######## design 1 ########
design_1/logic_types.png
Drawn at 6 px/um.
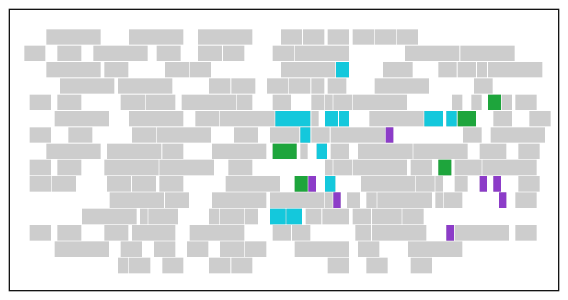

## src/rtl/rms_src_if.sv

```systemverilog
// rms_src amplitude request channel.
// One-deep valid/ready slot carrying the commanded RMS code.
interface rms_src_if #(
   parameter int W = 11
);
   logic [W-1:0] v_rms_set;
   logic         set_valid;
   logic         set_ready;

   modport master (
      output v_rms_set,
      output set_valid,
      input  set_ready
   );

   modport slave (
      input  v_rms_set,
      input  set_valid,
      output set_ready
   );
endinterface

```

## src/rtl/rms_src.sv

```systemverilog
// rms_src: zero-mean square wave whose frame RMS equals the active code.
// Optional output muting is built with RMS_SRC_MUTE_EN.
module rms_src #(
   parameter int data_bit_width = 12,
   parameter int bit_points     = 8
) (
   input  logic                             clk_fs,
   input  logic                             rst_n,
   rms_src_if.slave                         set,
`ifdef RMS_SRC_MUTE_EN
   input  logic                             mute,
`endif
   output logic signed [data_bit_width-1:0] data_s,
   output logic [data_bit_width-2:0]        amp_active,
   output logic                             irq
);

   localparam int AW = data_bit_width - 1;
   localparam int CW = bit_points;

   localparam logic [CW-1:0] LAST    = '1;
   localparam logic [CW-1:0] HALF_M1 = LAST >> 1;
   localparam logic [CW-1:0] ONE     = CW'(1);

   logic [CW-1:0] cnt;
   logic [AW-1:0] pending;
   logic          full;
   logic          muted;
   logic          boundary;
   logic          take;

   logic signed [data_bit_width-1:0] pos;
   logic signed [data_bit_width-1:0] neg;
   logic signed [data_bit_width-1:0] sample;

   assign boundary      = (cnt == LAST);
   assign take          = set.set_valid & ~full;
   assign set.set_ready = ~full;

   always_ff @(posedge clk_fs or negedge rst_n) begin
      if (!rst_n) cnt <= '0;
      else        cnt <= cnt + ONE;
   end

   // A slot filled on the boundary edge waits for the next boundary.
   always_ff @(posedge clk_fs or negedge rst_n) begin
      if (!rst_n) begin
         pending    <= '0;
         full       <= 1'b0;
         amp_active <= '0;
      end else if (take) begin
         pending <= set.v_rms_set;
         full    <= 1'b1;
      end else if (boundary && full) begin
         amp_active <= pending;
         full       <= 1'b0;
      end
   end

`ifdef RMS_SRC_MUTE_EN
   always_ff @(posedge clk_fs or negedge rst_n) begin
      if (!rst_n)        muted <= 1'b0;
      else if (boundary) muted <= mute;
   end
`else
   assign muted = 1'b0;
`endif

   assign pos = {1'b0, amp_active};
   assign neg = -pos;

   always_comb begin
      sample = '0;
      if (!muted) sample = cnt[CW-1] ? neg : pos;
   end

   always_ff @(posedge clk_fs or negedge rst_n) begin
      if (!rst_n) data_s <= '0;
      else        data_s <= sample;
   end

   always_ff @(posedge clk_fs or negedge rst_n) begin
      if (!rst_n)              irq <= 1'b0;
      else if (cnt == HALF_M1) irq <= 1'b0;
      else if (cnt == ONE)     irq <= 1'b1;
   end

endmodule

```

## src/flat_wrapper.sv

```systemverilog
// flat-port wrapper written by rule: the top's interface ports become plain ports
module rms_src_flat 
#(
   parameter int data_bit_width = 12,
   parameter int bit_points     = 8
)
  (clk_fs, rst_n, data_s, amp_active, irq, set_v_rms_set, set_set_valid, set_set_ready);
  rms_src_if #(.W(11)) set_i ();
  input  logic clk_fs;
  input  logic rst_n;
  output logic signed [data_bit_width-1:0] data_s;
  output logic [data_bit_width-2:0] amp_active;
  output logic irq;
  input wire logic [$bits(set_i.v_rms_set)-1:0] set_v_rms_set;
  input wire logic [$bits(set_i.set_valid)-1:0] set_set_valid;
  output wire logic [$bits(set_i.set_ready)-1:0] set_set_ready;
  assign set_i.v_rms_set = set_v_rms_set;
  assign set_i.set_valid = set_set_valid;
  assign set_set_ready = set_i.set_ready;
  rms_src #(.data_bit_width(data_bit_width), .bit_points(bit_points)) u_core (.clk_fs(clk_fs), .rst_n(rst_n), .set(set_i), .data_s(data_s), .amp_active(amp_active), .irq(irq));
endmodule
```

## config.mk

```make
export PLATFORM = sky130hd
export DESIGN_NAME = rms_src_flat
export DESIGN_NICKNAME = d
export VERILOG_FILES = /design/src/rtl/rms_src_if.sv /design/src/rtl/rms_src.sv /design/src/flat_wrapper.sv
export SDC_FILE = /design/constraint.sdc
export NUM_CORES = 1
export LEC_CHECK = 0
export ABC_AREA = 0
export ABC_CLOCK_PERIOD_IN_PS = 2000
export CORE_ASPECT_RATIO = 0.5
export CORE_UTILIZATION = 45
export DETAILED_ROUTE_END_ITERATION = 10
export GPL_TIMING_DRIVEN = 0
export MAX_ROUTING_LAYER = met4
export PLACE_DENSITY = 0.72
export SLEW_MARGIN = 10
export SYNTH_ARGS = -nofsm -noshare
export SYNTH_HDL_FRONTEND = slang
export SYNTH_SLANG_ARGS = --single-unit
```

## constraint.sdc

```tcl
create_clock -name clk_fs -period 2 [get_ports clk_fs]
set_input_delay 0.3 -clock clk_fs [delete_from_list [all_inputs] [get_ports clk_fs]]
set_output_delay 0.3 -clock clk_fs [all_outputs]
set_load 0.01 [all_outputs]
```

######## design 2 ########
$ cat config.mk
export PLATFORM = sky130hd
export DESIGN_NAME = sram_responder
export DESIGN_NICKNAME = d
export VERILOG_FILES = /design/src/rtl/mem_bus_pkg.sv /design/src/rtl/sram_array.sv /design/src/rtl/sram_responder.sv
export SDC_FILE = /design/constraint.sdc
export NUM_CORES = 2
export LEC_CHECK = 0
export CORE_AREA = 5 5 580 582
export DETAILED_ROUTE_END_ITERATION = 6
export DIE_AREA = 0 0 585 587
export GPL_ROUTABILITY_DRIVEN = 0
export SYNTH_ARGS = -nofsm -noshare
export SYNTH_HDL_FRONTEND = slang
export SYNTH_HIERARCHICAL = 1
export SYNTH_SLANG_ARGS = --single-unit
$ cat constraint.sdc
create_clock -name Clk -period 3.92 [get_ports Clk]
set_clock_uncertainty 0.1 [all_clocks]
set_input_delay 0.392 -clock Clk [delete_from_list [all_inputs] [get_ports Clk]]
set_output_delay 0.392 -clock Clk [all_outputs]
set_load 0.01 [all_outputs]
$ cat src/rtl/mem_bus_pkg.sv
// Shared definitions for the /CE,/WE,/OE strobe bus: responder FSM states and
// the cycle-type codes reported at the end of every chip-enable cycle.
package mem_bus_pkg;

  typedef enum logic [2:0] {
    S_IDLE  = 3'd0,
    S_SEL   = 3'd1,
    S_READ  = 3'd2,
    S_WRITE = 3'd3,
    S_END   = 3'd4
  } bus_state_e;

  localparam logic [1:0] CYC_NONE  = 2'b00;
  localparam logic [1:0] CYC_READ  = 2'b01;
  localparam logic [1:0] CYC_WRITE = 2'b10;
  localparam logic [1:0] CYC_ERR   = 2'b11;

  // Error outranks write, write outranks read when one CE cycle saw several.
  function automatic logic [1:0] cycle_class(input logic err, input logic wr, input logic rd);
    if (err) return CYC_ERR;
    if (wr)  return CYC_WRITE;
    if (rd)  return CYC_READ;
    return CYC_NONE;
  endfunction

endpackage

$ cat src/rtl/sram_array.sv
// Single-port synchronous RAM, one-clock read latency; the read register is
// resettable so the responder's DataOut comes out of reset at zero.
module sram_array #(
  parameter int AW = 8,
  parameter int DW = 8
) (
  input  logic          clk,
  input  logic          rst,
  input  logic          en,
  input  logic          we,
  input  logic [AW-1:0] addr,
  input  logic [DW-1:0] wdata,
  output logic [DW-1:0] rdata
);

  logic [DW-1:0] mem [0:(1<<AW)-1];
  logic [DW-1:0] rdata_q;

  always_ff @(posedge clk) begin
    if (we) mem[addr] <= wdata;
  end

  always_ff @(posedge clk) begin
    if (rst)          rdata_q <= '0;
    else if (en && !we) rdata_q <= mem[addr];
  end

  assign rdata = rdata_q;

endmodule

$ cat src/rtl/sram_responder.sv
// sram_responder: on-FPGA stand-in for an async SRAM driven by /CE,/WE,/OE strobes.
// Defining TIMING_CHECK_EN adds a minimum strobe-width check (MIN_LOW clocks).
module sram_responder #(
  parameter int AW      = 8,
  parameter int DW      = 8,
  parameter int MIN_LOW = 2
) (
  input  logic          Clk,
  input  logic          Reset,
  input  logic          CE,
  input  logic          WE,
  input  logic          OE,
  input  logic [AW-1:0] Addr,
  input  logic [DW-1:0] DataIn,
  output logic [DW-1:0] DataOut,
  output logic          DataOE,
  output logic          CycleDone,
  output logic [1:0]    CycleType,
  output logic          Error
);
  import mem_bus_pkg::*;

  logic          ce_q, we_q, oe_q;
  logic [AW-1:0] addr_q, addr_prev_q;
  logic [DW-1:0] din_q, din_prev_q;
  bus_state_e    state_q, state_d;
  logic          cyc_rd_q, cyc_rd_d, cyc_wr_q, cyc_wr_d, cyc_err_q, cyc_err_d;
  logic [1:0]    cycle_type_q, cycle_type_d;
  logic          error_q, error_d;
  logic          conflict, addr_moved, oe_in_write, short_strobe, err_now;
  logic          write_end, ram_we, ram_en, cyc_clear;
  logic [AW-1:0] ram_addr;
  logic [DW-1:0] ram_rdata;

  // The _prev copies hold the address/data seen the clock before a strobe rises.
  always_ff @(posedge Clk) begin
    if (Reset) begin
      ce_q        <= 1'b1;
      we_q        <= 1'b1;
      oe_q        <= 1'b1;
      addr_q      <= '0;
      addr_prev_q <= '0;
      din_q       <= '0;
      din_prev_q  <= '0;
    end else begin
      ce_q        <= CE;
      we_q        <= WE;
      oe_q        <= OE;
      addr_q      <= Addr;
      addr_prev_q <= addr_q;
      din_q       <= DataIn;
      din_prev_q  <= din_q;
    end
  end

`ifdef TIMING_CHECK_EN
  localparam int CNT_W = $clog2(MIN_LOW) + 1;
  localparam logic [CNT_W-1:0] CNT_MAX   = {CNT_W{1'b1}};
  localparam logic [CNT_W-1:0] MIN_LOW_C = CNT_W'(MIN_LOW);

  logic [CNT_W-1:0] low_cnt_q, low_cnt_d;
  logic             strobe_on;

  always_comb begin
    strobe_on = !ce_q && (!we_q || !oe_q);
    low_cnt_d = '0;
    if (strobe_on) low_cnt_d = (low_cnt_q == CNT_MAX) ? low_cnt_q : low_cnt_q + 1'b1;
    short_strobe = !strobe_on && (low_cnt_q != '0) && (low_cnt_q < MIN_LOW_C);
  end

  always_ff @(posedge Clk) begin
    if (Reset) low_cnt_q <= '0;
    else       low_cnt_q <= low_cnt_d;
  end
`else
  logic unused_min_low;
  assign unused_min_low = (MIN_LOW > 0);
  assign short_strobe   = 1'b0;
`endif

  always_comb begin
    conflict    = !ce_q && !we_q && !oe_q;
    addr_moved  = !ce_q && (!we_q || !oe_q) && (addr_q != addr_prev_q);
    oe_in_write = (state_q == S_WRITE) && !oe_q;
    err_now     = conflict || addr_moved || oe_in_write || short_strobe;
    write_end   = (state_q == S_WRITE) && (we_q || ce_q);
    ram_we      = write_end && !short_strobe && !Reset;
    ram_en      = (state_q == S_READ);
    ram_addr    = ram_we ? addr_prev_q : addr_q;
  end

  always_comb begin
    state_d = state_q;
    case (state_q)
      S_IDLE:  if (!ce_q) state_d = S_SEL;
      S_SEL: begin
        if (ce_q)       state_d = S_END;
        else if (!we_q) state_d = S_WRITE;
        else if (!oe_q) state_d = S_READ;
      end
      S_READ: begin
        if (ce_q)       state_d = S_END;
        else if (!we_q) state_d = S_WRITE;
        else if (oe_q)  state_d = S_SEL;
      end
      S_WRITE: begin
        if (ce_q)       state_d = S_END;
        else if (we_q)  state_d = S_SEL;
      end
      S_END:   state_d = ce_q ? S_IDLE : S_SEL;
      default: state_d = S_IDLE;
    endcase
  end

  // Per-cycle history is collected from selection until the END pulse.
  always_comb begin
    cyc_clear    = (state_q == S_IDLE) || (state_q == S_END);
    cyc_rd_d     = (!cyc_clear && cyc_rd_q) || (state_q == S_READ);
    cyc_wr_d     = (!cyc_clear && cyc_wr_q) || (state_q == S_WRITE);
    cyc_err_d    = (!cyc_clear && cyc_err_q) || err_now;
    error_d      = error_q || err_now;
    cycle_type_d = cycle_type_q;
    if (state_d == S_END) cycle_type_d = cycle_class(cyc_err_d, cyc_wr_d, cyc_rd_d);
  end

  always_ff @(posedge Clk) begin
    if (Reset) begin
      state_q      <= S_IDLE;
      cyc_rd_q     <= 1'b0;
      cyc_wr_q     <= 1'b0;
      cyc_err_q    <= 1'b0;
      cycle_type_q <= CYC_NONE;
      error_q      <= 1'b0;
    end else begin
      state_q      <= state_d;
      cyc_rd_q     <= cyc_rd_d;
      cyc_wr_q     <= cyc_wr_d;
      cyc_err_q    <= cyc_err_d;
      cycle_type_q <= cycle_type_d;
      error_q      <= error_d;
    end
  end

  sram_array #(.AW(AW), .DW(DW)) u_array (
    .clk   (Clk),
    .rst   (Reset),
    .en    (ram_en),
    .we    (ram_we),
    .addr  (ram_addr),
    .wdata (din_prev_q),
    .rdata (ram_rdata)
  );

  // A low WE always takes the bus away from the responder.
  assign DataOE    = (state_q == S_READ) && !ce_q && !oe_q && we_q;
  assign DataOut   = ram_rdata;
  assign CycleDone = (state_q == S_END);
  assign CycleType = cycle_type_q;
  assign Error     = error_q;

endmodule

######## design 3 ########
**config.mk**
```make
export PLATFORM = sky130hd
export DESIGN_NAME = mm2st_dma_reader
export DESIGN_NICKNAME = d
export VERILOG_FILES = /design/src/rtl/mm2st_dma_reader.sv
export SDC_FILE = /design/constraint.sdc
export NUM_CORES = 1
export LEC_CHECK = 0
export ABC_AREA = 1
export CORE_AREA = 3 3 232 234
export CTS_BUF_LIST = sky130_fd_sc_hd__clkbuf_16
export DETAILED_ROUTE_END_ITERATION = 8
export DIE_AREA = 0 0 235 237
export MAX_ROUTING_LAYER = met4
export PLACE_DENSITY = 0.73
export SYNTH_ARGS = -nofsm -noshare
export SYNTH_HDL_FRONTEND = slang
export SYNTH_SLANG_ARGS = --single-unit
```
**constraint.sdc**
```tcl
create_clock -name clk -period 4.52 [get_ports clk]
set_input_delay 0.678 -clock clk [delete_from_list [all_inputs] [get_ports clk]]
set_output_delay 0.678 -clock clk [all_outputs]
set_load 0.01 [all_outputs]
```
**src/rtl/mm2st_dma_reader.sv**
```systemverilog
// mm2st_dma_reader: Avalon-MM read master that fetches LENGTH 32-bit words
// starting at base_addr into a small FIFO and streams them out as one
// Avalon-ST packet of 16-bit samples (low half first, then high half).
// Reads are credit-limited so outstanding reads plus buffered words never
// exceed FIFO_DEPTH.
// Optional build macro: MM2ST_BYTESWAP_EN -- swaps the two bytes of every
// emitted sample; timing and handshake are unchanged.
module mm2st_dma_reader #(
  parameter int ADDR_W     = 32,
  parameter int FIFO_DEPTH = 16,
  parameter int LEN_W      = 16
) (
  input  logic              clk,
  input  logic              rst_n,
  input  logic              start,
  input  logic [ADDR_W-1:0] base_addr,
  input  logic [LEN_W-1:0]  length,
  output logic              busy,
  output logic              done,
  output logic              err,
  output logic [ADDR_W-1:0] avm_address,
  output logic              avm_read,
  output logic [3:0]        avm_byteenable,
  input  logic              avm_waitrequest,
  input  logic [31:0]       avm_readdata,
  input  logic              avm_readdatavalid,
  input  logic [1:0]        avm_response,
  output logic [15:0]       aso_data,
  output logic              aso_valid,
  input  logic              aso_ready,
  output logic              aso_startofpacket,
  output logic              aso_endofpacket
);

  localparam int PW = $clog2(FIFO_DEPTH);

  typedef enum logic [1:0] {IDLE, ISSUE, DRAIN} state_t;

  state_t             state;
  logic [31:0]        mem [FIFO_DEPTH];
  logic [PW-1:0]      wr_ptr;
  logic [PW-1:0]      rd_ptr;
  logic [PW:0]        fifo_cnt;
  logic [PW:0]        outstanding;
  logic [LEN_W-1:0]   cmd_left;
  logic [LEN_W:0]     samp_left;
  logic               upper;
  logic               first;

  logic               accept;
  logic               push;
  logic               pop;
  logic               hs;
  logic               last_hs;
  logic [PW:0]        out_nxt;
  logic [PW:0]        cnt_nxt;
  logic [PW+1:0]      credit;
  logic [LEN_W-1:0]   cmd_left_nxt;
  logic [15:0]        sample;

  function automatic logic [15:0] order_sample(input logic [15:0] d);
`ifdef MM2ST_BYTESWAP_EN
    return {d[7:0], d[15:8]};
`else
    return d;
`endif
  endfunction

  // Handshake decode and next-cycle occupancy used by the credit check.
  // Read data is only accepted while reads are outstanding, so beats left
  // over from an aborted transfer are dropped.
  always_comb begin
    accept       = avm_read & ~avm_waitrequest;
    push         = avm_readdatavalid & (outstanding != '0);
    hs           = aso_valid & aso_ready;
    pop          = hs & upper;
    last_hs      = hs & aso_endofpacket;
    out_nxt      = outstanding + (PW+1)'(accept) - (PW+1)'(push);
    cnt_nxt      = fifo_cnt + (PW+1)'(push) - (PW+1)'(pop);
    credit       = {1'b0, out_nxt} + {1'b0, cnt_nxt};
    cmd_left_nxt = cmd_left - LEN_W'(accept);
    sample       = upper ? mem[rd_ptr][31:16] : mem[rd_ptr][15:0];
  end

  assign avm_byteenable    = 4'b1111;
  assign aso_valid         = busy & (fifo_cnt != '0);
  assign aso_data          = aso_valid ? order_sample(sample) : 16'h0000;
  assign aso_startofpacket = aso_valid & first;
  assign aso_endofpacket   = aso_valid & (samp_left == (LEN_W+1)'(1));

  // Read-data storage; contents need no reset because fifo_cnt guards them.
  always_ff @(posedge clk) begin
    if (push) mem[wr_ptr] <= avm_readdata;
  end

  // Transfer FSM, read issue with credit limit, FIFO pointers and stream counters.
  always_ff @(posedge clk or negedge rst_n) begin
    if (!rst_n) begin
      state       <= IDLE;
      busy        <= 1'b0;
      done        <= 1'b0;
      err         <= 1'b0;
      avm_read    <= 1'b0;
      avm_address <= '0;
      wr_ptr      <= '0;
      rd_ptr      <= '0;
      fifo_cnt    <= '0;
      outstanding <= '0;
      cmd_left    <= '0;
      samp_left   <= '0;
      upper       <= 1'b0;
      first       <= 1'b0;
    end else begin
      done        <= 1'b0;
      fifo_cnt    <= cnt_nxt;
      outstanding <= out_nxt;
      if (push) wr_ptr <= wr_ptr + PW'(1);
      if (pop) rd_ptr <= rd_ptr + PW'(1);
      if (push && (avm_response != 2'b00)) err <= 1'b1;
      if (accept) avm_address <= avm_address + ADDR_W'(4);
      if (hs) begin
        samp_left <= samp_left - (LEN_W+1)'(1);
        upper     <= ~upper;
        first     <= 1'b0;
      end
      case (state)
        IDLE: begin
          if (start) begin
            err <= 1'b0;
            if (length == '0) begin
              done <= 1'b1;
            end else begin
              state       <= ISSUE;
              busy        <= 1'b1;
              avm_read    <= 1'b1;
              avm_address <= base_addr & ~ADDR_W'(3);
              cmd_left    <= length;
              samp_left   <= {length, 1'b0};
              upper       <= 1'b0;
              first       <= 1'b1;
            end
          end
        end
        ISSUE: begin
          cmd_left <= cmd_left_nxt;
          // A stalled command is held untouched; otherwise decide afresh.
          if (!(avm_read && avm_waitrequest)) begin
            if (cmd_left_nxt == '0) begin
              avm_read <= 1'b0;
              state    <= DRAIN;
            end else begin
              avm_read <= (credit < (PW+2)'(FIFO_DEPTH));
            end
          end
        end
        DRAIN: begin
          if (last_hs) begin
            state <= IDLE;
            busy  <= 1'b0;
            done  <= 1'b1;
          end
        end
        default: state <= IDLE;
      endcase
    end
  end

endmodule

```
######## design 4 ########
$ cat src/rtl/horizontal_timing.sv
// Horizontal video timing generator: pixel-rate divider, pixel counter,
// and registered sync/active/tick decodes aligned with hCount.
module horizontal_timing #(
  parameter int H_ACTIVE = 640,
  parameter int H_FRONT  = 16,
  parameter int H_SYNC   = 96,
  parameter int H_BACK   = 48,
  parameter int CLK_DIV  = 2
) (
  input  logic       Clk,
  input  logic       vgaRst,
  input  logic       enable,
  output logic       pixelTick,
  output logic [9:0] hCount,
  output logic       hSync,
  output logic       hActive,
  output logic       lineTick
);

  localparam int H_TOTAL = H_ACTIVE + H_FRONT + H_SYNC + H_BACK;

  // 11-bit decode constants so an end boundary of exactly 1024 still compares correctly
  localparam logic [10:0] H_LAST     = 11'(H_TOTAL - 1);
  localparam logic [10:0] ACT_END    = 11'(H_ACTIVE);
  localparam logic [10:0] SYNC_START = 11'(H_ACTIVE + H_FRONT);
  localparam logic [10:0] SYNC_END   = 11'(H_ACTIVE + H_FRONT + H_SYNC);
  localparam logic [3:0]  DIV_LAST   = 4'(CLK_DIV - 1);

  logic [3:0] div_count;
  logic       advance;
  logic       wrap;
  logic [9:0] h_next;

  // Advance/wrap detection and next pixel index
  always_comb begin
    advance = enable && (div_count == DIV_LAST);
    wrap    = advance && ({1'b0, hCount} == H_LAST);
    h_next  = hCount;
    if (advance) h_next = wrap ? 10'd0 : hCount + 10'd1;
  end

  // Clock divider: counts only while enabled, holds otherwise
  always_ff @(posedge Clk) begin
    if (vgaRst)       div_count <= '0;
    else if (advance) div_count <= '0;
    else if (enable)  div_count <= div_count + 4'd1;
  end

  // Counter and outputs; decodes use h_next so they line up with hCount
  always_ff @(posedge Clk) begin
    if (vgaRst) begin
      hCount    <= '0;
      hSync     <= 1'b1;
      hActive   <= 1'b1;
      pixelTick <= 1'b0;
      lineTick  <= 1'b0;
    end else begin
      hCount    <= h_next;
      hSync     <= !(({1'b0, h_next} >= SYNC_START) && ({1'b0, h_next} < SYNC_END));
      hActive   <= ({1'b0, h_next} < ACT_END);
      pixelTick <= advance;
      lineTick  <= wrap;
    end
  end

endmodule

$ cat config.mk
export PLATFORM = sky130hd
export DESIGN_NAME = horizontal_timing
export DESIGN_NICKNAME = d
export VERILOG_FILES = /design/src/rtl/horizontal_timing.sv
export SDC_FILE = /design/constraint.sdc
export NUM_CORES = 1
export LEC_CHECK = 0
export ABC_AREA = 0
export CORE_UTILIZATION = 45
export CTS_CLUSTER_DIAMETER = 120
export DETAILED_ROUTE_END_ITERATION = 10
export PLACE_DENSITY = 0.8
export SYNTH_ARGS = -nofsm -noshare
export SYNTH_HDL_FRONTEND = slang
export SYNTH_SLANG_ARGS = --single-unit
$ cat constraint.sdc
create_clock -name Clk -period 2.3 [get_ports Clk]
set_clock_uncertainty 0.05 [all_clocks]
set_input_delay 0.575 -clock Clk [delete_from_list [all_inputs] [get_ports Clk]]
set_output_delay 0.575 -clock Clk [all_outputs]
set_load 0.005 [all_outputs]
design_4/congestion.png
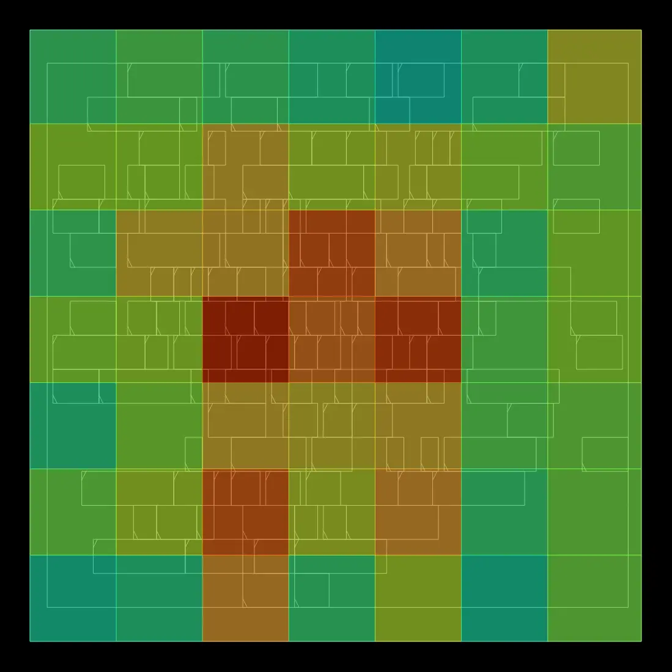
grt peak-use layer: met2
per-cell routed wire length: 13.49 um
met1 Track Usage GR: 0.2640
gr usage total: 0.1989

==> notes.md, design 4 <==
Notes from the flow run.

Status:
- The run finished with clean final reports.

Floorplanning:
- The floorplan step set the die width to 48.90 um.
- The run puts the die boundary height at 48.90 um.

Synthesis:
- The run gives the count of flip-flops with a built-in enable after synthesis as 0.
- The run gives the most used flip-flop cell as sky130_fd_sc_hd__dfxtp_1.
- The run gives the area share of the largest cell type after synthesis as 0.3641.

Finish:
- The finished cells cover 1207 um2.
- Across the whole layout, storage elements account for roughly 360 um2.
- Per the cell usage report, the commonest logic cell in the layout is sky130_fd_sc_hd__dfxtp_1.

Critical path:
- The run gives the setup slack on the worst flop-to-flop path as between 0.4 and 0.5 ns.
- The most critical setup path has its startpoint at hCount[5]$_SDFF_PP0_.

Min path:
- The run gives the worst min-delay path startpoint as div_count[1]$_SDFFE_PP0P_.

Detailed routing:
- The run gives the number of iterations in the first detailed-routing pass as 4.

Place:
- As logged by OpenROAD, the buffers inserted on ports number 16.

Global route:
- The run gives the via count of the first global-routing pass as 830.
design_3/congestion.png
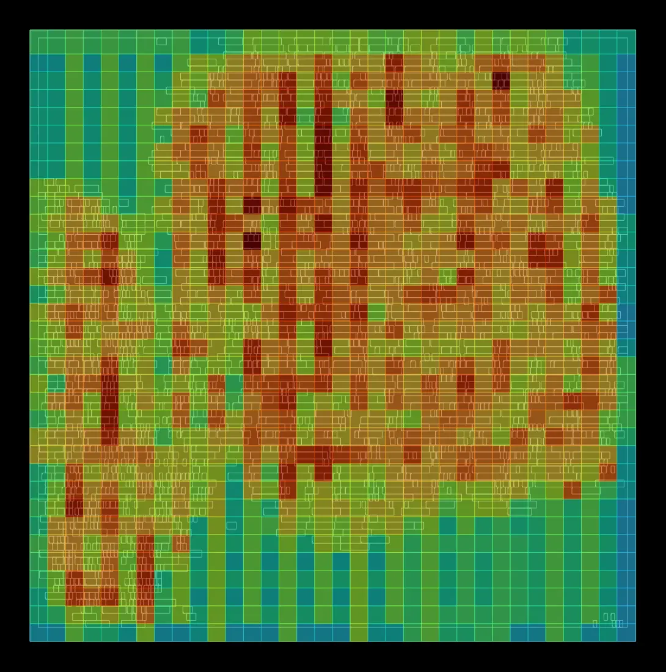
met3 GRT Util: 0.04705
met1 Track Usage GR: 0.3121

==> notes.md, design 3 <==
Notes from the flow run.

Status:
- The flow ran to the end, and the final reports show no timing, DRC or antenna violations.

Critical path:
- Counting both buffers and inverters, the worst setup path holds a total of 2.
- The arrival time of data at the worst endpoint is listed as approximately 3.7 ns.
- STA puts the critical path data required time at between 3 and 4 ns.
- The kind of cell with the highest combined delay along the critical path is buffers and inverters.

Synthesis:
- Of all cell types, the one taking the most synthesized area is sky130_fd_sc_hd__edfxtp_1.
- The run gives the fraction of the yosys area taken by sequential cells as 0.6830.
- Synthesis handed over a netlist of 2220 instances.

Floorplanning:
- The run puts the pre-placement core utilization at 0.4933.

Power:
- The run gives the relative contribution of combinational cells to total power as 0.363.
- The run puts the portion of total power attributed to sequential cells at 0.373.

STA:
- The worst path meets setup with 0.1872 ns of slack.

Finish:
- The run gives the final non-filler cell total as 3079.
- Per the cell usage report, the commonest logic cells after layout are sky130_fd_sc_hd__edfxtp_1, sky130_fd_sc_hd__nor2_1, sky130_fd_sc_hd__o21ai_0, sky130_fd_sc_hd__nand2_1, sky130_fd_sc_hd__clkdlybuf4s50_1.
- The run gives the count of non-CTS inverters in the layout as roughly 120.
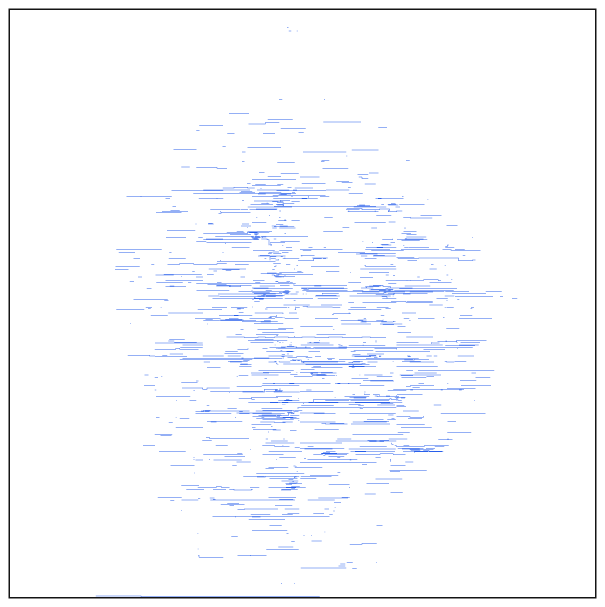
design_2/layer_met3.png
Drawn at 1 px/um.
- share of all routed wire: 7.4%
- main direction: horizontal
- wire length on this layer: 16700 um
DR vias: 43.34k
met3 GRT Util: 0.02164
final wirelength: 226900 um

design_2/congestion.png
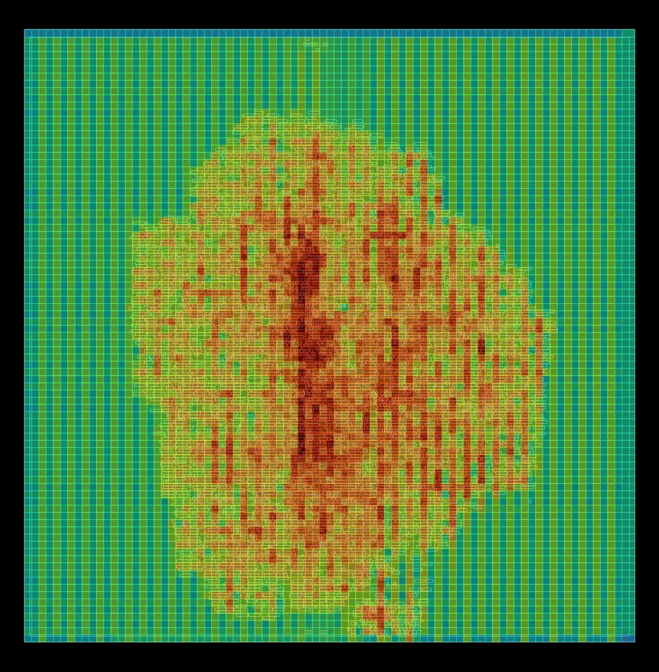
met2 demand-to-capacity share in global routing: 0.2081
Finished Core Util: 0.3036
met1 Track Usage GR: 0.1700
grt peak-use layer: met2

==> notes.md, design 2 <==
Notes from the flow run.

CTS:
- In this run the deepest clock path goes through 3 buffers.
- The run gives the number of buffers added to fix hold violations after cts as 17.
- The run puts the post-cts repair resize count at 17.
- The run gives the number of setup buffers added after CTS as 5.

Finish:
- The run gives the count of plain and timing-repair buffers in the layout as a little over 800.
- The run puts the number of diodes at 1.
- The final layout report lists a filler cell count of around 32k.
- After routing the design area is roughly 100000 um2.

Status:
- The flow ran to the end, but the final reports show violations.
- The checks that failed: design-rule violations.

Detailed routing:
- The run puts the remaining design rule violation count at 1.
- The run puts the average routed wire per standard cell at 24.53 um.
- The run gives the number of vias per cell after detailed routing as 4.687.

Place:
- The run gives the post-placement worst setup slack as -0.9089 ns.

Synthesis:
- The run puts the post-synthesis average cell area at ~21 um2.
- The run puts the area fraction in and, or, nand and nor cells at 0.03424.
- The run gives the count of flip-flops with a built-in enable after synthesis as 2048.
- The run gives the adder-cell area share of the yosys netlist as 0.
- sky130_fd_sc_hd__edfxtp_1 is the most common cell in the netlist.
- The run puts the cell count after synthesis at 3952.
- The run puts the area share of the largest cell type after synthesis at 0.7492.
- The run puts the number of register bits inferred by synthesis at 2100.

Global route:
- The run puts the pin count of the biggest net entering global routing at approximately 140.
- The run puts the global route total overflow at 0.
- The run gives the number of antenna violations at the first check in global routing as 5.

STA:
- The run gives the worst-margin pin slew as between 1 and 1.5 ns.
- The run gives the total negative setup slack as 0 ns.
- The run gives the number of endpoints with negative hold slack in the final report as 0.

Critical path:
- The timing report notes that buffer and inverter cells on the critical path total 4.
- STA classifies the critical path endpoint as a flip-flop.
- The worst setup path is of the flip-flop to flip-flop kind.
- The run puts the worst path arrival time at 4.47 ns.
- The run puts the setup slack on the worst flop-to-flop path at ~0.034 ns.

Flow run:
- The number of maximum-capacitance violations recorded for the run is 0.
- The run puts the number of warnings in the stage logs at 37.

Power:
- The run gives the sequential-cell power consumption as around 25 mW.
- The run puts the relative contribution of combinational cells to total power at 0.051.
design_1/congestion.png
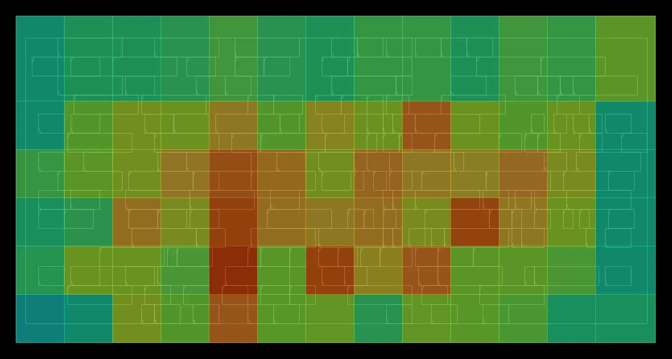
met1 Track Usage GR: 0.2325
met3 GRT Util: 0.04950
grt peak-use layer: met2
met2 demand-to-capacity share in global routing: 0.2697
gr usage total: 0.1814

design_1/layer_met3.png
Drawn at 6 px/um.
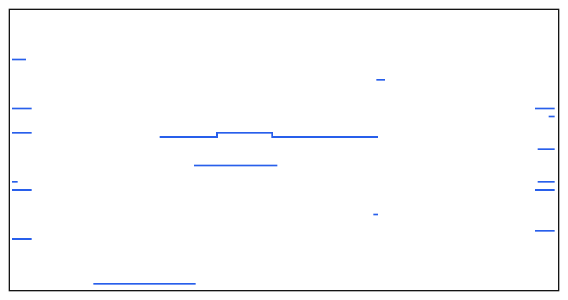
- wire length on this layer: 98.7 um
- share of all routed wire: 3.1%
- nets with wire on the layer: 14
- longest straight run: 17.5 um
- main direction: horizontal
DR vias: 1113
final wirelength: 3186 um

About design_1/logic_types.png:
- inverters: purple (cells 7)
- inverting AOI/OAI gates: cyan (cells 11)
- AND and OR gates: green (cells 5; where right middle)
Non-Filler Instances: 228
logic share of the area: 0.2735
leading cell type in the layout, fill and taps excluded: sky130_fd_sc_hd__dfrtp_1

==> notes.md, design 1 <==
Notes from the flow run.

Place:
- The run puts the placed standard-cell area at approximately 2300 um2.
- The run gives the post-placement worst setup slack as ~0.22 ns.
- The run puts the number of placed instances with taps included at around 220.

Synthesis:
- The cell-mix breakdown from Yosys lists the XOR/XNOR area share as 0.07317.
- Ranked by instance count, the synthesized netlist is headed by sky130_fd_sc_hd__dfrtp_1, sky130_fd_sc_hd__mux2_2, sky130_fd_sc_hd__xnor2_1.
- The run puts the share of flip-flops with an asynchronous set or reset at 1.000.
- The run gives the area fraction in and, or, nand and nor cells as 0.07735.
- Of the total synthesized cell area, the portion taken by full adders, half adders and majority gates is 0.02091.
- Ranked by total cell area, the synthesized netlist is headed by sky130_fd_sc_hd__dfrtp_1, sky130_fd_sc_hd__mux2_2, sky130_fd_sc_hd__xnor2_1, sky130_fd_sc_hd__xor2_1, sky130_fd_sc_hd__ha_1.

Status:
- The run finished with clean final reports.

CTS:
- The run puts the number of setup buffers added after CTS at 0.
- The run gives the CTS tree as yes.
- The run puts the number of buffers added to fix hold violations after cts at 1.

Global route:
- The number of antenna violations at the first check in global routing came to 0.
- The run gives the global route total overflow as 0.
- The via count of the first global-routing pass is roughly 1.1k.

Power:
- The run gives the switching power summed over all nets as 315.3 uW.
- The run puts the share of total power in the clock network at 0.338.

Finish:
- The run puts the final standard cell utilization of the core at 0.6466.
- The run puts the final-layout non-clock buffer area share at 0.1848.
- The run puts the total area of sequential cells at approximately 1100 um2.
- u_core.data_s holds more flip-flops than any other register.
- The run gives the number of nets in the layout as roughly 190.

STA:
- The run puts the setup clock skew after layout at 0.004731 ns.
- The most critical hold endpoint after final layout shows a slack of ~0.4 ns.

Floorplanning:
- 39 I/O pins were placed.

Critical path:
- The run puts the worst path arrival time at ~1.4 ns.

Detailed routing:
- The run gives the highest routing layer actually used as met4.

######## design 5 ########
design_5/logic_types.png
Drawn at 6 px/um.
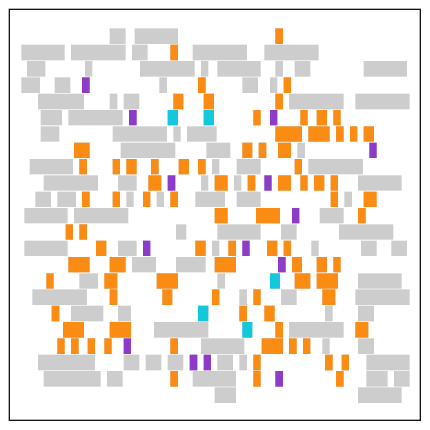

## config.mk

```make
export PLATFORM = sky130hd
export DESIGN_NAME = nor4_x4
export DESIGN_NICKNAME = d
export VERILOG_FILES = /design/src/rtl/nor4_x4.sv
export SDC_FILE = /design/constraint.sdc
export NUM_CORES = 1
export LEC_CHECK = 0
export ABC_AREA = 1
export CELL_PAD_IN_SITES_DETAIL_PLACEMENT = 1
export CELL_PAD_IN_SITES_GLOBAL_PLACEMENT = 2
export CORE_UTILIZATION = 28
export DETAILED_ROUTE_END_ITERATION = 10
export GPL_TIMING_DRIVEN = 1
export PLACE_DENSITY_LB_ADDON = 0.1
export SLEW_MARGIN = 20
export SYNTH_ARGS = -nofsm -noshare
export SYNTH_HDL_FRONTEND = slang
export SYNTH_SLANG_ARGS = --single-unit
```

## constraint.sdc

```tcl
create_clock -name clk -period 1.8 [get_ports clk]
set_input_delay 0.45 -clock clk [delete_from_list [all_inputs] [get_ports clk]]
set_output_delay 0.45 -clock clk [all_outputs]
set_load 0.05 [all_outputs]
```

## src/rtl/nor4_x4.sv

```systemverilog
// nor4_x4 -- four-input NOR cell wrapper (X4 drive class) with a registered
// activity monitor.
//
// Parameters:
//   CNT_W    width of the zn_cnt high-cycle counter (2..32)
//
// Ports:
//   clk      system clock, all state updates on its rising edge
//   rst_n    asynchronous active-low reset of the monitor registers
//   A1..A4   NOR inputs
//   ZN       combinational ~(A1|A2|A3|A4), independent of clk and rst_n
//   cnt_clr  synchronous clear of zn_cnt (wins over increment)
//   zn_q     ZN registered on clk
//   zn_rise  one-cycle pulse when zn_q goes 0 -> 1
//   zn_fall  one-cycle pulse when zn_q goes 1 -> 0
//   zn_cnt   saturating count of cycles with zn_q == 1
module nor4_x4 #(
    parameter int unsigned CNT_W = 16
) (
    input  logic             clk,
    input  logic             rst_n,
    input  logic             A1,
    input  logic             A2,
    input  logic             A3,
    input  logic             A4,
    output logic             ZN,
    input  logic             cnt_clr,
    output logic             zn_q,
    output logic             zn_rise,
    output logic             zn_fall,
    output logic [CNT_W-1:0] zn_cnt
);

    // Plain continuous NOR keeps 4-state behaviour: a 1 on any input
    // dominates X/Z on the others.
    assign ZN = ~(A1 | A2 | A3 | A4);

    always_ff @(posedge clk or negedge rst_n) begin
        if (!rst_n) begin
            zn_q    <= 1'b0;
            zn_rise <= 1'b0;
            zn_fall <= 1'b0;
        end else begin
            zn_q    <= ZN;
            zn_rise <= ZN & ~zn_q;
            zn_fall <= ~ZN & zn_q;
        end
    end

    // Counts on the registered copy, so a cycle is counted one edge after
    // zn_q shows it high.
    always_ff @(posedge clk or negedge rst_n) begin
        if (!rst_n) begin
            zn_cnt <= '0;
        end else if (cnt_clr) begin
            zn_cnt <= '0;
        end else if (zn_q && (zn_cnt != '1)) begin
            zn_cnt <= zn_cnt + 1'b1;
        end
    end

endmodule

```

######## design 6 ########
===== config.mk =====
export PLATFORM = sky130hd
export DESIGN_NAME = seg_display_scanner
export DESIGN_NICKNAME = d
export VERILOG_FILES = /design/src/rtl/seg_display_scanner.sv
export SDC_FILE = /design/constraint.sdc
export NUM_CORES = 1
export LEC_CHECK = 0
export CORE_AREA = 2 2 86 88
export DETAILED_ROUTE_END_ITERATION = 10
export DIE_AREA = 0 0 88 90
export PLACE_DENSITY = 0.75
export SYNTH_ARGS = -nofsm -noshare
export SYNTH_HDL_FRONTEND = slang
export SYNTH_SLANG_ARGS = --single-unit

===== constraint.sdc =====
create_clock -name clock -period 3.3 [get_ports clock]
set_input_delay 0.33 -clock clock [delete_from_list [all_inputs] [get_ports clock]]
set_output_delay 0.33 -clock clock [all_outputs]
set_load 0.005 [all_outputs]

===== src/rtl/seg_display_scanner.sv =====
// N-digit multiplexed seven-segment scanner with frame-aligned double buffering.
// Optional digit blinking is built when SEG_BLINK_EN is defined.
module seg_display_scanner #(
  parameter int NUM_DIGITS       = 4,
  parameter int SCAN_DIV         = 100000,
  parameter bit ANODE_ACTIVE_LOW = 1'b1,
  parameter int BLINK_FRAMES     = 32
) (
  input  logic                  clock,
  input  logic                  reset,
  input  logic                  load,
  input  logic [4*NUM_DIGITS-1:0] digit_data,
  input  logic [NUM_DIGITS-1:0] digit_en,
`ifdef SEG_BLINK_EN
  input  logic [NUM_DIGITS-1:0] blink_mask,
`endif
  output logic [NUM_DIGITS-1:0] anode,
  output logic [6:0]            cathode,
  output logic [((NUM_DIGITS > 1) ? $clog2(NUM_DIGITS) : 1)-1:0] digit_sel,
  output logic                  frame_tick
);

  localparam int SW = (NUM_DIGITS > 1) ? $clog2(NUM_DIGITS) : 1;
  localparam int PW = (SCAN_DIV > 1) ? $clog2(SCAN_DIV) : 1;

  typedef logic [NUM_DIGITS-1:0][3:0] data_t;

  logic [PW-1:0]         presc;
  logic                  presc_tc;
  logic                  sel_last;
  logic                  wrap;
  logic [SW-1:0]         sel_nxt;

  data_t                 act_data;
  data_t                 pend_data;
  data_t                 nxt_data;
  logic [NUM_DIGITS-1:0] act_en;
  logic [NUM_DIGITS-1:0] pend_en;
  logic [NUM_DIGITS-1:0] nxt_en;
  logic                  pend_flag;

  logic                  lit;
  logic [NUM_DIGITS-1:0] onehot;
  logic [NUM_DIGITS-1:0] anode_d;
  logic [6:0]            cathode_d;

  function automatic logic [6:0] seg7(input logic [3:0] v);
    logic [6:0] s;
    unique case (v)
      4'h0: s = 7'b0000001;
      4'h1: s = 7'b1001111;
      4'h2: s = 7'b0010010;
      4'h3: s = 7'b0000110;
      4'h4: s = 7'b1001100;
      4'h5: s = 7'b0100100;
      4'h6: s = 7'b0100000;
      4'h7: s = 7'b0001111;
      4'h8: s = 7'b0000000;
      4'h9: s = 7'b0000100;
      4'hA: s = 7'b0001000;
      4'hB: s = 7'b1100000;
      4'hC: s = 7'b0110001;
      4'hD: s = 7'b1000010;
      4'hE: s = 7'b0110000;
      default: s = 7'b0111000;
    endcase
    return s;
  endfunction

  always_comb begin
    presc_tc = (presc == PW'(SCAN_DIV - 1));
    sel_last = (digit_sel == SW'(NUM_DIGITS - 1));
    wrap     = presc_tc && sel_last;
    sel_nxt  = digit_sel;
    if (presc_tc) begin
      sel_nxt = sel_last ? '0 : digit_sel + SW'(1);
    end
  end

`ifdef SEG_BLINK_EN
  localparam int BW = (BLINK_FRAMES > 1) ? $clog2(BLINK_FRAMES) : 1;

  logic [NUM_DIGITS-1:0] act_mask;
  logic [NUM_DIGITS-1:0] pend_mask;
  logic [NUM_DIGITS-1:0] nxt_mask;
  logic [BW-1:0]         fcnt;
  logic [BW-1:0]         fcnt_nxt;
  logic                  phase;
  logic                  phase_nxt;
  logic                  fcnt_last;

  always_comb begin
    fcnt_last = (fcnt == BW'(BLINK_FRAMES - 1));
    fcnt_nxt  = fcnt;
    phase_nxt = phase;
    if (wrap) begin
      fcnt_nxt = fcnt_last ? '0 : fcnt + BW'(1);
      if (fcnt_last) begin
        phase_nxt = ~phase;
      end
    end
  end
`else
  logic unused_blink;
  assign unused_blink = (BLINK_FRAMES > 0);
`endif

  // New frame contents: a wrap-cycle load wins over anything pending.
  always_comb begin
    nxt_data = act_data;
    nxt_en   = act_en;
`ifdef SEG_BLINK_EN
    nxt_mask = act_mask;
`endif
    if (wrap) begin
      if (load) begin
        nxt_data = digit_data;
        nxt_en   = digit_en;
`ifdef SEG_BLINK_EN
        nxt_mask = blink_mask;
`endif
      end else if (pend_flag) begin
        nxt_data = pend_data;
        nxt_en   = pend_en;
`ifdef SEG_BLINK_EN
        nxt_mask = pend_mask;
`endif
      end
    end
  end

  always_comb begin
    lit = nxt_en[sel_nxt];
`ifdef SEG_BLINK_EN
    if (nxt_mask[sel_nxt] && !phase_nxt) begin
      lit = 1'b0;
    end
`endif
    onehot    = lit ? (NUM_DIGITS'(1) << sel_nxt) : '0;
    anode_d   = ANODE_ACTIVE_LOW ? ~onehot : onehot;
    cathode_d = lit ? seg7(nxt_data[sel_nxt]) : 7'h7F;
  end

  always_ff @(posedge clock) begin
    if (reset) begin
      presc      <= '0;
      digit_sel  <= '0;
      frame_tick <= 1'b0;
      act_data   <= '0;
      act_en     <= '0;
      pend_data  <= '0;
      pend_en    <= '0;
      pend_flag  <= 1'b0;
      anode      <= {NUM_DIGITS{ANODE_ACTIVE_LOW}};
      cathode    <= 7'h7F;
    end else begin
      presc      <= presc_tc ? '0 : presc + PW'(1);
      digit_sel  <= sel_nxt;
      frame_tick <= wrap;
      act_data   <= nxt_data;
      act_en     <= nxt_en;
      if (wrap) begin
        pend_flag <= 1'b0;
      end else if (load) begin
        pend_data <= digit_data;
        pend_en   <= digit_en;
        pend_flag <= 1'b1;
      end
      anode      <= anode_d;
      cathode    <= cathode_d;
    end
  end

`ifdef SEG_BLINK_EN
  always_ff @(posedge clock) begin
    if (reset) begin
      act_mask  <= '0;
      pend_mask <= '0;
      fcnt      <= '0;
      phase     <= 1'b1;
    end else begin
      act_mask <= nxt_mask;
      fcnt     <= fcnt_nxt;
      phase    <= phase_nxt;
      if (!wrap && load) begin
        pend_mask <= blink_mask;
      end
    end
  end
`endif

endmodule



## Gallery

Sizing map.
(a)
Drawn at 4 px/um.
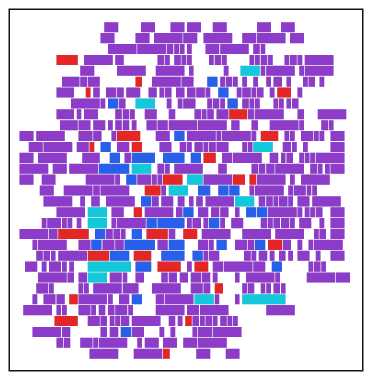
(b)
Drawn at 6 px/um.
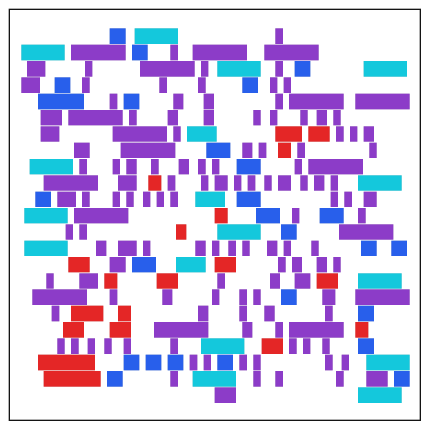
- (a) = design 6
- (b) = design 5

Key to (a):
- _6 and larger: cyan (cells 13)
- _0 and _1 cells: purple (cells 416)
- _3 and _4 cells: blue (cells 36)
- _2 cells: red (cells 28)

design_6/logic_types.png
Drawn at 4 px/um.
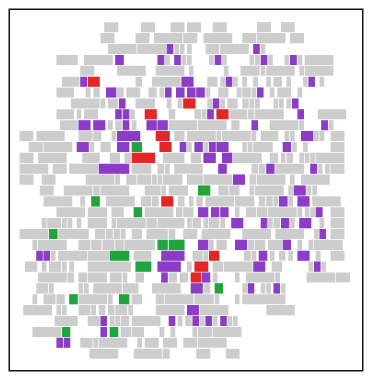
- inverting AOI/OAI gates: purple (cells 85)
- AND-OR and OR-AND gates: red (cells 11)
- AND and OR gates: green (cells 14)

design_6/layer_met3.png
Drawn at 6 px/um.
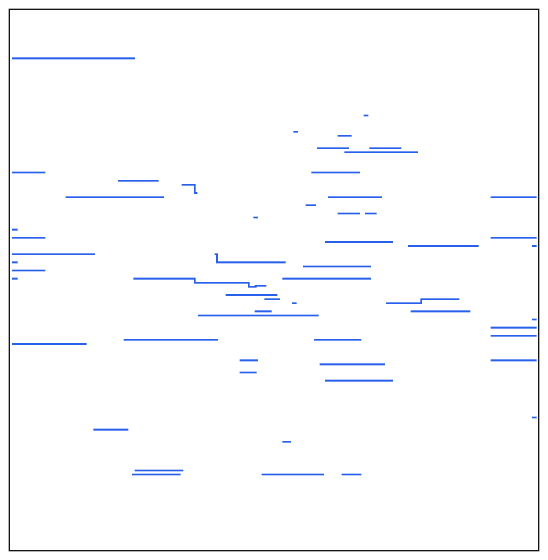
- wire length on this layer: 401 um
- nets with wire on the layer: 44
- longest straight run: 20.2 um
- main direction: horizontal
met3 GRT Util: 0.03581
DR vias: 3307
final wirelength: 8930 um

==> notes.md, design 6 <==
Notes from the flow run.

Status:
- The run finished with clean final reports.

Finish:
- For this run, the script counts the antenna cells in the layout as 0.
- The run gives the number of filler cells placed in the layout as ~600.
- At the end of the flow the core is filled with cells to 0.6248.
- The run gives the count of plain and timing-repair buffers in the layout as 62.

Synthesis:
- Yosys instantiated no cell more often than sky130_fd_sc_hd__nor2_1.
- The run puts the warning count from the yosys run at 0.
- The run gives the library cell with the largest summed area after synthesis as sky130_fd_sc_hd__dfxtp_1.
- The run puts the cell count after synthesis at about 440.
- Post-synth the commonest register cell is sky130_fd_sc_hd__dfxtp_1.
- The run gives the parity-gate share of the synthesized area counting xor and xnor cells as 0.02993.
- The run gives the main logic family after synthesis as simple AND/OR/NAND/NOR gates.

Detailed routing:
- After detailed routing, the wire length on met1 is 4113 um.
- Detailed routing placed a total of 400 um of wire on met3.

Power:
- Of the total power, combinational logic draws 0.068.
- IR analysis of the VDD net gives a maximum drop of ~0.26 mV.
- The power report attributes to the sequential group a share of 0.500.
- The run gives the power density of the placed cells as between 400 and 500 nW/um2.

Global route:
- The number of antenna violations at the first check in global routing is 0.

Floorplanning:
- At the floorplan stage, the core utilization is reported as 0.5003.
- The run puts the area of the core at 7020 um2.
- The run gives the total die size as 7920 um2.

Critical path:
- The report lists the cells along the critical path as ha_2 -> nand4_1 -> nor4_4 -> buf_4 -> mux2_2 -> or4_4 -> o211ai_4 -> a21bo_4 -> o32ai_2 -> nor2_1.
- The slowest stage of the critical path is the sky130_fd_sc_hd__or4_4 cell.
- The run gives the worst path arrival time as around 3.3 ns.

STA:
- The run puts the period utilization at 0.9406.
- The run puts the maximum clock frequency at 322.2 MHz.
- The run puts the post-route worst setup slack at roughly 0.20 ns.
- The run puts the worst relative slew slack at 0.5474.

CTS:
- TritonCTS built the clock tree.
design_5/placement_by_type.png
Drawn at 6 px/um. Fill, decap, tap and diode cells in grey.
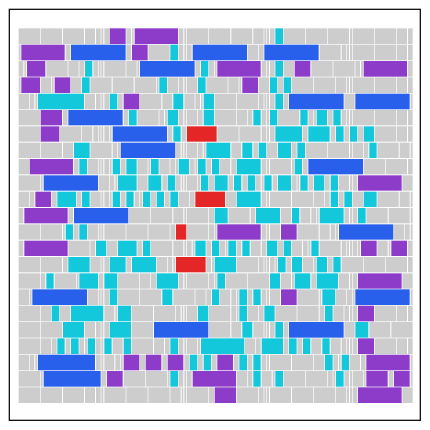
- combinational and other logic: cyan (cells 140)
- clock drivers and dummy loads: red (cells 4)
- flops: blue (cells 19)
- other buffers and delay cells: purple (cells 38)

Notes on design_5/logic_types.png above:
- inverters: purple (cells 14)
- NAND gates: orange (cells 87)
- inverting AOI/OAI gates: cyan (cells 5)

==> notes.md, design 5 <==
Notes from the flow run.

Synthesis:
- The run puts the cell count after synthesis at approximately 160.
- The run gives the post-synthesis average cell area as roughly 7.6 um2.
- sky130_fd_sc_hd__nand2_1 is the most common cell in the netlist.

Flow run:
- The run gives the max capacitance violation total as 0.

STA:
- For this run, the top clock speed supported by timing is 571.9 MHz.
- Post-route period utilization is reported as 0.9715.
- The most critical hold endpoint after final layout shows a slack of 0.5242 ns.

Finish:
- Among all cell classes, the greatest summed area belongs to logic gates.
- Ranked by flip-flop count, first place goes to zn_cnt.
- The run gives the share of final-layout standard cells stronger than drive strength 1 as 0.3085.
- Leaving out fill and tap cells, the most frequent cell in the layout is sky130_fd_sc_hd__nand2_1.
- Per the layout area report, the sequential fraction of cell area is 0.2653.
- The top cell types in the final layout, fill and taps aside, are sky130_fd_sc_hd__nand2_1, sky130_fd_sc_hd__nor2_1, sky130_fd_sc_hd__buf_4, sky130_fd_sc_hd__dfrtp_1, sky130_fd_sc_hd__nand3_1.
- The run puts the final standard cell utilization of the core at 0.4378.
- The run gives the layout multi-input combinational cell count as between 100 and 150.

Min path:
- The run gives the worst hold path class as primary input to asynchronous set/reset pin.

Power:
- Total power for the finished layout comes to 832.4 uW.
- The run puts the power density of the placed cells at 462.0 nW/um2.
- The run puts the static leakage at approximately 0.82 nW.
- The run gives the share of total power in the clock network as 0.381.

Critical path:
- The run gives the largest stage delay on the critical path as around 0.44 ns.
- Per the STA report, the cell with the highest stage delay on the worst path is sky130_fd_sc_hd__clkdlybuf4s50_1.
- The report puts the cell count of the worst reg-to-reg path at 10.

Detailed routing:
- The run gives the remaining antenna violation count as 0.

CTS:
- Per the CTS log, the root buffer master is sky130_fd_sc_hd__clkbuf_8.

Place:
- The run gives the post-placement worst setup slack as -0.08969 ns.
- For this run the detailed placement stage logged an HPWL of about 2600 um.

Floorplanning:
- The run gives the tap cell count as ~50.

Status:
- The flow ran to the end, and the final reports show no timing, DRC or antenna violations.

######## design 7 ########
design_7/congestion.png
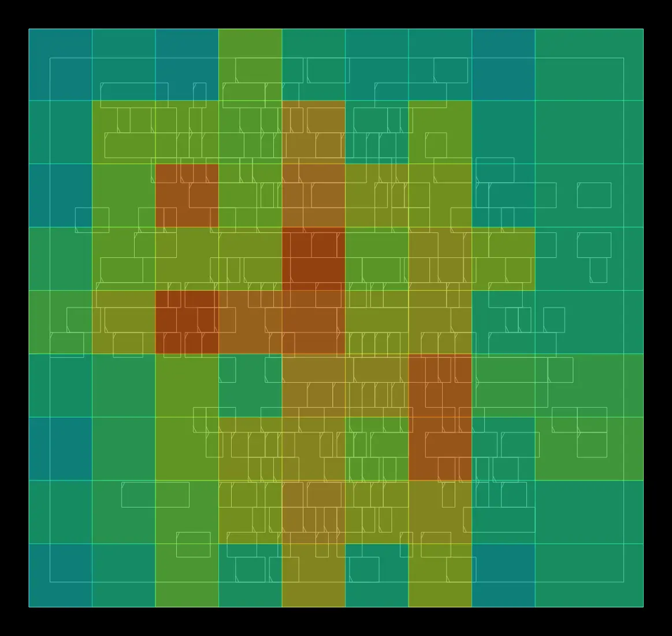

$ cat config.mk
export PLATFORM = sky130hd
export DESIGN_NAME = parking_spot_allocator
export DESIGN_NICKNAME = d
export VERILOG_FILES = /design/src/rtl/parking_spot_allocator.sv
export SDC_FILE = /design/constraint.sdc
export NUM_CORES = 1
export LEC_CHECK = 0
export ABC_AREA = 1
export CAP_MARGIN = 20
export CORE_AREA = 2 2 65 61
export DETAILED_ROUTE_END_ITERATION = 8
export DIE_AREA = 0 0 67 63
export MAX_ROUTING_LAYER = met4
export PLACE_DENSITY = 0.59
export SLEW_MARGIN = 20
export SYNTH_ARGS = -nofsm -noshare
export SYNTH_HDL_FRONTEND = slang
export SYNTH_SLANG_ARGS = --single-unit
export TNS_END_PERCENT = 100
$ cat constraint.sdc
create_clock -name clk -period 1.5 [get_ports clk]
set_input_delay 0.375 -clock clk [delete_from_list [all_inputs] [get_ports clk]]
set_output_delay 0.375 -clock clk [all_outputs]
set_load 0.005 [all_outputs]
$ cat src/rtl/parking_spot_allocator.sv
// Entry/exit front end of the parking capacity counter: owns the occupancy
// vector, hands out the lowest free spot and times the entry barrier.
module parking_spot_allocator #(
    parameter int N_SPOTS     = 8,
    parameter int ID_W        = 3,
    parameter int GATE_CYCLES = 4
) (
    input  logic               clk,
    input  logic               rst,
    input  logic               entry_req,
    input  logic               exit_req,
    input  logic [ID_W-1:0]    exit_spot,
    output logic               entry_grant,
    output logic [ID_W-1:0]    entry_spot,
    output logic               entry_deny,
    output logic               exit_err,
    output logic               gate_open,
    output logic [N_SPOTS-1:0] capacity,
    output logic               full
);

    localparam int TIMER_W = 4;

    typedef enum logic {IDLE, OPEN} state_t;

    state_t               state_q, state_d;
    logic [TIMER_W-1:0]   timer_q, timer_d;
    logic [N_SPOTS-1:0]   cap_q, cap_d;
    logic [ID_W-1:0]      spot_q, spot_d;
    logic                 grant_q, grant_d;
    logic                 deny_q, deny_d;
    logic                 err_q, err_d;
    logic                 gate_q, gate_d;

    logic [N_SPOTS-1:0]   entry_set;
    logic [N_SPOTS-1:0]   exit_clr;
    logic [ID_W-1:0]      free_idx;

    assign full = &cap_q;

    // Scan from the top so the last hit wins: lowest-index free spot.
    always_comb begin
        free_idx = '0;
        for (int i = N_SPOTS-1; i >= 0; i--) begin
            if (!cap_q[i]) free_idx = ID_W'(i);
        end
    end

    always_comb begin
        state_d   = state_q;
        timer_d   = timer_q;
        spot_d    = spot_q;
        gate_d    = gate_q;
        grant_d   = 1'b0;
        deny_d    = 1'b0;
        err_d     = 1'b0;
        entry_set = '0;
        exit_clr  = '0;

        case (state_q)
            IDLE: begin
                if (entry_req && !full) begin
                    entry_set[free_idx] = 1'b1;
                    spot_d  = free_idx;
                    grant_d = 1'b1;
                    gate_d  = 1'b1;
                    timer_d = TIMER_W'(GATE_CYCLES-1);
                    state_d = OPEN;
                end else if (entry_req) begin
                    deny_d = 1'b1;
                end
            end
            OPEN: begin
                if (timer_q == '0) begin
                    gate_d  = 1'b0;
                    state_d = IDLE;
                end else begin
                    timer_d = timer_q - 1'b1;
                end
            end
            default: state_d = IDLE;
        endcase

        if (exit_req) begin
            if (cap_q[exit_spot]) exit_clr[exit_spot] = 1'b1;
            else                  err_d = 1'b1;
        end

        // A spot freed this edge only becomes allocatable next cycle.
        cap_d = (cap_q | entry_set) & ~exit_clr;
    end

    always_ff @(posedge clk) begin
        if (rst) begin
            state_q <= IDLE;
            timer_q <= '0;
            cap_q   <= '0;
            spot_q  <= '0;
            grant_q <= 1'b0;
            deny_q  <= 1'b0;
            err_q   <= 1'b0;
            gate_q  <= 1'b0;
        end else begin
            state_q <= state_d;
            timer_q <= timer_d;
            cap_q   <= cap_d;
            spot_q  <= spot_d;
            grant_q <= grant_d;
            deny_q  <= deny_d;
            err_q   <= err_d;
            gate_q  <= gate_d;
        end
    end

    assign entry_grant = grant_q;
    assign entry_spot  = spot_q;
    assign entry_deny  = deny_q;
    assign exit_err    = err_q;
    assign gate_open   = gate_q;
    assign capacity    = cap_q;

endmodule

######## design 8 ########
### config.mk
export PLATFORM = sky130hd
export DESIGN_NAME = mem_arbiter
export DESIGN_NICKNAME = d
export VERILOG_FILES = /design/src/rtl/mem_arbiter_pkg.sv /design/src/rtl/mem_arb_pick.sv /design/src/rtl/mem_arbiter.sv
export SDC_FILE = /design/constraint.sdc
export NUM_CORES = 1
export LEC_CHECK = 0
export ABC_CLOCK_PERIOD_IN_PS = 2200
export CAP_MARGIN = 25
export CORE_AREA = 2 2 198 200
export CTS_CLUSTER_SIZE = 10
export DETAILED_ROUTE_END_ITERATION = 10
export DIE_AREA = 0 0 200 202
export SYNTH_ARGS = -nofsm -noshare
export SYNTH_HDL_FRONTEND = slang
export SYNTH_SLANG_ARGS = --single-unit
### constraint.sdc
create_clock -name sys_clk -period 2.2 [get_ports sys_clk]
set_input_delay 0.22 -clock sys_clk [delete_from_list [all_inputs] [get_ports sys_clk]]
set_output_delay 0.22 -clock sys_clk [all_outputs]
set_load 0.02 [all_outputs]
### src/rtl/mem_arbiter_pkg.sv
// mem_arbiter_pkg: shared state encodings, port indices and widths for the line-fill arbiter
package mem_arbiter_pkg;
  typedef enum logic [1:0] {
    ARB_IDLE   = 2'd0,
    ARB_BUSY_I = 2'd1,
    ARB_BUSY_D = 2'd2
  } arb_state_t;
  localparam logic ARB_PORT_I = 1'b0;
  localparam logic ARB_PORT_D = 1'b1;
  localparam int LINE_W = 12;
  localparam int BURST_W = 4;
endpackage

### src/rtl/mem_arb_pick.sv
// mem_arb_pick: combinational winner select; MEM_ARB_DPRIO_EN gives d-priority with a burst cap, else round-robin
module mem_arb_pick
  import mem_arbiter_pkg::*;
`ifdef MEM_ARB_DPRIO_EN
  #(parameter int MAX_BURST = 4)
`endif
(
  input  logic               i_req_i,
  input  logic               i_req_d,
`ifdef MEM_ARB_DPRIO_EN
  input  logic [BURST_W-1:0] i_burst_cnt,
`else
  input  logic               i_rr_ptr,
`endif
  output logic               o_valid,
  output logic               o_port
);
  logic w_tie_port;
`ifdef MEM_ARB_DPRIO_EN
  assign w_tie_port = (i_burst_cnt >= BURST_W'(MAX_BURST)) ? ARB_PORT_I : ARB_PORT_D;
`else
  assign w_tie_port = i_rr_ptr;
`endif
  assign o_valid = i_req_i | i_req_d;
  assign o_port  = (i_req_i & i_req_d) ? w_tie_port : (i_req_d ? ARB_PORT_D : ARB_PORT_I);
endmodule

### src/rtl/mem_arbiter.sv
// mem_arbiter: shares one line-fill memory port between i- and d-cache refill engines (option: MEM_ARB_DPRIO_EN)
module mem_arbiter
  import mem_arbiter_pkg::*;
#(
  parameter int MAX_BURST = 4
) (
  input  logic         sys_clk,
  input  logic         sys_rst,
  input  logic         i_request,
  input  logic         i_rwn,
  input  logic [15:0]  i_addr,
  input  logic [15:0]  i_commit,
  input  logic [127:0] i_wdata,
  output logic         i_finish,
  output logic         i_partial,
  output logic         i_replace,
  input  logic         d_request,
  input  logic         d_rwn,
  input  logic [15:0]  d_addr,
  input  logic [15:0]  d_commit,
  input  logic [127:0] d_wdata,
  output logic         d_finish,
  output logic         d_partial,
  output logic         d_replace,
  output logic         mem_request,
  output logic         mem_rwn,
  output logic [15:0]  mem_addr,
  output logic [15:0]  mem_commit,
  output logic [127:0] mem_write_data,
  input  logic         mem_finish,
  input  logic         mem_partial,
  input  logic         mem_replace,
  input  logic [4:0]   mem_replace_set,
  input  logic [6:0]   mem_replace_tag
);
  arb_state_t r_state, w_next;
  logic w_gnt, w_port, w_take, w_win_rwn;
  logic r_mem_req, r_mem_rwn;
  logic [15:0] r_mem_addr, r_mem_commit;
  logic [127:0] r_mem_wdata;
  logic [LINE_W-1:0] r_line_i, r_line_d, w_rep_line;
  logic r_lv_i, r_lv_d, w_own_i, w_own_d;
`ifdef MEM_ARB_DPRIO_EN
  logic [BURST_W-1:0] r_burst_cnt;
  mem_arb_pick #(.MAX_BURST(MAX_BURST)) u_pick (
    .i_req_i(i_request), .i_req_d(d_request), .i_burst_cnt(r_burst_cnt),
    .o_valid(w_gnt), .o_port(w_port)
  );
  // burst_cnt counts d-grants made while i waits; any i-grant or idle i_request clears it
  always_ff @(posedge sys_clk)
    if (sys_rst || !i_request) r_burst_cnt <= '0;
    else if (w_take) r_burst_cnt <= (w_port == ARB_PORT_D) ? r_burst_cnt + 1'b1 : '0;
`else
  logic r_rr_ptr;
  mem_arb_pick u_pick (
    .i_req_i(i_request), .i_req_d(d_request), .i_rr_ptr(r_rr_ptr),
    .o_valid(w_gnt), .o_port(w_port)
  );
  // round-robin pointer moves to the loser after every grant
  always_ff @(posedge sys_clk)
    if (sys_rst) r_rr_ptr <= ARB_PORT_I;
    else if (w_take) r_rr_ptr <= ~w_port;
  if (MAX_BURST < 1 || MAX_BURST > 15) begin : g_max_burst_out_of_range
  end
`endif
  assign w_take    = (r_state == ARB_IDLE) && w_gnt;
  assign w_win_rwn = w_port ? d_rwn : i_rwn;
  // state register
  always_ff @(posedge sys_clk)
    r_state <= sys_rst ? ARB_IDLE : w_next;
  // next state: grant from IDLE, leave BUSY on finish or when the owner withdraws
  always_comb
    w_next = (r_state == ARB_IDLE)   ? (w_gnt ? (w_port ? ARB_BUSY_D : ARB_BUSY_I) : ARB_IDLE) :
             (r_state == ARB_BUSY_I) ? ((!i_request || mem_finish) ? ARB_IDLE : ARB_BUSY_I) :
                                       ((!d_request || mem_finish) ? ARB_IDLE : ARB_BUSY_D);
  // memory command registers latch the winner once and hold through BUSY
  always_ff @(posedge sys_clk)
    if (sys_rst) begin
      r_mem_req    <= 1'b0;
      r_mem_rwn    <= 1'b0;
      r_mem_addr   <= '0;
      r_mem_commit <= '0;
      r_mem_wdata  <= '0;
    end else begin
      r_mem_req <= (w_next != ARB_IDLE);
      if (w_take) begin
        r_mem_rwn    <= w_win_rwn;
        r_mem_addr   <= w_port ? d_addr : i_addr;
        r_mem_commit <= w_port ? d_commit : i_commit;
        r_mem_wdata  <= w_port ? d_wdata : i_wdata;
      end
    end
  // line records remember the last refill line each port was granted; writebacks leave them alone
  always_ff @(posedge sys_clk)
    if (sys_rst) begin
      r_lv_i   <= 1'b0;
      r_lv_d   <= 1'b0;
      r_line_i <= '0;
      r_line_d <= '0;
    end else if (w_take && w_win_rwn) begin
      if (w_port == ARB_PORT_D) begin
        r_lv_d   <= 1'b1;
        r_line_d <= d_addr[15:4];
      end else begin
        r_lv_i   <= 1'b1;
        r_line_i <= i_addr[15:4];
      end
    end
  // outputs: finish/partial only to a still-requesting owner, replace to every matching recorded line
  always_comb begin
    w_own_i    = !sys_rst && (r_state == ARB_BUSY_I) && i_request;
    w_own_d    = !sys_rst && (r_state == ARB_BUSY_D) && d_request;
    w_rep_line = {mem_replace_tag, mem_replace_set};
    i_finish   = w_own_i && mem_finish;
    i_partial  = w_own_i && mem_partial;
    d_finish   = w_own_d && mem_finish;
    d_partial  = w_own_d && mem_partial;
    i_replace  = !sys_rst && mem_replace && r_lv_i && (r_line_i == w_rep_line);
    d_replace  = !sys_rst && mem_replace && r_lv_d && (r_line_d == w_rep_line);
  end
  assign mem_request    = r_mem_req;
  assign mem_rwn        = r_mem_rwn;
  assign mem_addr       = r_mem_addr;
  assign mem_commit     = r_mem_commit;
  assign mem_write_data = r_mem_wdata;
endmodule

######## design 9 ########
## src/rtl/rs_pkg.sv

```systemverilog
// rs_pkg: GF(2^8) field and RS(255,K) t=2 generator constants shared by the encoder.
package rs_pkg;
    localparam logic [8:0] GF_POLY = 9'h11D;
    localparam int NPAR = 4;
    localparam logic [7:0] G0 = 8'h40;
    localparam logic [7:0] G1 = 8'h78;
    localparam logic [7:0] G2 = 8'h36;
    localparam logic [7:0] G3 = 8'h0F;

    typedef enum logic [1:0] {S_DATA = 2'b01, S_PAR = 2'b10} state_t;

    function automatic logic [7:0] gf_xtime(input logic [7:0] a);
        return {a[6:0], 1'b0} ^ (a[7] ? GF_POLY[7:0] : 8'h00);
    endfunction
endpackage

```

## src/rtl/rs_gf_cmul.sv

```systemverilog
// rs_gf_cmul: multiply a GF(2^8) symbol by constant C; folds to a fixed XOR network.
module rs_gf_cmul
    import rs_pkg::*;
#(
    parameter logic [7:0] C = 8'h01
) (
    input  logic [7:0] a,
    output logic [7:0] y
);
    logic [7:0] m;

    always_comb begin
        y = 8'h00;
        m = a;
        for (int i = 0; i < 8; i++) begin
            y = y ^ (C[i] ? m : 8'h00);
            m = gf_xtime(m);
        end
    end
endmodule

```

## src/rtl/s0_rs_enc.sv

```systemverilog
// s0_rs_enc: systematic RS(255,K) encoder, 4 parity symbols from an LFSR,
// registered output slot with downstream back-pressure.
module s0_rs_enc
    import rs_pkg::*;
#(
    parameter int K  = 251,
    parameter int CW = 8
) (
    input  logic       clk,
    input  logic       rstn,
    input  logic [7:0] din,
    input  logic       din_vld,
    output logic       din_rdy,
    output logic [7:0] dout,
    output logic       dout_vld,
    input  logic       dout_rdy,
    output logic       dout_sop,
    output logic       dout_eop,
    output logic       dout_par,
    output logic       enc_busy
);
    state_t state;
    logic [CW-1:0] cnt;
    logic [1:0] pidx;
    logic [7:0] r0, r1, r2, r3, f, m0, m1, m2, m3;
    logic load, acc;

    assign load = !dout_vld || dout_rdy;
    // gated by rstn so the handshake reads 0 while reset is held
    assign din_rdy = rstn && state == S_DATA && load;
    assign acc = din_vld && din_rdy;
    assign f = din ^ r3;
    assign enc_busy = cnt != '0 || state == S_PAR;

    rs_gf_cmul #(.C(G0)) u_g0 (.a(f), .y(m0));
    rs_gf_cmul #(.C(G1)) u_g1 (.a(f), .y(m1));
    rs_gf_cmul #(.C(G2)) u_g2 (.a(f), .y(m2));
    rs_gf_cmul #(.C(G3)) u_g3 (.a(f), .y(m3));

    always_ff @(posedge clk or negedge rstn) begin
        if (!rstn) begin
            state    <= S_DATA;
            cnt      <= '0;
            pidx     <= 2'd0;
            {r3, r2, r1, r0} <= '0;
            dout     <= 8'h00;
            dout_vld <= 1'b0;
            dout_sop <= 1'b0;
            dout_eop <= 1'b0;
            dout_par <= 1'b0;
        end else if (state == S_DATA) begin
            if (acc) begin
                dout     <= din;
                dout_vld <= 1'b1;
                dout_sop <= cnt == '0;
                dout_eop <= 1'b0;
                dout_par <= 1'b0;
                r3       <= r2 ^ m3;
                r2       <= r1 ^ m2;
                r1       <= r0 ^ m1;
                r0       <= m0;
                cnt      <= cnt + 1'b1;
                if (cnt == CW'(K - 1)) begin
                    state <= S_PAR;
                    pidx  <= 2'd0;
                end
            end else if (load) begin
                dout_vld <= 1'b0;
            end
        end else if (load) begin
            // parity drains highest-order first; zeros shifted in leave the LFSR clear
            dout     <= r3;
            dout_vld <= 1'b1;
            dout_sop <= 1'b0;
            dout_par <= 1'b1;
            dout_eop <= pidx == 2'(NPAR - 1);
            {r3, r2, r1, r0} <= {r2, r1, r0, 8'h00};
            pidx     <= pidx + 2'd1;
            if (pidx == 2'(NPAR - 1)) begin
                cnt   <= '0;
                state <= S_DATA;
            end
        end
    end
endmodule

```

## config.mk

```make
export PLATFORM = sky130hd
export DESIGN_NAME = s0_rs_enc
export DESIGN_NICKNAME = d
export VERILOG_FILES = /design/src/rtl/rs_pkg.sv /design/src/rtl/rs_gf_cmul.sv /design/src/rtl/s0_rs_enc.sv
export SDC_FILE = /design/constraint.sdc
export NUM_CORES = 1
export LEC_CHECK = 0
export ABC_AREA = 0
export CAP_MARGIN = 20
export CORE_MARGIN = 1
export CORE_UTILIZATION = 63
export CTS_CLUSTER_SIZE = 16
export DETAILED_ROUTE_END_ITERATION = 16
export MAX_ROUTING_LAYER = met4
export PLACE_DENSITY_LB_ADDON = 0.05
export SYNTH_ARGS = -nofsm -noshare
export SYNTH_HDL_FRONTEND = slang
export SYNTH_SLANG_ARGS = --single-unit
```

## constraint.sdc

```tcl
create_clock -name clk -period 3.5 [get_ports clk]
set_input_delay 1.05 -clock clk [delete_from_list [all_inputs] [get_ports clk]]
set_output_delay 1.05 -clock clk [all_outputs]
set_load 0.01 [all_outputs]
```

######## design 10 ########
**src/rtl/sub4_pkg.sv**
```systemverilog
// Shared widths, accumulator limits and the decoded result record for the sub4 result stage.
package sub4_pkg;
  localparam int DIFF_W  = 5;
  localparam int MAG_W   = 4;
  localparam int ACC_W   = 8;
  localparam int ACC_MAX = 127;
  localparam int ACC_MIN = -128;

  typedef struct packed {
    logic              neg;
    logic [MAG_W-1:0]  mag;
    logic              zero;
    logic [DIFF_W-1:0] sval;
  } result_t;

  localparam int RES_W = $bits(result_t);

  // The subtractor word is A-B+16, so the carry bit is the inverted sign.
  function automatic result_t decode(input logic [DIFF_W-1:0] d);
    result_t r;
    r.neg  = ~d[DIFF_W-1];
    r.sval = {~d[DIFF_W-1], d[MAG_W-1:0]};
    r.mag  = r.neg ? (~d[MAG_W-1:0] + 1'b1) : d[MAG_W-1:0];
    r.zero = (d == {1'b1, {MAG_W{1'b0}}});
    return r;
  endfunction
endpackage

```
**src/rtl/sub4_fifo.sv**
```systemverilog
// Result FIFO: power-of-two storage with wrapping pointers and an occupancy count.
module sub4_fifo #(
  parameter int DEPTH = 4,
  parameter int WIDTH = 11
) (
  input  logic             clk,
  input  logic             rst,
  input  logic             push_i,
  input  logic             pop_i,
  input  logic [WIDTH-1:0] wdata_i,
  output logic [WIDTH-1:0] rdata_o,
  output logic             full_o,
  output logic             empty_o
);
  localparam int PTR_W = $clog2(DEPTH);
  localparam int CNT_W = $clog2(DEPTH + 1);

  logic [WIDTH-1:0] mem_q [DEPTH];
  logic [PTR_W-1:0] wr_ptr_q, wr_ptr_d;
  logic [PTR_W-1:0] rd_ptr_q, rd_ptr_d;
  logic [CNT_W-1:0] count_q, count_d;
  logic             do_push, do_pop;

  assign full_o  = (count_q == CNT_W'(DEPTH));
  assign empty_o = (count_q == '0);
  assign do_push = push_i && !full_o;
  assign do_pop  = pop_i && !empty_o;
  assign rdata_o = mem_q[rd_ptr_q];

  always_comb begin
    wr_ptr_d = wr_ptr_q;
    rd_ptr_d = rd_ptr_q;
    count_d  = count_q;
    if (do_push) wr_ptr_d = wr_ptr_q + 1'b1;
    if (do_pop)  rd_ptr_d = rd_ptr_q + 1'b1;
    case ({do_push, do_pop})
      2'b10:   count_d = count_q + 1'b1;
      2'b01:   count_d = count_q - 1'b1;
      default: count_d = count_q;
    endcase
  end

  always_ff @(posedge clk or posedge rst) begin
    if (rst) begin
      wr_ptr_q <= '0;
      rd_ptr_q <= '0;
      count_q  <= '0;
    end else begin
      wr_ptr_q <= wr_ptr_d;
      rd_ptr_q <= rd_ptr_d;
      count_q  <= count_d;
    end
  end

  // Storage is left unreset; occupancy alone decides what is visible.
  always_ff @(posedge clk) begin
    if (do_push && !rst) mem_q[wr_ptr_q] <= wdata_i;
  end
endmodule

```
**src/rtl/sub4_result_stage.sv**
```systemverilog
// Decodes subtractor words into sign/magnitude/zero/value records and queues them.
// Optional running saturating accumulator enabled by defining SUB4_ACCUM_EN.
module sub4_result_stage
  import sub4_pkg::*;
#(
  parameter int DEPTH = 4
) (
  input  logic              clk,
  input  logic              rst,
  input  logic              in_valid,
  input  logic [DIFF_W-1:0] in_diff,
  output logic              in_ready,
  output logic              out_valid,
  input  logic              out_ready,
  output logic              out_neg,
  output logic [MAG_W-1:0]  out_mag,
  output logic              out_zero,
  output logic [DIFF_W-1:0] out_sval
`ifdef SUB4_ACCUM_EN
  ,
  input  logic              acc_clr,
  output logic signed [ACC_W-1:0] acc_out,
  output logic              acc_sat
`endif
);
  result_t dec_w;
  result_t head_w;
  logic    full_w, empty_w;
  logic    push_w, pop_w;

  assign dec_w     = decode(in_diff);
  assign in_ready  = !full_w;
  assign out_valid = !empty_w;
  assign push_w    = in_valid && in_ready;
  assign pop_w     = out_valid && out_ready;

  sub4_fifo #(
    .DEPTH (DEPTH),
    .WIDTH (RES_W)
  ) u_fifo (
    .clk     (clk),
    .rst     (rst),
    .push_i  (push_w),
    .pop_i   (pop_w),
    .wdata_i (dec_w),
    .rdata_o (head_w),
    .full_o  (full_w),
    .empty_o (empty_w)
  );

  always_comb begin
    out_neg  = 1'b0;
    out_mag  = '0;
    out_zero = 1'b0;
    out_sval = '0;
    if (out_valid) begin
      out_neg  = head_w.neg;
      out_mag  = head_w.mag;
      out_zero = head_w.zero;
      out_sval = head_w.sval;
    end
  end

`ifdef SUB4_ACCUM_EN
  logic signed [ACC_W-1:0] acc_q, acc_d;
  logic                    sat_q, sat_d;
  logic [ACC_W:0]          add_w;

  // Returns {saturated, clamped sum}.
  function automatic logic [ACC_W:0] sat_add(input logic signed [ACC_W-1:0] a,
                                             input logic [DIFF_W-1:0] b);
    logic signed [ACC_W:0] sum;
    sum = $signed({a[ACC_W-1], a}) + $signed({{(ACC_W+1-DIFF_W){b[DIFF_W-1]}}, b});
    if (sum > $signed((ACC_W+1)'(ACC_MAX)))      return {1'b1, ACC_W'(ACC_MAX)};
    else if (sum < $signed((ACC_W+1)'(ACC_MIN))) return {1'b1, ACC_W'(ACC_MIN)};
    else                                         return {1'b0, sum[ACC_W-1:0]};
  endfunction

  assign add_w = sat_add(acc_q, dec_w.sval);

  always_comb begin
    acc_d = acc_q;
    sat_d = sat_q;
    if (acc_clr) begin
      acc_d = '0;
      sat_d = 1'b0;
    end else if (push_w) begin
      acc_d = add_w[ACC_W-1:0];
      sat_d = sat_q | add_w[ACC_W];
    end
  end

  always_ff @(posedge clk or posedge rst) begin
    if (rst) begin
      acc_q <= '0;
      sat_q <= 1'b0;
    end else begin
      acc_q <= acc_d;
      sat_q <= sat_d;
    end
  end

  assign acc_out = acc_q;
  assign acc_sat = sat_q;
`endif
endmodule

```
**config.mk**
```make
export PLATFORM = sky130hd
export DESIGN_NAME = sub4_result_stage
export DESIGN_NICKNAME = d
export VERILOG_FILES = /design/src/rtl/sub4_pkg.sv /design/src/rtl/sub4_fifo.sv /design/src/rtl/sub4_result_stage.sv
export SDC_FILE = /design/constraint.sdc
export NUM_CORES = 1
export LEC_CHECK = 0
export CAP_MARGIN = 40
export CORE_ASPECT_RATIO = 0.8
export CORE_UTILIZATION = 38
export CTS_BUF_LIST = sky130_fd_sc_hd__clkbuf_8
export DETAILED_ROUTE_END_ITERATION = 12
export HOLD_SLACK_MARGIN = 0.08
export PLACE_DENSITY = 0.59
export SYNTH_ARGS = -nofsm -noshare
export SYNTH_HDL_FRONTEND = slang
export SYNTH_HIERARCHICAL = 1
export SYNTH_SLANG_ARGS = --single-unit
```
**constraint.sdc**
```tcl
create_clock -name clk -period 4 [get_ports clk]
set_clock_uncertainty 0.05 [all_clocks]
set_input_delay 0.8 -clock clk [delete_from_list [all_inputs] [get_ports clk]]
set_output_delay 0.8 -clock clk [all_outputs]
set_load 0.005 [all_outputs]
```

## Gallery

The metal 3 layer.
image #1
Drawn at 2 px/um.
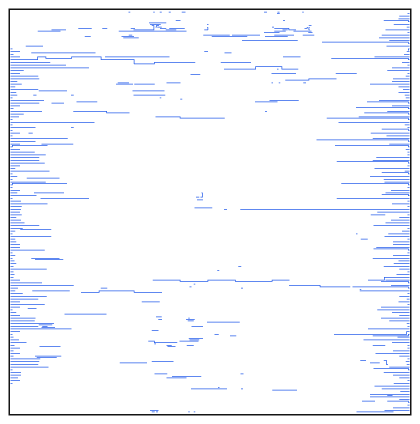
image #2
Drawn at 8 px/um.
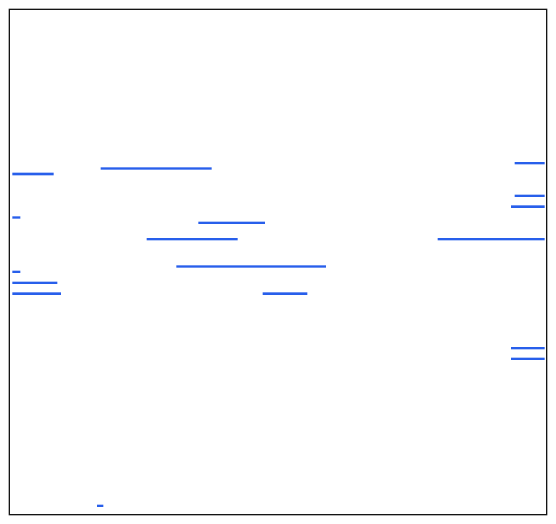
image #3
Drawn at 6 px/um.
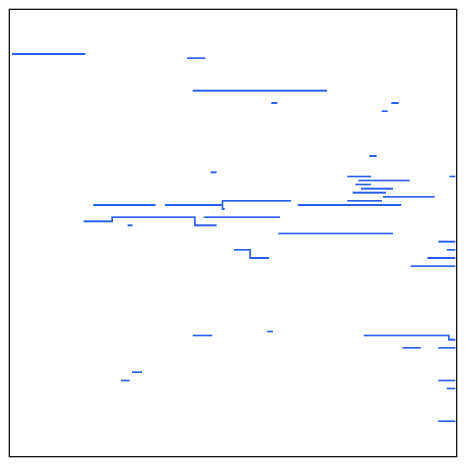
image #4
Drawn at 6 px/um.
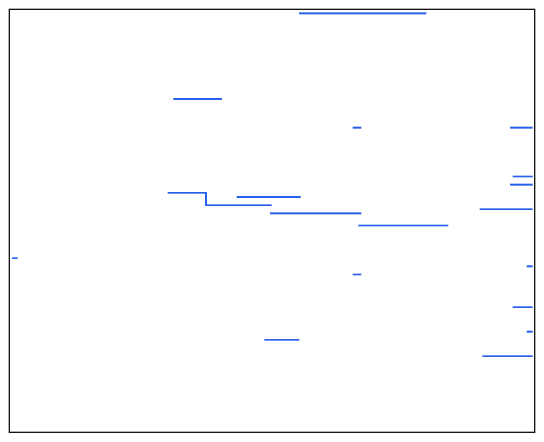
| from | picture |
|---|---|
| design 10 | image #4 |
| design 8 | image #1 |
| design 7 | image #2 |
| design 9 | image #3 |
The one with the smallest die is image #2.

design_8/congestion.png
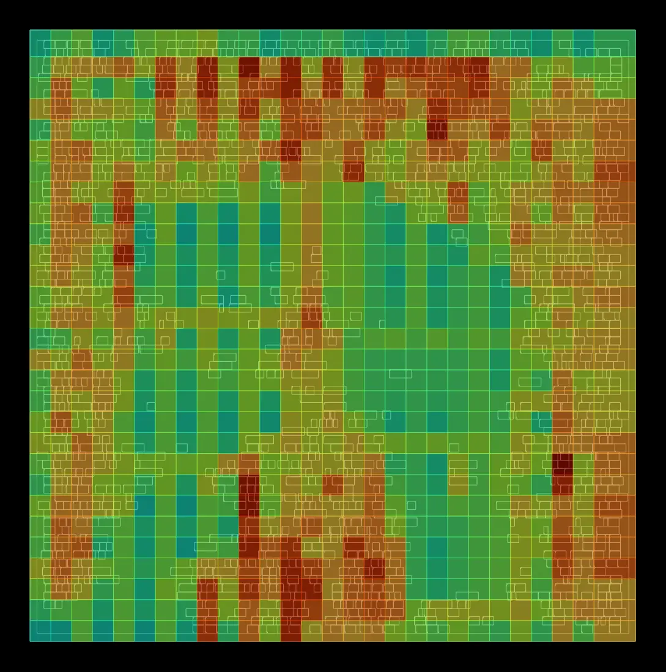
per-cell routed wire length: 22.41 um
met3 GRT Util: 0.06291
met1 Track Usage GR: 0.2533
grt peak-use layer: met2
Finished Core Util: 0.4050

==> notes.md, design 8 <==
Notes from the flow run.

Floorplanning:
- The run gives the row count as 72.
- The chip occupies roughly 40000 um2.
- The run puts the pre-placement core utilization at 0.2457.

CTS:
- The run gives the CTS tree as yes.
- The run puts the post-cts repair resize count at 5.
- The tree is rooted in a sky130_fd_sc_hd__clkbuf_16.

Synthesis:
- Per the post-synthesis report, the nets total about 1.4k.
- The run gives the cell with the most instances after synthesis as sky130_fd_sc_hd__dfxtp_1.
- For reference, the top logic cell family by area is AND-OR/OR-AND gates.
- The run gives the area share of and-or/or-and cells after synthesis as 0.2326.

STA:
- The run puts the maximum clock frequency at between 500 and 600 MHz.
- The run puts the worst-margin pin slew at between 0.9 and 1 ns.
- Adding up every negative setup slack in the final design gives 0 ns.
- The run gives the period utilization as 0.9032.

Finish:
- The run puts the flop share of the area at 0.2469.
- The run gives the number of nets in the layout as 1826.
- Once layout is complete, the cells apart from fillers number about 2.0k.

Global route:
- The run puts the number of antenna violations at the first check in global routing at 5.

Place:
- The count of buffers added on input and output ports is between 500 and 600.

Status:
- The run finished with clean final reports.

Critical path:
- Counting buffers and inverters, the worst setup path is 5 cells deep.

Detailed routing:
- Per the detail_route log, met3 wirelength is slightly above 4000 um.
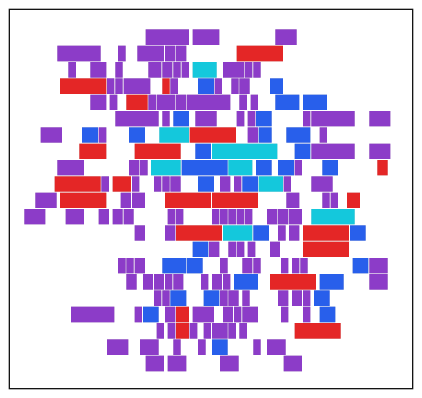
design_7/sizes.png
Drawn at 6 px/um.
- _2 cells: red (cells 21)
- _6 and larger: cyan (cells 8)
- _0 and _1 cells: purple (cells 143)
- _3 and _4 cells: blue (cells 32)
slack of the critical path: 0.03767 ns
Area Overhead vs Synth: 51.94%
Non-Filler Cell Area, Final: 1662 um2

design_7/placement_by_type.png
Drawn at 6 px/um. Fill, decap, tap and diode cells in grey.
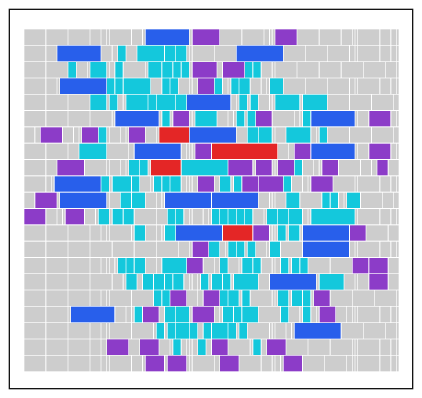
- other buffers and delay cells: purple (cells 48)
- flops: blue (cells 20)
- clock drivers and dummy loads: red (cells 4)
- combinational and other logic: cyan (cells 132)

## Picture notes: design_7/congestion.png
per-cell routed wire length: 10.92 um
met2 demand-to-capacity share in global routing: 0.2166
grt peak-use layer: met2
Finished Core Util: 0.4650

==> notes.md, design 7 <==
Notes from the flow run.

Critical path:
- The run gives the data required time of the critical path as around 1.1 ns.
- The run gives the worst path arrival time as approximately 1.1 ns.
- The run gives the critical path capture point as gate_open.
- In the setup report, the worst path falls into the class flip-flop to output pin.
- The run gives the number of cell instances on the worst register-to-register path as 8.
- The run puts the number of stages on the worst setup path at 1.

Finish:
- The filler cells instantiated in the layout total roughly 380.
- The run gives the layout multi-input combinational cell count as around 100.
- The layout summary lists the proportion of cells stronger than drive strength 1 as 0.2990.

CTS:
- The run gives the number of H-tree levels as 1.
- The run gives the number of setup buffers added after CTS as 3.
- The run puts the total CTS buffers at 3.
- The run gives the CTS tree as yes.
- The run puts the post-cts repair resize count at 32.

Detailed routing:
- Wire segments on met3 add up to between 100 and 150 um in the final route.
- After detailed routing, the total wire length is 2730 um.
- Nets still carrying antenna violations after routing amount to 0.
- Signal nets in the final route climb as high as met4.
- Once iteration 0 of detailed routing completed, the report listed 35 DRC markers.

Status:
- The flow ran to the end, and the final reports show no timing, DRC or antenna violations.

STA:
- The run gives the final setup violation count as 0.
- Summed over all failing endpoints, the final setup total negative slack is 0 ns.
- The tightest hold path in the finished design has a slack of between 0.4 and 0.5 ns.
- The run puts the number of endpoints with negative hold slack in the final report at 0.

Synthesis:
- In this run, the synthesized area fraction spent on and/or/nand/nor cells is recorded as 0.3227.

Global route:
- The run puts the number of antenna violations at the first check in global routing at 0.

Place:
- The run puts the placer congestion estimate at 0.9285.
- The run puts the number of placed instances with taps included at 241.

Flow run:
- The run puts the number of warnings in the stage logs at 28.

Floorplanning:
- The run puts the number of top-level pins at 23.
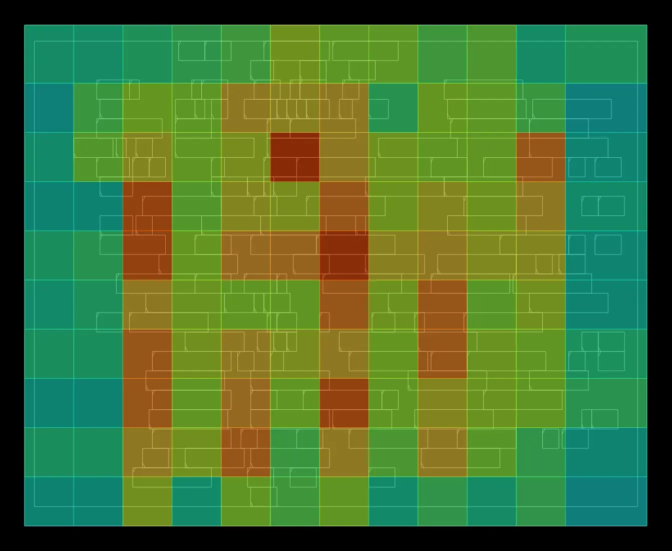
design_10/congestion.png
met1 Track Usage GR: 0.1657
grt peak-use layer: met2
gr usage total: 0.1360
per-cell routed wire length: 15.77 um

design_10/placement_by_type.png
Drawn at 4 px/um. Fill, decap, tap and diode cells in grey.
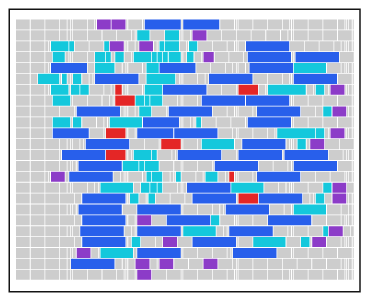
- clock drivers and dummy loads: red (cells 8)
- other buffers and delay cells: purple (cells 22)
- flops: blue (cells 51)
- combinational and other logic: cyan (cells 71)
total number of placement rows: 24
area of the core: 5525 um2

==> notes.md, design 10 <==
Notes from the flow run.

Synthesis:
- The cell-mix breakdown from Yosys lists the simple-gate area share as 0.08592.
- The run puts the parity-gate share of the synthesized area counting xor and xnor cells at 0.02770.
- The area fraction of the largest cell type after synthesis is 0.5969.

Place:
- The run puts the placed wire-length estimate after detailed placement at 2364 um.
- The run gives the placed standard-cell area as about 2500 um2.
- The run puts the placer congestion estimate at 0.6851.

Finish:
- The run gives the number of flip-flops under the largest register name as between 40 and 50.
- The run gives the number of filler cells placed in the layout as 496.
- Multi-input combinational cells in the finished layout were counted as ~60.

Status:
- The flow ran to the end, and the final reports show no timing, DRC or antenna violations.

Detailed routing:
- The run puts the routed metal-1 wirelength at 1513 um.
- The final route contains 1094 vias.

Critical path:
- The timing report attributes the biggest portion of critical-path delay to flip-flops.
- The most critical setup path has its startpoint at u_fifo/rd_ptr_q[0]$_DFFE_PP0P_.
- STA classifies the critical path startpoint as a flip-flop.

Floorplanning:
- The run gives the die boundary height as 70.26 um.

Flow run:
- The run puts the max capacitance violation total at 0.

CTS:
- The run gives the number of buffers added to fix hold violations after cts as 0.
- The cell sitting at the root of the clock tree is a sky130_fd_sc_hd__clkbuf_8.

Min path:
- The run puts the number of cells on the worst hold path at 1.

STA:
- The run puts the number of endpoints with negative hold slack in the final report at 0.
design_9/sizes.png
Drawn at 4 px/um.
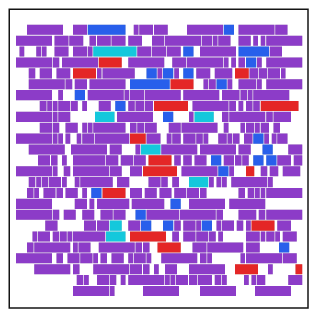
- _2 cells: red (cells 16)
- _6 and larger: cyan (cells 7)
- _3 and _4 cells: blue (cells 26)
- _0 and _1 cells: purple (cells 312)
Area Overhead vs Synth: 16.98%
slack of the critical path: 0.2643 ns
count of non-CTS buffers in the layout: 47
Non-Filler Cell Area, Final: 3854 um2

==> notes.md, design 9 <==
Notes from the flow run.

Floorplanning:
- The floorplan has 25 rows.
- The run gives the die extent in x as roughly 74 um.
- The run gives the tap cell count as 67.

STA:
- The final timing report lists a max-slew violation count of 0.
- The run puts the maximum clock frequency at between 300 and 400 MHz.
- The run puts the final hold slack at between 0.4 and 0.5 ns.

Synthesis:
- Counting flops with an async set or reset pin after synthesis yields a share of 1.000.
- For reference, the top cells by area after synthesis are sky130_fd_sc_hd__dfrtp_1, sky130_fd_sc_hd__xnor2_1, sky130_fd_sc_hd__xnor3_1, sky130_fd_sc_hd__o21ai_0, sky130_fd_sc_hd__nand2_1.
- The run puts the cell count after synthesis at about 320.
- After synthesis, the most frequently instantiated cells are sky130_fd_sc_hd__dfrtp_1, sky130_fd_sc_hd__xnor2_1, sky130_fd_sc_hd__nand2_1.
- Of the synthesized area, sequential elements account for 0.4258.
- The run puts the post-synthesis average cell area at between 10 and 15 um2.
- After synthesis the netlist holds a flip-flop and latch count of around 56.
- The run gives the most used flip-flop cell as sky130_fd_sc_hd__dfrtp_1.

Flow run:
- The run puts the max capacitance violation total at 0.
- The run puts the number of warnings in the stage logs at 28.

Detailed routing:
- The run puts the via total after detailed routing at roughly 2.4k.
- The run gives the wire length reported by the detailed router as roughly 7000 um.
- The run puts the violation count after the first detailed-routing iteration at around 220.

Critical path:
- The run gives the number of stages on the worst setup path as 6.
- The report puts the cell count of the worst reg-to-reg path at 4.
- Traced cell by cell, the critical path runs through inv_1 -> ha_1 -> or4b_2 -> nor4_4 -> o21ai_0 -> dlymetal6s2s_1.
- The run puts the buffering stage count on the worst path with inverters included at 2.
- The slowest stage of the critical path is the sky130_fd_sc_hd__or4b_2 cell.
- The most critical setup path has its endpoint at enc_busy.

Place:
- RePlAce ended its routability-driven mode at a weighted congestion of about 0.85.

CTS:
- The run puts the post-cts repair resize count at 2.
- The run puts the clock transition at the register clock pins on the worst setup and hold paths after CTS at around 0.1 ns.
- TritonCTS built the clock tree.

Status:
- The run finished with clean final reports.

Global route:
- met2 track demand over resource after global routing is 0.4869.
- The run puts the via count of the first global-routing pass at about 2.3k.
- Summed over all layers, the global routing overflow is 0.
- The run gives the most utilized layer in the global route result as met2.

Min path:
- According to the hold report, the worst path is of the flip-flop to flip-flop type.

Finish:
- The layout summary lists the proportion of cells stronger than drive strength 1 as 0.1357.
- The design has roughly 56 sequential cells.

######## design 11 ########
design_11/layer_met3.png
Drawn at 4 px/um.
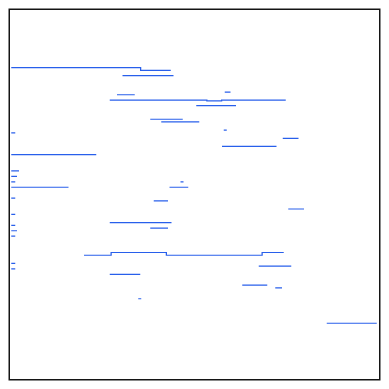

==> src/rtl/ps2_host_tx_if.sv <==
// Host-side PS/2 transmit bundle: command handshake, open-drain line controls and frame status.
interface ps2_host_tx_if;
    logic [7:0] tx_data;
    logic       tx_valid;
    logic       tx_ready;
    logic       ps2_clk_in;
    logic       ps2_data_in;
    logic       ps2_clk_oe;
    logic       ps2_data_oe;
    logic       busy;
    logic       rx_inhibit;
    logic       done;
    logic       ack_ok;
    logic       timeout;

    modport master (
        output tx_data, tx_valid, ps2_clk_in, ps2_data_in,
        input  tx_ready, ps2_clk_oe, ps2_data_oe, busy, rx_inhibit, done, ack_ok, timeout
    );

    modport slave (
        input  tx_data, tx_valid, ps2_clk_in, ps2_data_in,
        output tx_ready, ps2_clk_oe, ps2_data_oe, busy, rx_inhibit, done, ack_ok, timeout
    );
endinterface

==> src/rtl/ps2_host_tx.sv <==
// PS/2 host-to-device transmitter: inhibit, request-to-send, clock out one odd-parity byte
// on device-generated clock falls, collect the ACK, with a frame timeout.
module ps2_host_tx #(
    parameter int INHIBIT_CYCLES = 10000,
    parameter int TIMEOUT_CYCLES = 2000000,
    parameter int FILTER_CYCLES  = 4
) (
    input logic          clk,
    input logic          rst_n,
    ps2_host_tx_if.slave bus
);
    localparam int INH_W = ($clog2(INHIBIT_CYCLES) > 3) ? $clog2(INHIBIT_CYCLES) : 3;
    localparam int TO_W  = ($clog2(TIMEOUT_CYCLES) > 1) ? $clog2(TIMEOUT_CYCLES) : 1;
    localparam int FLT_W = ($clog2(FILTER_CYCLES) > 1) ? $clog2(FILTER_CYCLES) : 1;

    localparam logic [INH_W-1:0] INH_LAST = INH_W'(INHIBIT_CYCLES - 1);
    localparam logic [INH_W-1:0] RTS_LAST = INH_W'(7);
    localparam logic [TO_W-1:0]  TO_LAST  = TO_W'(TIMEOUT_CYCLES - 1);
    localparam logic [FLT_W-1:0] FLT_LAST = FLT_W'(FILTER_CYCLES - 1);

    typedef enum logic [2:0] {
        S_IDLE, S_INHIBIT, S_RTS, S_SEND, S_WAIT_IDLE, S_DONE
    } state_t;

    state_t             r_state, w_state_nxt;
    logic               r_clk_meta, r_clk_sync, r_data_meta, r_data_sync;
    logic               r_clk_filt, r_clk_filt_d;
    logic [FLT_W-1:0]   r_flt_cnt;
    logic [INH_W-1:0]   r_phase_cnt;
    logic [TO_W-1:0]    r_to_cnt;
    logic [3:0]         r_bit_idx;
    logic [7:0]         r_byte;
    logic               r_par, r_data_bit, r_ack, r_to;
    logic               w_fall, w_accept, w_inh_end, w_rts_end, w_to_hit, w_last_fall, w_line_idle;

    // NOTE: sequential state uses non-blocking assignments so every register sees pre-edge values.
    always_ff @(posedge clk or negedge rst_n) begin
        if (!rst_n) begin
            r_clk_meta  <= 1'b1;
            r_clk_sync  <= 1'b1;
            r_data_meta <= 1'b1;
            r_data_sync <= 1'b1;
        end else begin
            r_clk_meta  <= bus.ps2_clk_in;
            r_clk_sync  <= r_clk_meta;
            r_data_meta <= bus.ps2_data_in;
            r_data_sync <= r_data_meta;
        end
    end

    // Filtered clock follows the synced level only after FILTER_CYCLES differing samples in a row.
    always_ff @(posedge clk or negedge rst_n) begin
        if (!rst_n) begin
            r_clk_filt   <= 1'b1;
            r_clk_filt_d <= 1'b1;
            r_flt_cnt    <= '0;
        end else begin
            r_clk_filt_d <= r_clk_filt;
            if (r_clk_sync == r_clk_filt) begin
                r_flt_cnt <= '0;
            end else if (r_flt_cnt == FLT_LAST) begin
                r_clk_filt <= r_clk_sync;
                r_flt_cnt  <= '0;
            end else begin
                r_flt_cnt <= r_flt_cnt + 1'b1;
            end
        end
    end

    assign w_fall      = r_clk_filt_d & ~r_clk_filt;
    assign w_accept    = (r_state == S_IDLE) & bus.tx_valid;
    assign w_inh_end   = (r_state == S_INHIBIT) && (r_phase_cnt == INH_LAST);
    assign w_rts_end   = (r_state == S_RTS) && (r_phase_cnt == RTS_LAST);
    assign w_to_hit    = ((r_state == S_SEND) || (r_state == S_WAIT_IDLE)) && (r_to_cnt == TO_LAST);
    assign w_last_fall = (r_state == S_SEND) && w_fall && (r_bit_idx == 4'd10);
    assign w_line_idle = r_clk_filt & r_data_sync;

    always_ff @(posedge clk or negedge rst_n) begin
        if (!rst_n) r_state <= S_IDLE;
        else        r_state <= w_state_nxt;
    end

    // NOTE: every always_comb output gets a default first so no path can infer a latch.
    always_comb begin
        w_state_nxt = r_state;
        unique case (r_state)
            S_IDLE:      if (w_accept) w_state_nxt = S_INHIBIT;
            S_INHIBIT:   if (w_inh_end) w_state_nxt = S_RTS;
            S_RTS:       if (w_rts_end) w_state_nxt = S_SEND;
            S_SEND:      if (w_to_hit) w_state_nxt = S_DONE;
                         else if (w_last_fall) w_state_nxt = S_WAIT_IDLE;
            S_WAIT_IDLE: if (w_to_hit || w_line_idle) w_state_nxt = S_DONE;
            S_DONE:      w_state_nxt = S_IDLE;
            default:     w_state_nxt = S_IDLE;
        endcase
    end

    always_comb begin
        bus.ps2_clk_oe  = (r_state == S_INHIBIT) || (r_state == S_RTS);
        bus.ps2_data_oe = (r_state == S_RTS) || ((r_state == S_SEND) && r_data_bit);
        bus.busy        = (r_state != S_IDLE);
        bus.rx_inhibit  = (r_state != S_IDLE);
        bus.tx_ready    = (r_state == S_IDLE);
        bus.done        = (r_state == S_DONE);
        bus.ack_ok      = r_ack;
        bus.timeout     = r_to;
    end

    always_ff @(posedge clk or negedge rst_n) begin
        if (!rst_n) begin
            r_phase_cnt <= '0;
            r_to_cnt    <= '0;
            r_bit_idx   <= '0;
            r_byte      <= '0;
            r_par       <= 1'b0;
            r_data_bit  <= 1'b0;
            r_ack       <= 1'b0;
            r_to        <= 1'b0;
        end else begin
            unique case (r_state)
                S_IDLE: if (w_accept) begin
                    r_byte      <= bus.tx_data;
                    r_par       <= ~^bus.tx_data;
                    r_ack       <= 1'b0;
                    r_to        <= 1'b0;
                    r_phase_cnt <= '0;
                end
                S_INHIBIT: r_phase_cnt <= w_inh_end ? '0 : r_phase_cnt + 1'b1;
                S_RTS: begin
                    r_phase_cnt <= r_phase_cnt + 1'b1;
                    if (w_rts_end) begin
                        r_to_cnt   <= '0;
                        r_bit_idx  <= '0;
                        r_data_bit <= 1'b1;
                    end
                end
                S_SEND, S_WAIT_IDLE: begin
                    r_to_cnt <= r_to_cnt + 1'b1;
                    if (w_to_hit) begin
                        r_to  <= 1'b1;
                        r_ack <= 1'b0;
                    end else if ((r_state == S_SEND) && w_fall) begin
                        // Index counts falls already seen; the line changes on the cycle after each fall.
                        r_bit_idx <= r_bit_idx + 1'b1;
                        if (r_bit_idx < 4'd8)        r_data_bit <= ~r_byte[r_bit_idx[2:0]];
                        else if (r_bit_idx == 4'd8)  r_data_bit <= ~r_par;
                        else if (r_bit_idx == 4'd9)  r_data_bit <= 1'b0;
                        else                         r_ack      <= ~r_data_sync;
                    end
                end
                default: ;
            endcase
        end
    end
endmodule
==> src/flat_wrapper.sv <==
// flat-port wrapper written by rule: the top's interface ports become plain ports
module ps2_host_tx_flat 
#(
    parameter int INHIBIT_CYCLES = 10000,
    parameter int TIMEOUT_CYCLES = 2000000,
    parameter int FILTER_CYCLES  = 4
)
  (clk, rst_n, bus_tx_data, bus_tx_valid, bus_ps2_clk_in, bus_ps2_data_in, bus_tx_ready, bus_ps2_clk_oe, bus_ps2_data_oe, bus_busy, bus_rx_inhibit, bus_done, bus_ack_ok, bus_timeout);
  ps2_host_tx_if bus_i ();
  input logic clk;
  input logic rst_n;
  input wire logic [$bits(bus_i.tx_data)-1:0] bus_tx_data;
  input wire logic [$bits(bus_i.tx_valid)-1:0] bus_tx_valid;
  input wire logic [$bits(bus_i.ps2_clk_in)-1:0] bus_ps2_clk_in;
  input wire logic [$bits(bus_i.ps2_data_in)-1:0] bus_ps2_data_in;
  output wire logic [$bits(bus_i.tx_ready)-1:0] bus_tx_ready;
  output wire logic [$bits(bus_i.ps2_clk_oe)-1:0] bus_ps2_clk_oe;
  output wire logic [$bits(bus_i.ps2_data_oe)-1:0] bus_ps2_data_oe;
  output wire logic [$bits(bus_i.busy)-1:0] bus_busy;
  output wire logic [$bits(bus_i.rx_inhibit)-1:0] bus_rx_inhibit;
  output wire logic [$bits(bus_i.done)-1:0] bus_done;
  output wire logic [$bits(bus_i.ack_ok)-1:0] bus_ack_ok;
  output wire logic [$bits(bus_i.timeout)-1:0] bus_timeout;
  assign bus_i.tx_data = bus_tx_data;
  assign bus_i.tx_valid = bus_tx_valid;
  assign bus_i.ps2_clk_in = bus_ps2_clk_in;
  assign bus_i.ps2_data_in = bus_ps2_data_in;
  assign bus_tx_ready = bus_i.tx_ready;
  assign bus_ps2_clk_oe = bus_i.ps2_clk_oe;
  assign bus_ps2_data_oe = bus_i.ps2_data_oe;
  assign bus_busy = bus_i.busy;
  assign bus_rx_inhibit = bus_i.rx_inhibit;
  assign bus_done = bus_i.done;
  assign bus_ack_ok = bus_i.ack_ok;
  assign bus_timeout = bus_i.timeout;
  ps2_host_tx #(.INHIBIT_CYCLES(INHIBIT_CYCLES), .TIMEOUT_CYCLES(TIMEOUT_CYCLES), .FILTER_CYCLES(FILTER_CYCLES)) u_core (.clk(clk), .rst_n(rst_n), .bus(bus_i));
endmodule
==> config.mk <==
export PLATFORM = sky130hd
export DESIGN_NAME = ps2_host_tx_flat
export DESIGN_NICKNAME = d
export VERILOG_FILES = /design/src/rtl/ps2_host_tx_if.sv /design/src/rtl/ps2_host_tx.sv /design/src/flat_wrapper.sv
export SDC_FILE = /design/constraint.sdc
export NUM_CORES = 1
export LEC_CHECK = 0
export CAP_MARGIN = 10
export CORE_MARGIN = 10
export CORE_UTILIZATION = 64
export DETAILED_ROUTE_END_ITERATION = 8
export GPL_TIMING_DRIVEN = 1
export MAX_ROUTING_LAYER = met4
export PLACE_DENSITY_LB_ADDON = 0.2
export SLEW_MARGIN = 40
export SYNTH_ARGS = -nofsm -noshare
export SYNTH_HDL_FRONTEND = slang
export SYNTH_SLANG_ARGS = --single-unit
==> constraint.sdc <==
create_clock -name clk -period 4.3 [get_ports clk]
set_input_delay 0.645 -clock clk [delete_from_list [all_inputs] [get_ports clk]]
set_output_delay 0.645 -clock clk [all_outputs]
set_load 0.01 [all_outputs]
######## design 12 ########
## config.mk

```make
export PLATFORM = sky130hd
export DESIGN_NAME = lsu_port
export DESIGN_NICKNAME = d
export VERILOG_FILES = /design/src/rtl/lsu_pkg.sv /design/src/rtl/lsu_align.sv /design/src/rtl/lsu_port.sv
export SDC_FILE = /design/constraint.sdc
export NUM_CORES = 1
export LEC_CHECK = 0
export CAP_MARGIN = 25
export CORE_MARGIN = 5
export CORE_UTILIZATION = 39
export DETAILED_ROUTE_END_ITERATION = 8
export GPL_TIMING_DRIVEN = 0
export PLACE_DENSITY_LB_ADDON = 0.15
export SLEW_MARGIN = 20
export SYNTH_ARGS = -nofsm -noshare
export SYNTH_HDL_FRONTEND = slang
export SYNTH_SLANG_ARGS = --single-unit
```

## constraint.sdc

```tcl
create_clock -name clk -period 1.8 [get_ports clk]
set_input_delay 0.36 -clock clk [delete_from_list [all_inputs] [get_ports clk]]
set_output_delay 0.36 -clock clk [all_outputs]
set_load 0.005 [all_outputs]
```

## src/rtl/lsu_pkg.sv

```systemverilog
// Shared types and helpers for the load/store port: access sizes, FSM states,
// byte-enable generation and store-data lane replication.
package lsu_pkg;

    typedef enum logic [1:0] {
        SZ_BYTE = 2'd0,
        SZ_HALF = 2'd1,
        SZ_WORD = 2'd2
    } size_e;

    typedef enum logic [1:0] {
        IDLE  = 2'd0,
        ISSUE = 2'd1,
        WAIT  = 2'd2,
        RESP  = 2'd3
    } state_e;

    function automatic logic [3:0] byte_en(input logic [1:0] size, input logic [1:0] o);
        case (size)
            SZ_BYTE: byte_en = 4'b0001 << o;
            SZ_HALF: byte_en = 4'b0011 << o;
            default: byte_en = 4'b1111;
        endcase
    endfunction

    // Replicate the right-justified store data across all lanes so whichever
    // lanes are enabled see the correct bytes.
    function automatic logic [31:0] store_rep(input logic [1:0] size, input logic [31:0] wdata);
        case (size)
            SZ_BYTE: store_rep = {4{wdata[7:0]}};
            SZ_HALF: store_rep = {2{wdata[15:0]}};
            default: store_rep = wdata;
        endcase
    endfunction

endpackage

```

## src/rtl/lsu_align.sv

```systemverilog
// Load aligner: shifts the addressed lane down to bit 0 and sign/zero extends
// to 32 bits. Purely combinational.
module lsu_align
    import lsu_pkg::*;
(
    input  logic [31:0] rdata,
    input  logic [1:0]  off,
    input  logic [1:0]  size,
    input  logic        is_unsigned,
    output logic [31:0] data
);

    logic [31:0] shifted;

    always_comb begin
        shifted = rdata >> {off, 3'b000};
        case (size)
            SZ_BYTE: data = is_unsigned ? {24'h0, shifted[7:0]}
                                        : {{24{shifted[7]}}, shifted[7:0]};
            SZ_HALF: data = is_unsigned ? {16'h0, shifted[15:0]}
                                        : {{16{shifted[15]}}, shifted[15:0]};
            default: data = shifted;
        endcase
    end

endmodule

```

## src/rtl/lsu_port.sv

```systemverilog
// Single-request load/store initiator for one port of the byte-enabled memory.
// Optional build macro MISALIGN_TRAP_EN: misaligned half/word accesses fault
// instead of having their offending low address bits forced to zero.
module lsu_port
    import lsu_pkg::*;
#(
    parameter int ADDR_W = 13
) (
    input  logic              clk,
    input  logic              rst,
    input  logic              req_valid,
    output logic              req_ready,
    input  logic [31:0]       req_addr,
    input  logic              req_we,
    input  logic [1:0]        req_size,
    input  logic              req_unsigned,
    input  logic [31:0]       req_wdata,
    output logic              rsp_valid,
    input  logic              rsp_ready,
    output logic [31:0]       rsp_rdata,
    output logic              rsp_fault,
    output logic [ADDR_W-1:0] mem_addr,
    output logic [31:0]       mem_wdata,
    input  logic [31:0]       mem_rdata,
    output logic [3:0]        mem_data_en,
    output logic              mem_write_en
);

    state_e state, state_nxt;

    logic [ADDR_W-1:0] addr_q;
    logic [31:0]       wdata_q;
    logic [3:0]        be_q;
    logic              we_q;
    logic [1:0]        off_q;
    logic [1:0]        size_q;
    logic              uns_q;
    logic [31:0]       rdata_q;
    logic              fault_q;

    logic [1:0]  raw_o, eff_o;
    logic        range_flt, size_flt, mis_flt, dec_fault;
    logic [31:0] aligned;

    // Request decode
    always_comb begin
        raw_o     = req_addr[1:0];
        range_flt = |req_addr[31:ADDR_W];
        size_flt  = (req_size == 2'd3);
`ifdef MISALIGN_TRAP_EN
        mis_flt = ((req_size == SZ_HALF) && raw_o[0]) ||
                  ((req_size == SZ_WORD) && (raw_o != 2'b00));
        eff_o   = raw_o;
`else
        mis_flt = 1'b0;
        case (req_size)
            SZ_HALF: eff_o = raw_o & 2'b10;
            SZ_WORD: eff_o = 2'b00;
            default: eff_o = raw_o;
        endcase
`endif
        dec_fault = range_flt | size_flt | mis_flt;
    end

    lsu_align u_align (
        .rdata       (mem_rdata),
        .off         (off_q),
        .size        (size_q),
        .is_unsigned (uns_q),
        .data        (aligned)
    );

    always_ff @(posedge clk) begin
        if (rst) state <= IDLE;
        else     state <= state_nxt;
    end

    always_comb begin
        state_nxt = state;
        case (state)
            IDLE:    if (req_valid) state_nxt = dec_fault ? RESP : ISSUE;
            ISSUE:   state_nxt = WAIT;
            WAIT:    state_nxt = RESP;
            RESP:    if (rsp_ready) state_nxt = IDLE;
            default: state_nxt = IDLE;
        endcase
    end

    always_ff @(posedge clk) begin
        if (rst) begin
            addr_q  <= '0;
            wdata_q <= '0;
            be_q    <= '0;
            we_q    <= 1'b0;
            off_q   <= '0;
            size_q  <= '0;
            uns_q   <= 1'b0;
            rdata_q <= '0;
            fault_q <= 1'b0;
        end else begin
            case (state)
                IDLE: if (req_valid) begin
                    rdata_q <= '0;
                    if (dec_fault) begin
                        fault_q <= 1'b1;
                    end else begin
                        fault_q <= 1'b0;
                        addr_q  <= req_addr[ADDR_W-1:0];
                        wdata_q <= store_rep(req_size, req_wdata);
                        be_q    <= byte_en(req_size, eff_o);
                        we_q    <= req_we;
                        off_q   <= eff_o;
                        size_q  <= req_size;
                        uns_q   <= req_unsigned;
                    end
                end
                // Memory read data is valid in the cycle after ISSUE.
                WAIT: rdata_q <= we_q ? 32'h0 : aligned;
                default: ;
            endcase
        end
    end

    // Strobes are gated by reset so a reset landing in ISSUE suppresses the write.
    assign mem_write_en = (state == ISSUE) && !rst && we_q;
    assign mem_data_en  = ((state == ISSUE) && !rst) ? be_q : 4'b0000;
    assign mem_addr     = addr_q;
    assign mem_wdata    = wdata_q;
    assign req_ready    = (state == IDLE) && !rst;
    assign rsp_valid    = (state == RESP);
    assign rsp_rdata    = rdata_q;
    assign rsp_fault    = fault_q;

endmodule
```


==> gallery <==
Congestion heat map.
panel A
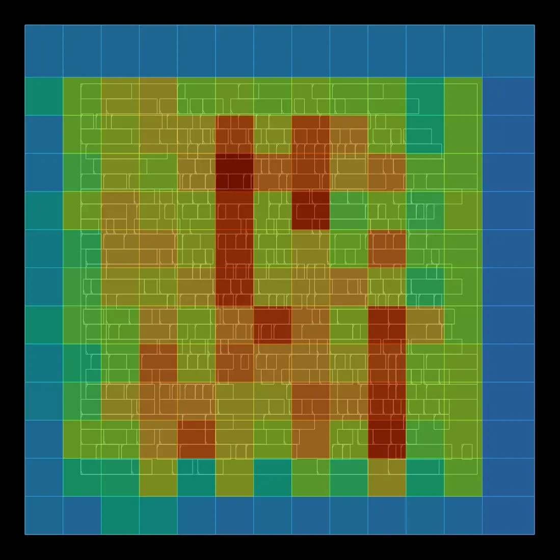
panel B
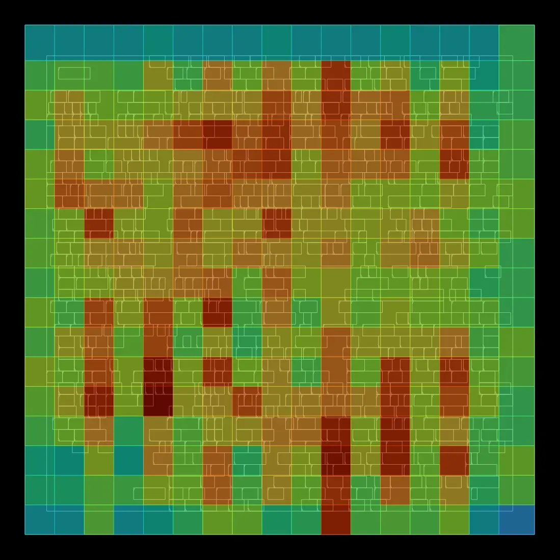
- most wire per cell: panel B
- highest track usage: panel B
design 11 -> panel A
design 12 -> panel B

design_11/sizes.png
Drawn at 4 px/um.
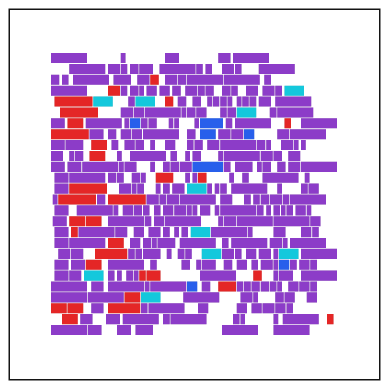
- _2 cells: red (cells 31)
- _6 and larger: cyan (cells 10)
- _0 and _1 cells: purple (cells 310)
- _3 and _4 cells: blue (cells 7)

About design_11/layer_met3.png:
- longest straight run: 32.2 um
- share of all routed wire: 4.6%

==> notes.md, design 11 <==
Notes from the flow run.

Status:
- The flow ran to the end, and the final reports show no timing, DRC or antenna violations.

Power:
- Per report_power, the Clock row totals about 450 uW.
- The run gives the static leakage as between 1 and 1.5 nW.
- The run puts the switching power as a share of total power at 0.3806.

Synthesis:
- The run gives the post-synthesis average cell area as about 10 um2.
- The run gives the netlist area before placement as ~3300 um2.
- During synthesis, Yosys emitted a total of 0 warnings.
- The run gives the cell count after synthesis as between 300 and 400.
- The run gives the count of flip-flops with a built-in enable after synthesis as 0.
- The run puts the net count after synthesis at approximately 350.
- Looking at area per cell type in the netlist, the leader is sky130_fd_sc_hd__dfrtp_1.
- The portion of synthesized area spent on multiplexers is 0.05356.
- Of the total synthesized cell area, the portion taken by AND, OR, NAND and NOR gates is 0.2232.

Critical path:
- The worst setup path is of the flip-flop to output pin kind.
- For the worst setup path, the data required time is approximately 3.7 ns.
- The run gives the largest stage delay on the critical path as around 0.55 ns.
- The endpoint identified for the worst register-to-register timing path is u_core.r_state[0]$_DFFE_PN0P_.
- Per STA, the endpoint of the critical path is bus_tx_ready.
- The run gives the type of element capturing the critical path as an output pin.
- The worst register-to-register path begins at u_core.r_state[2]$_DFFE_PN0P_.

Finish:
- In the final layout, the registers with the most flip-flops are u_core.r_to_cnt x21, u_core.r_phase_cnt x14, u_core.r_byte x8.
- The run puts the flop share of the area at 0.4153.
- The final report gives the core utilization as 0.7396.
- The run gives the layout multi-input combinational cell count as roughly 250.
- The layout report lists the non-clock buffer share of cell area as 0.05400.
- The run puts the final-layout clock-cell area share at 0.04667.
- The run puts the count of non-CTS inverters in the layout at 8.

Detailed routing:
- The routed design shows a via density per instance of just over 6.
- In the log, the iteration count for the first detailed-route pass is 4.
- The routed design uses 307 um of met3 wire.
- Across all layers, the routed design uses roughly 2.6k vias.

CTS:
- The run gives the number of H-tree levels as 3.
- The run puts the total CTS buffers at 9.
- The run gives the post-cts repair resize count as 0.

STA:
- Subtracting the final worst setup slack from the clock period gives ~2.6 ns.
- The run puts the worst-margin pin slew at a little over 0.7 ns.
- The max-slew check reports its worst relative slack as 0.5205.
- Setup repair after global routing left no endpoint under its margin.
- The run gives the maximum clock frequency as around 380 MHz.

Floorplanning:
- The run puts the row count at 26.
- During tapcell insertion the tool placed 70 well taps.
- The run puts the area of the core at 5075 um2.

Global route:
- The run gives the first-pass GRT wire length as roughly 12000 um.
- The run puts the global routing met3 resource utilization at 0.05705.
- The run puts the via count of the first global-routing pass at 2551.
design_12/layer_met3.png
Drawn at 4 px/um.
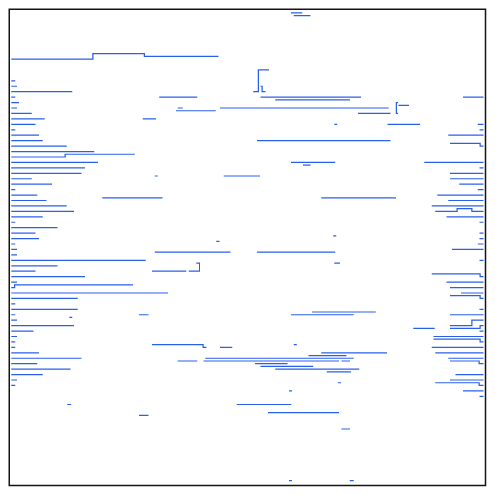
- main direction: horizontal
- wire length on this layer: 1400 um
- longest straight run: 41.9 um
- nets with wire on the layer: 138

design_12/placement_by_type.png
Drawn at 3 px/um. Fill, decap, tap and diode cells in grey.
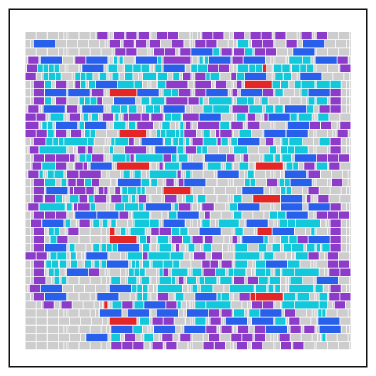
- other buffers and delay cells: purple (cells 263)
- combinational and other logic: cyan (cells 340)
- clock drivers and dummy loads: red (cells 15)
- flops: blue (cells 90)
Non-Filler Cell Area, Final: 7498 um2
area of the core: 11520 um2
total number of placement rows: 39
Finished Core Util: 0.6511

==> notes.md, design 12 <==
Notes from the flow run.

Detailed routing:
- The run gives the wire length reported by the detailed router as 17090 um.
- Per the detail_route log, met3 wirelength is approximately 1400 um.

STA:
- Endpoints with negative setup slack in the final report add up to 22.
- The run gives the post-route worst setup slack as -0.04847 ns.

Power:
- The run gives the relative contribution of combinational cells to total power as 0.309.
- The run gives the worst ir drop on vdd as 0.4241 mV.
- Per the OpenROAD power report, leakage power amounts to about 2.7 nW.
- Switching power as a fraction of the total was reported as 0.2831.

Min path:
- The run gives the number of cells on the worst hold path as 3.
- In this run the most critical hold path is launched from req_size[0].

Finish:
- The run gives the final-layout non-clock buffer area share as 0.3362.
- The run puts the flop share of the area at 0.2409.
- The run gives the total area of sequential cells as ~1800 um2.

Place:
- The run gives the number of placed instances with taps included as slightly above 800.

Global route:
- The run gives the met1 demand-to-capacity share in global routing as 0.2998.

Status:
- The final reports fail on negative setup slack.
- The run finished, with violations left.

Critical path:
- The run gives the slowest cell on the critical path as sky130_fd_sc_hd__dfxtp_4.
- By startpoint and endpoint, the worst setup path is classified as flip-flop to output pin.
- In this run the number of cells on the critical path is 6.
- Data on the critical path arrives at its endpoint at 1.49 ns.

Synthesis:
- The post-synth count of flops with an enable pin is 0.

CTS:
- The run gives the number of H-tree levels as 3.
- The run puts the clock sink total at 90.

Flow run:
- The run gives the number of warnings in the stage logs as 33.

Floorplanning:
- The run gives the pre-placement core utilization as 0.4000.


==> notes/layouts.md <==
Pictures saved along the way, in no particular order.

The metal 3 layer.
shot_01.png
Drawn at 6 px/um.
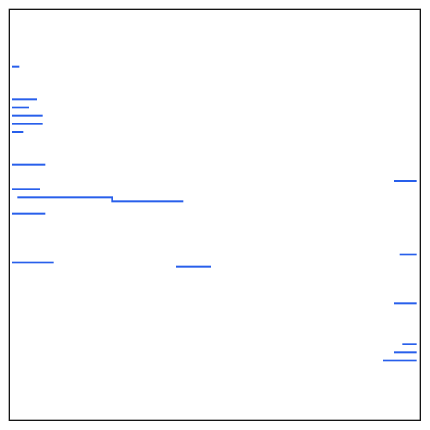
shot_02.png
Drawn at 10 px/um.
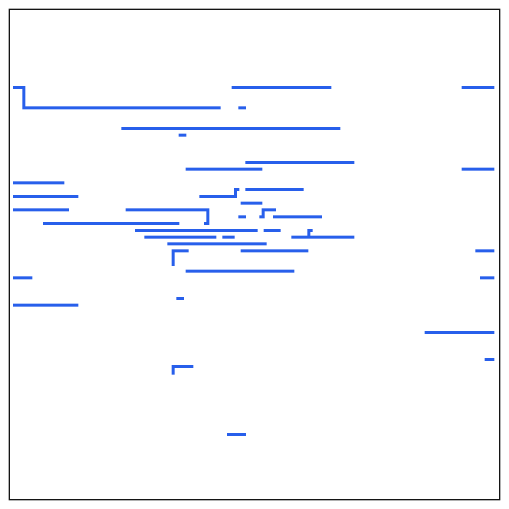
shot_03.png
Drawn at 2 px/um.
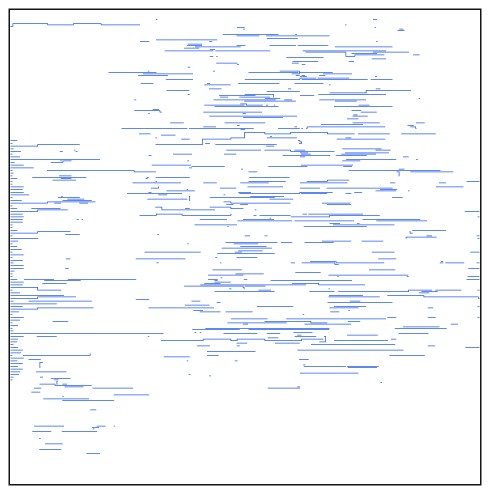
design 3 -> shot_03.png
design 4 -> shot_02.png
design 5 -> shot_01.png
The one with the largest die is shot_03.png.
The one with the smallest die is shot_02.png.

Key to shot_03.png:
- main direction: horizontal
- longest straight run: 76.1 um
- nets with wire on the layer: 257
- share of all routed wire: 9.5%


==> notes/layouts.md <==
Pictures saved along the way, in no particular order.

Gate-type map.
Plate I
Drawn at 3 px/um.
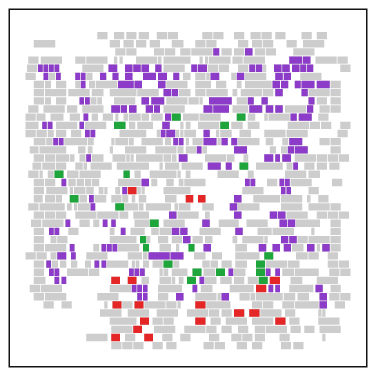
Plate II
Drawn at 1.5 px/um.
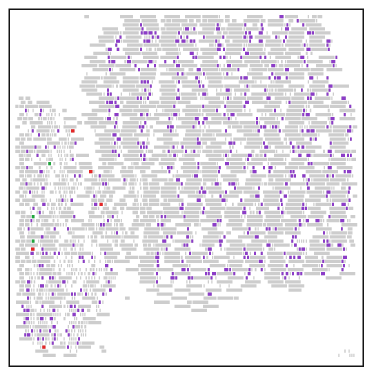
Plate III
Drawn at 2 px/um.
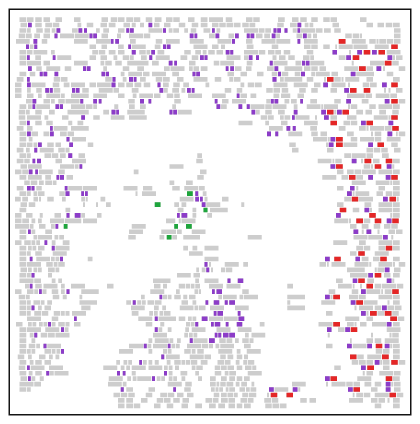
Plate IV
Drawn at 6 px/um.
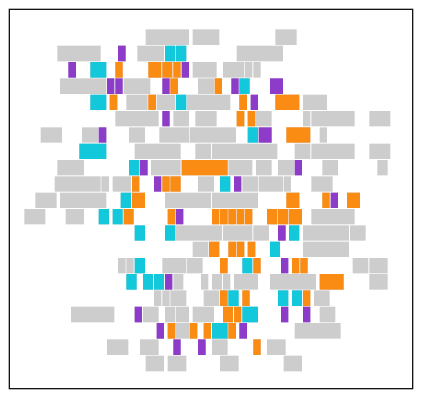
Plate V
Drawn at 4 px/um.
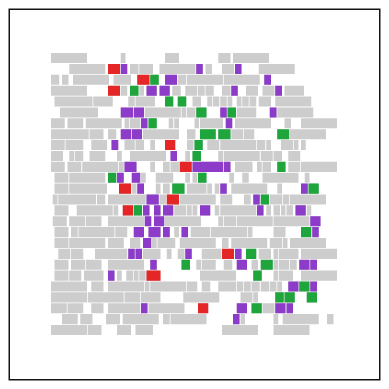
Plate VI
Drawn at 8 px/um.
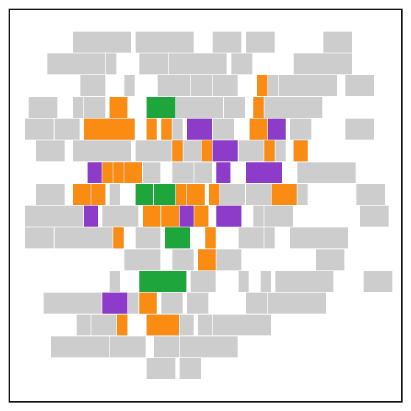
| from | picture |
|---|---|
| design 8 | Plate III |
| design 7 | Plate IV |
| design 3 | Plate II |
| design 4 | Plate VI |
| design 12 | Plate I |
| design 11 | Plate V |

Key to Plate VI:
- NAND gates: orange (cells 29)
- inverting AOI/OAI gates: purple (cells 10; where middle)
- AND and OR gates: green (cells 5; where middle)

Power figures rest on the tool's default switching activity, not on a simulated workload.
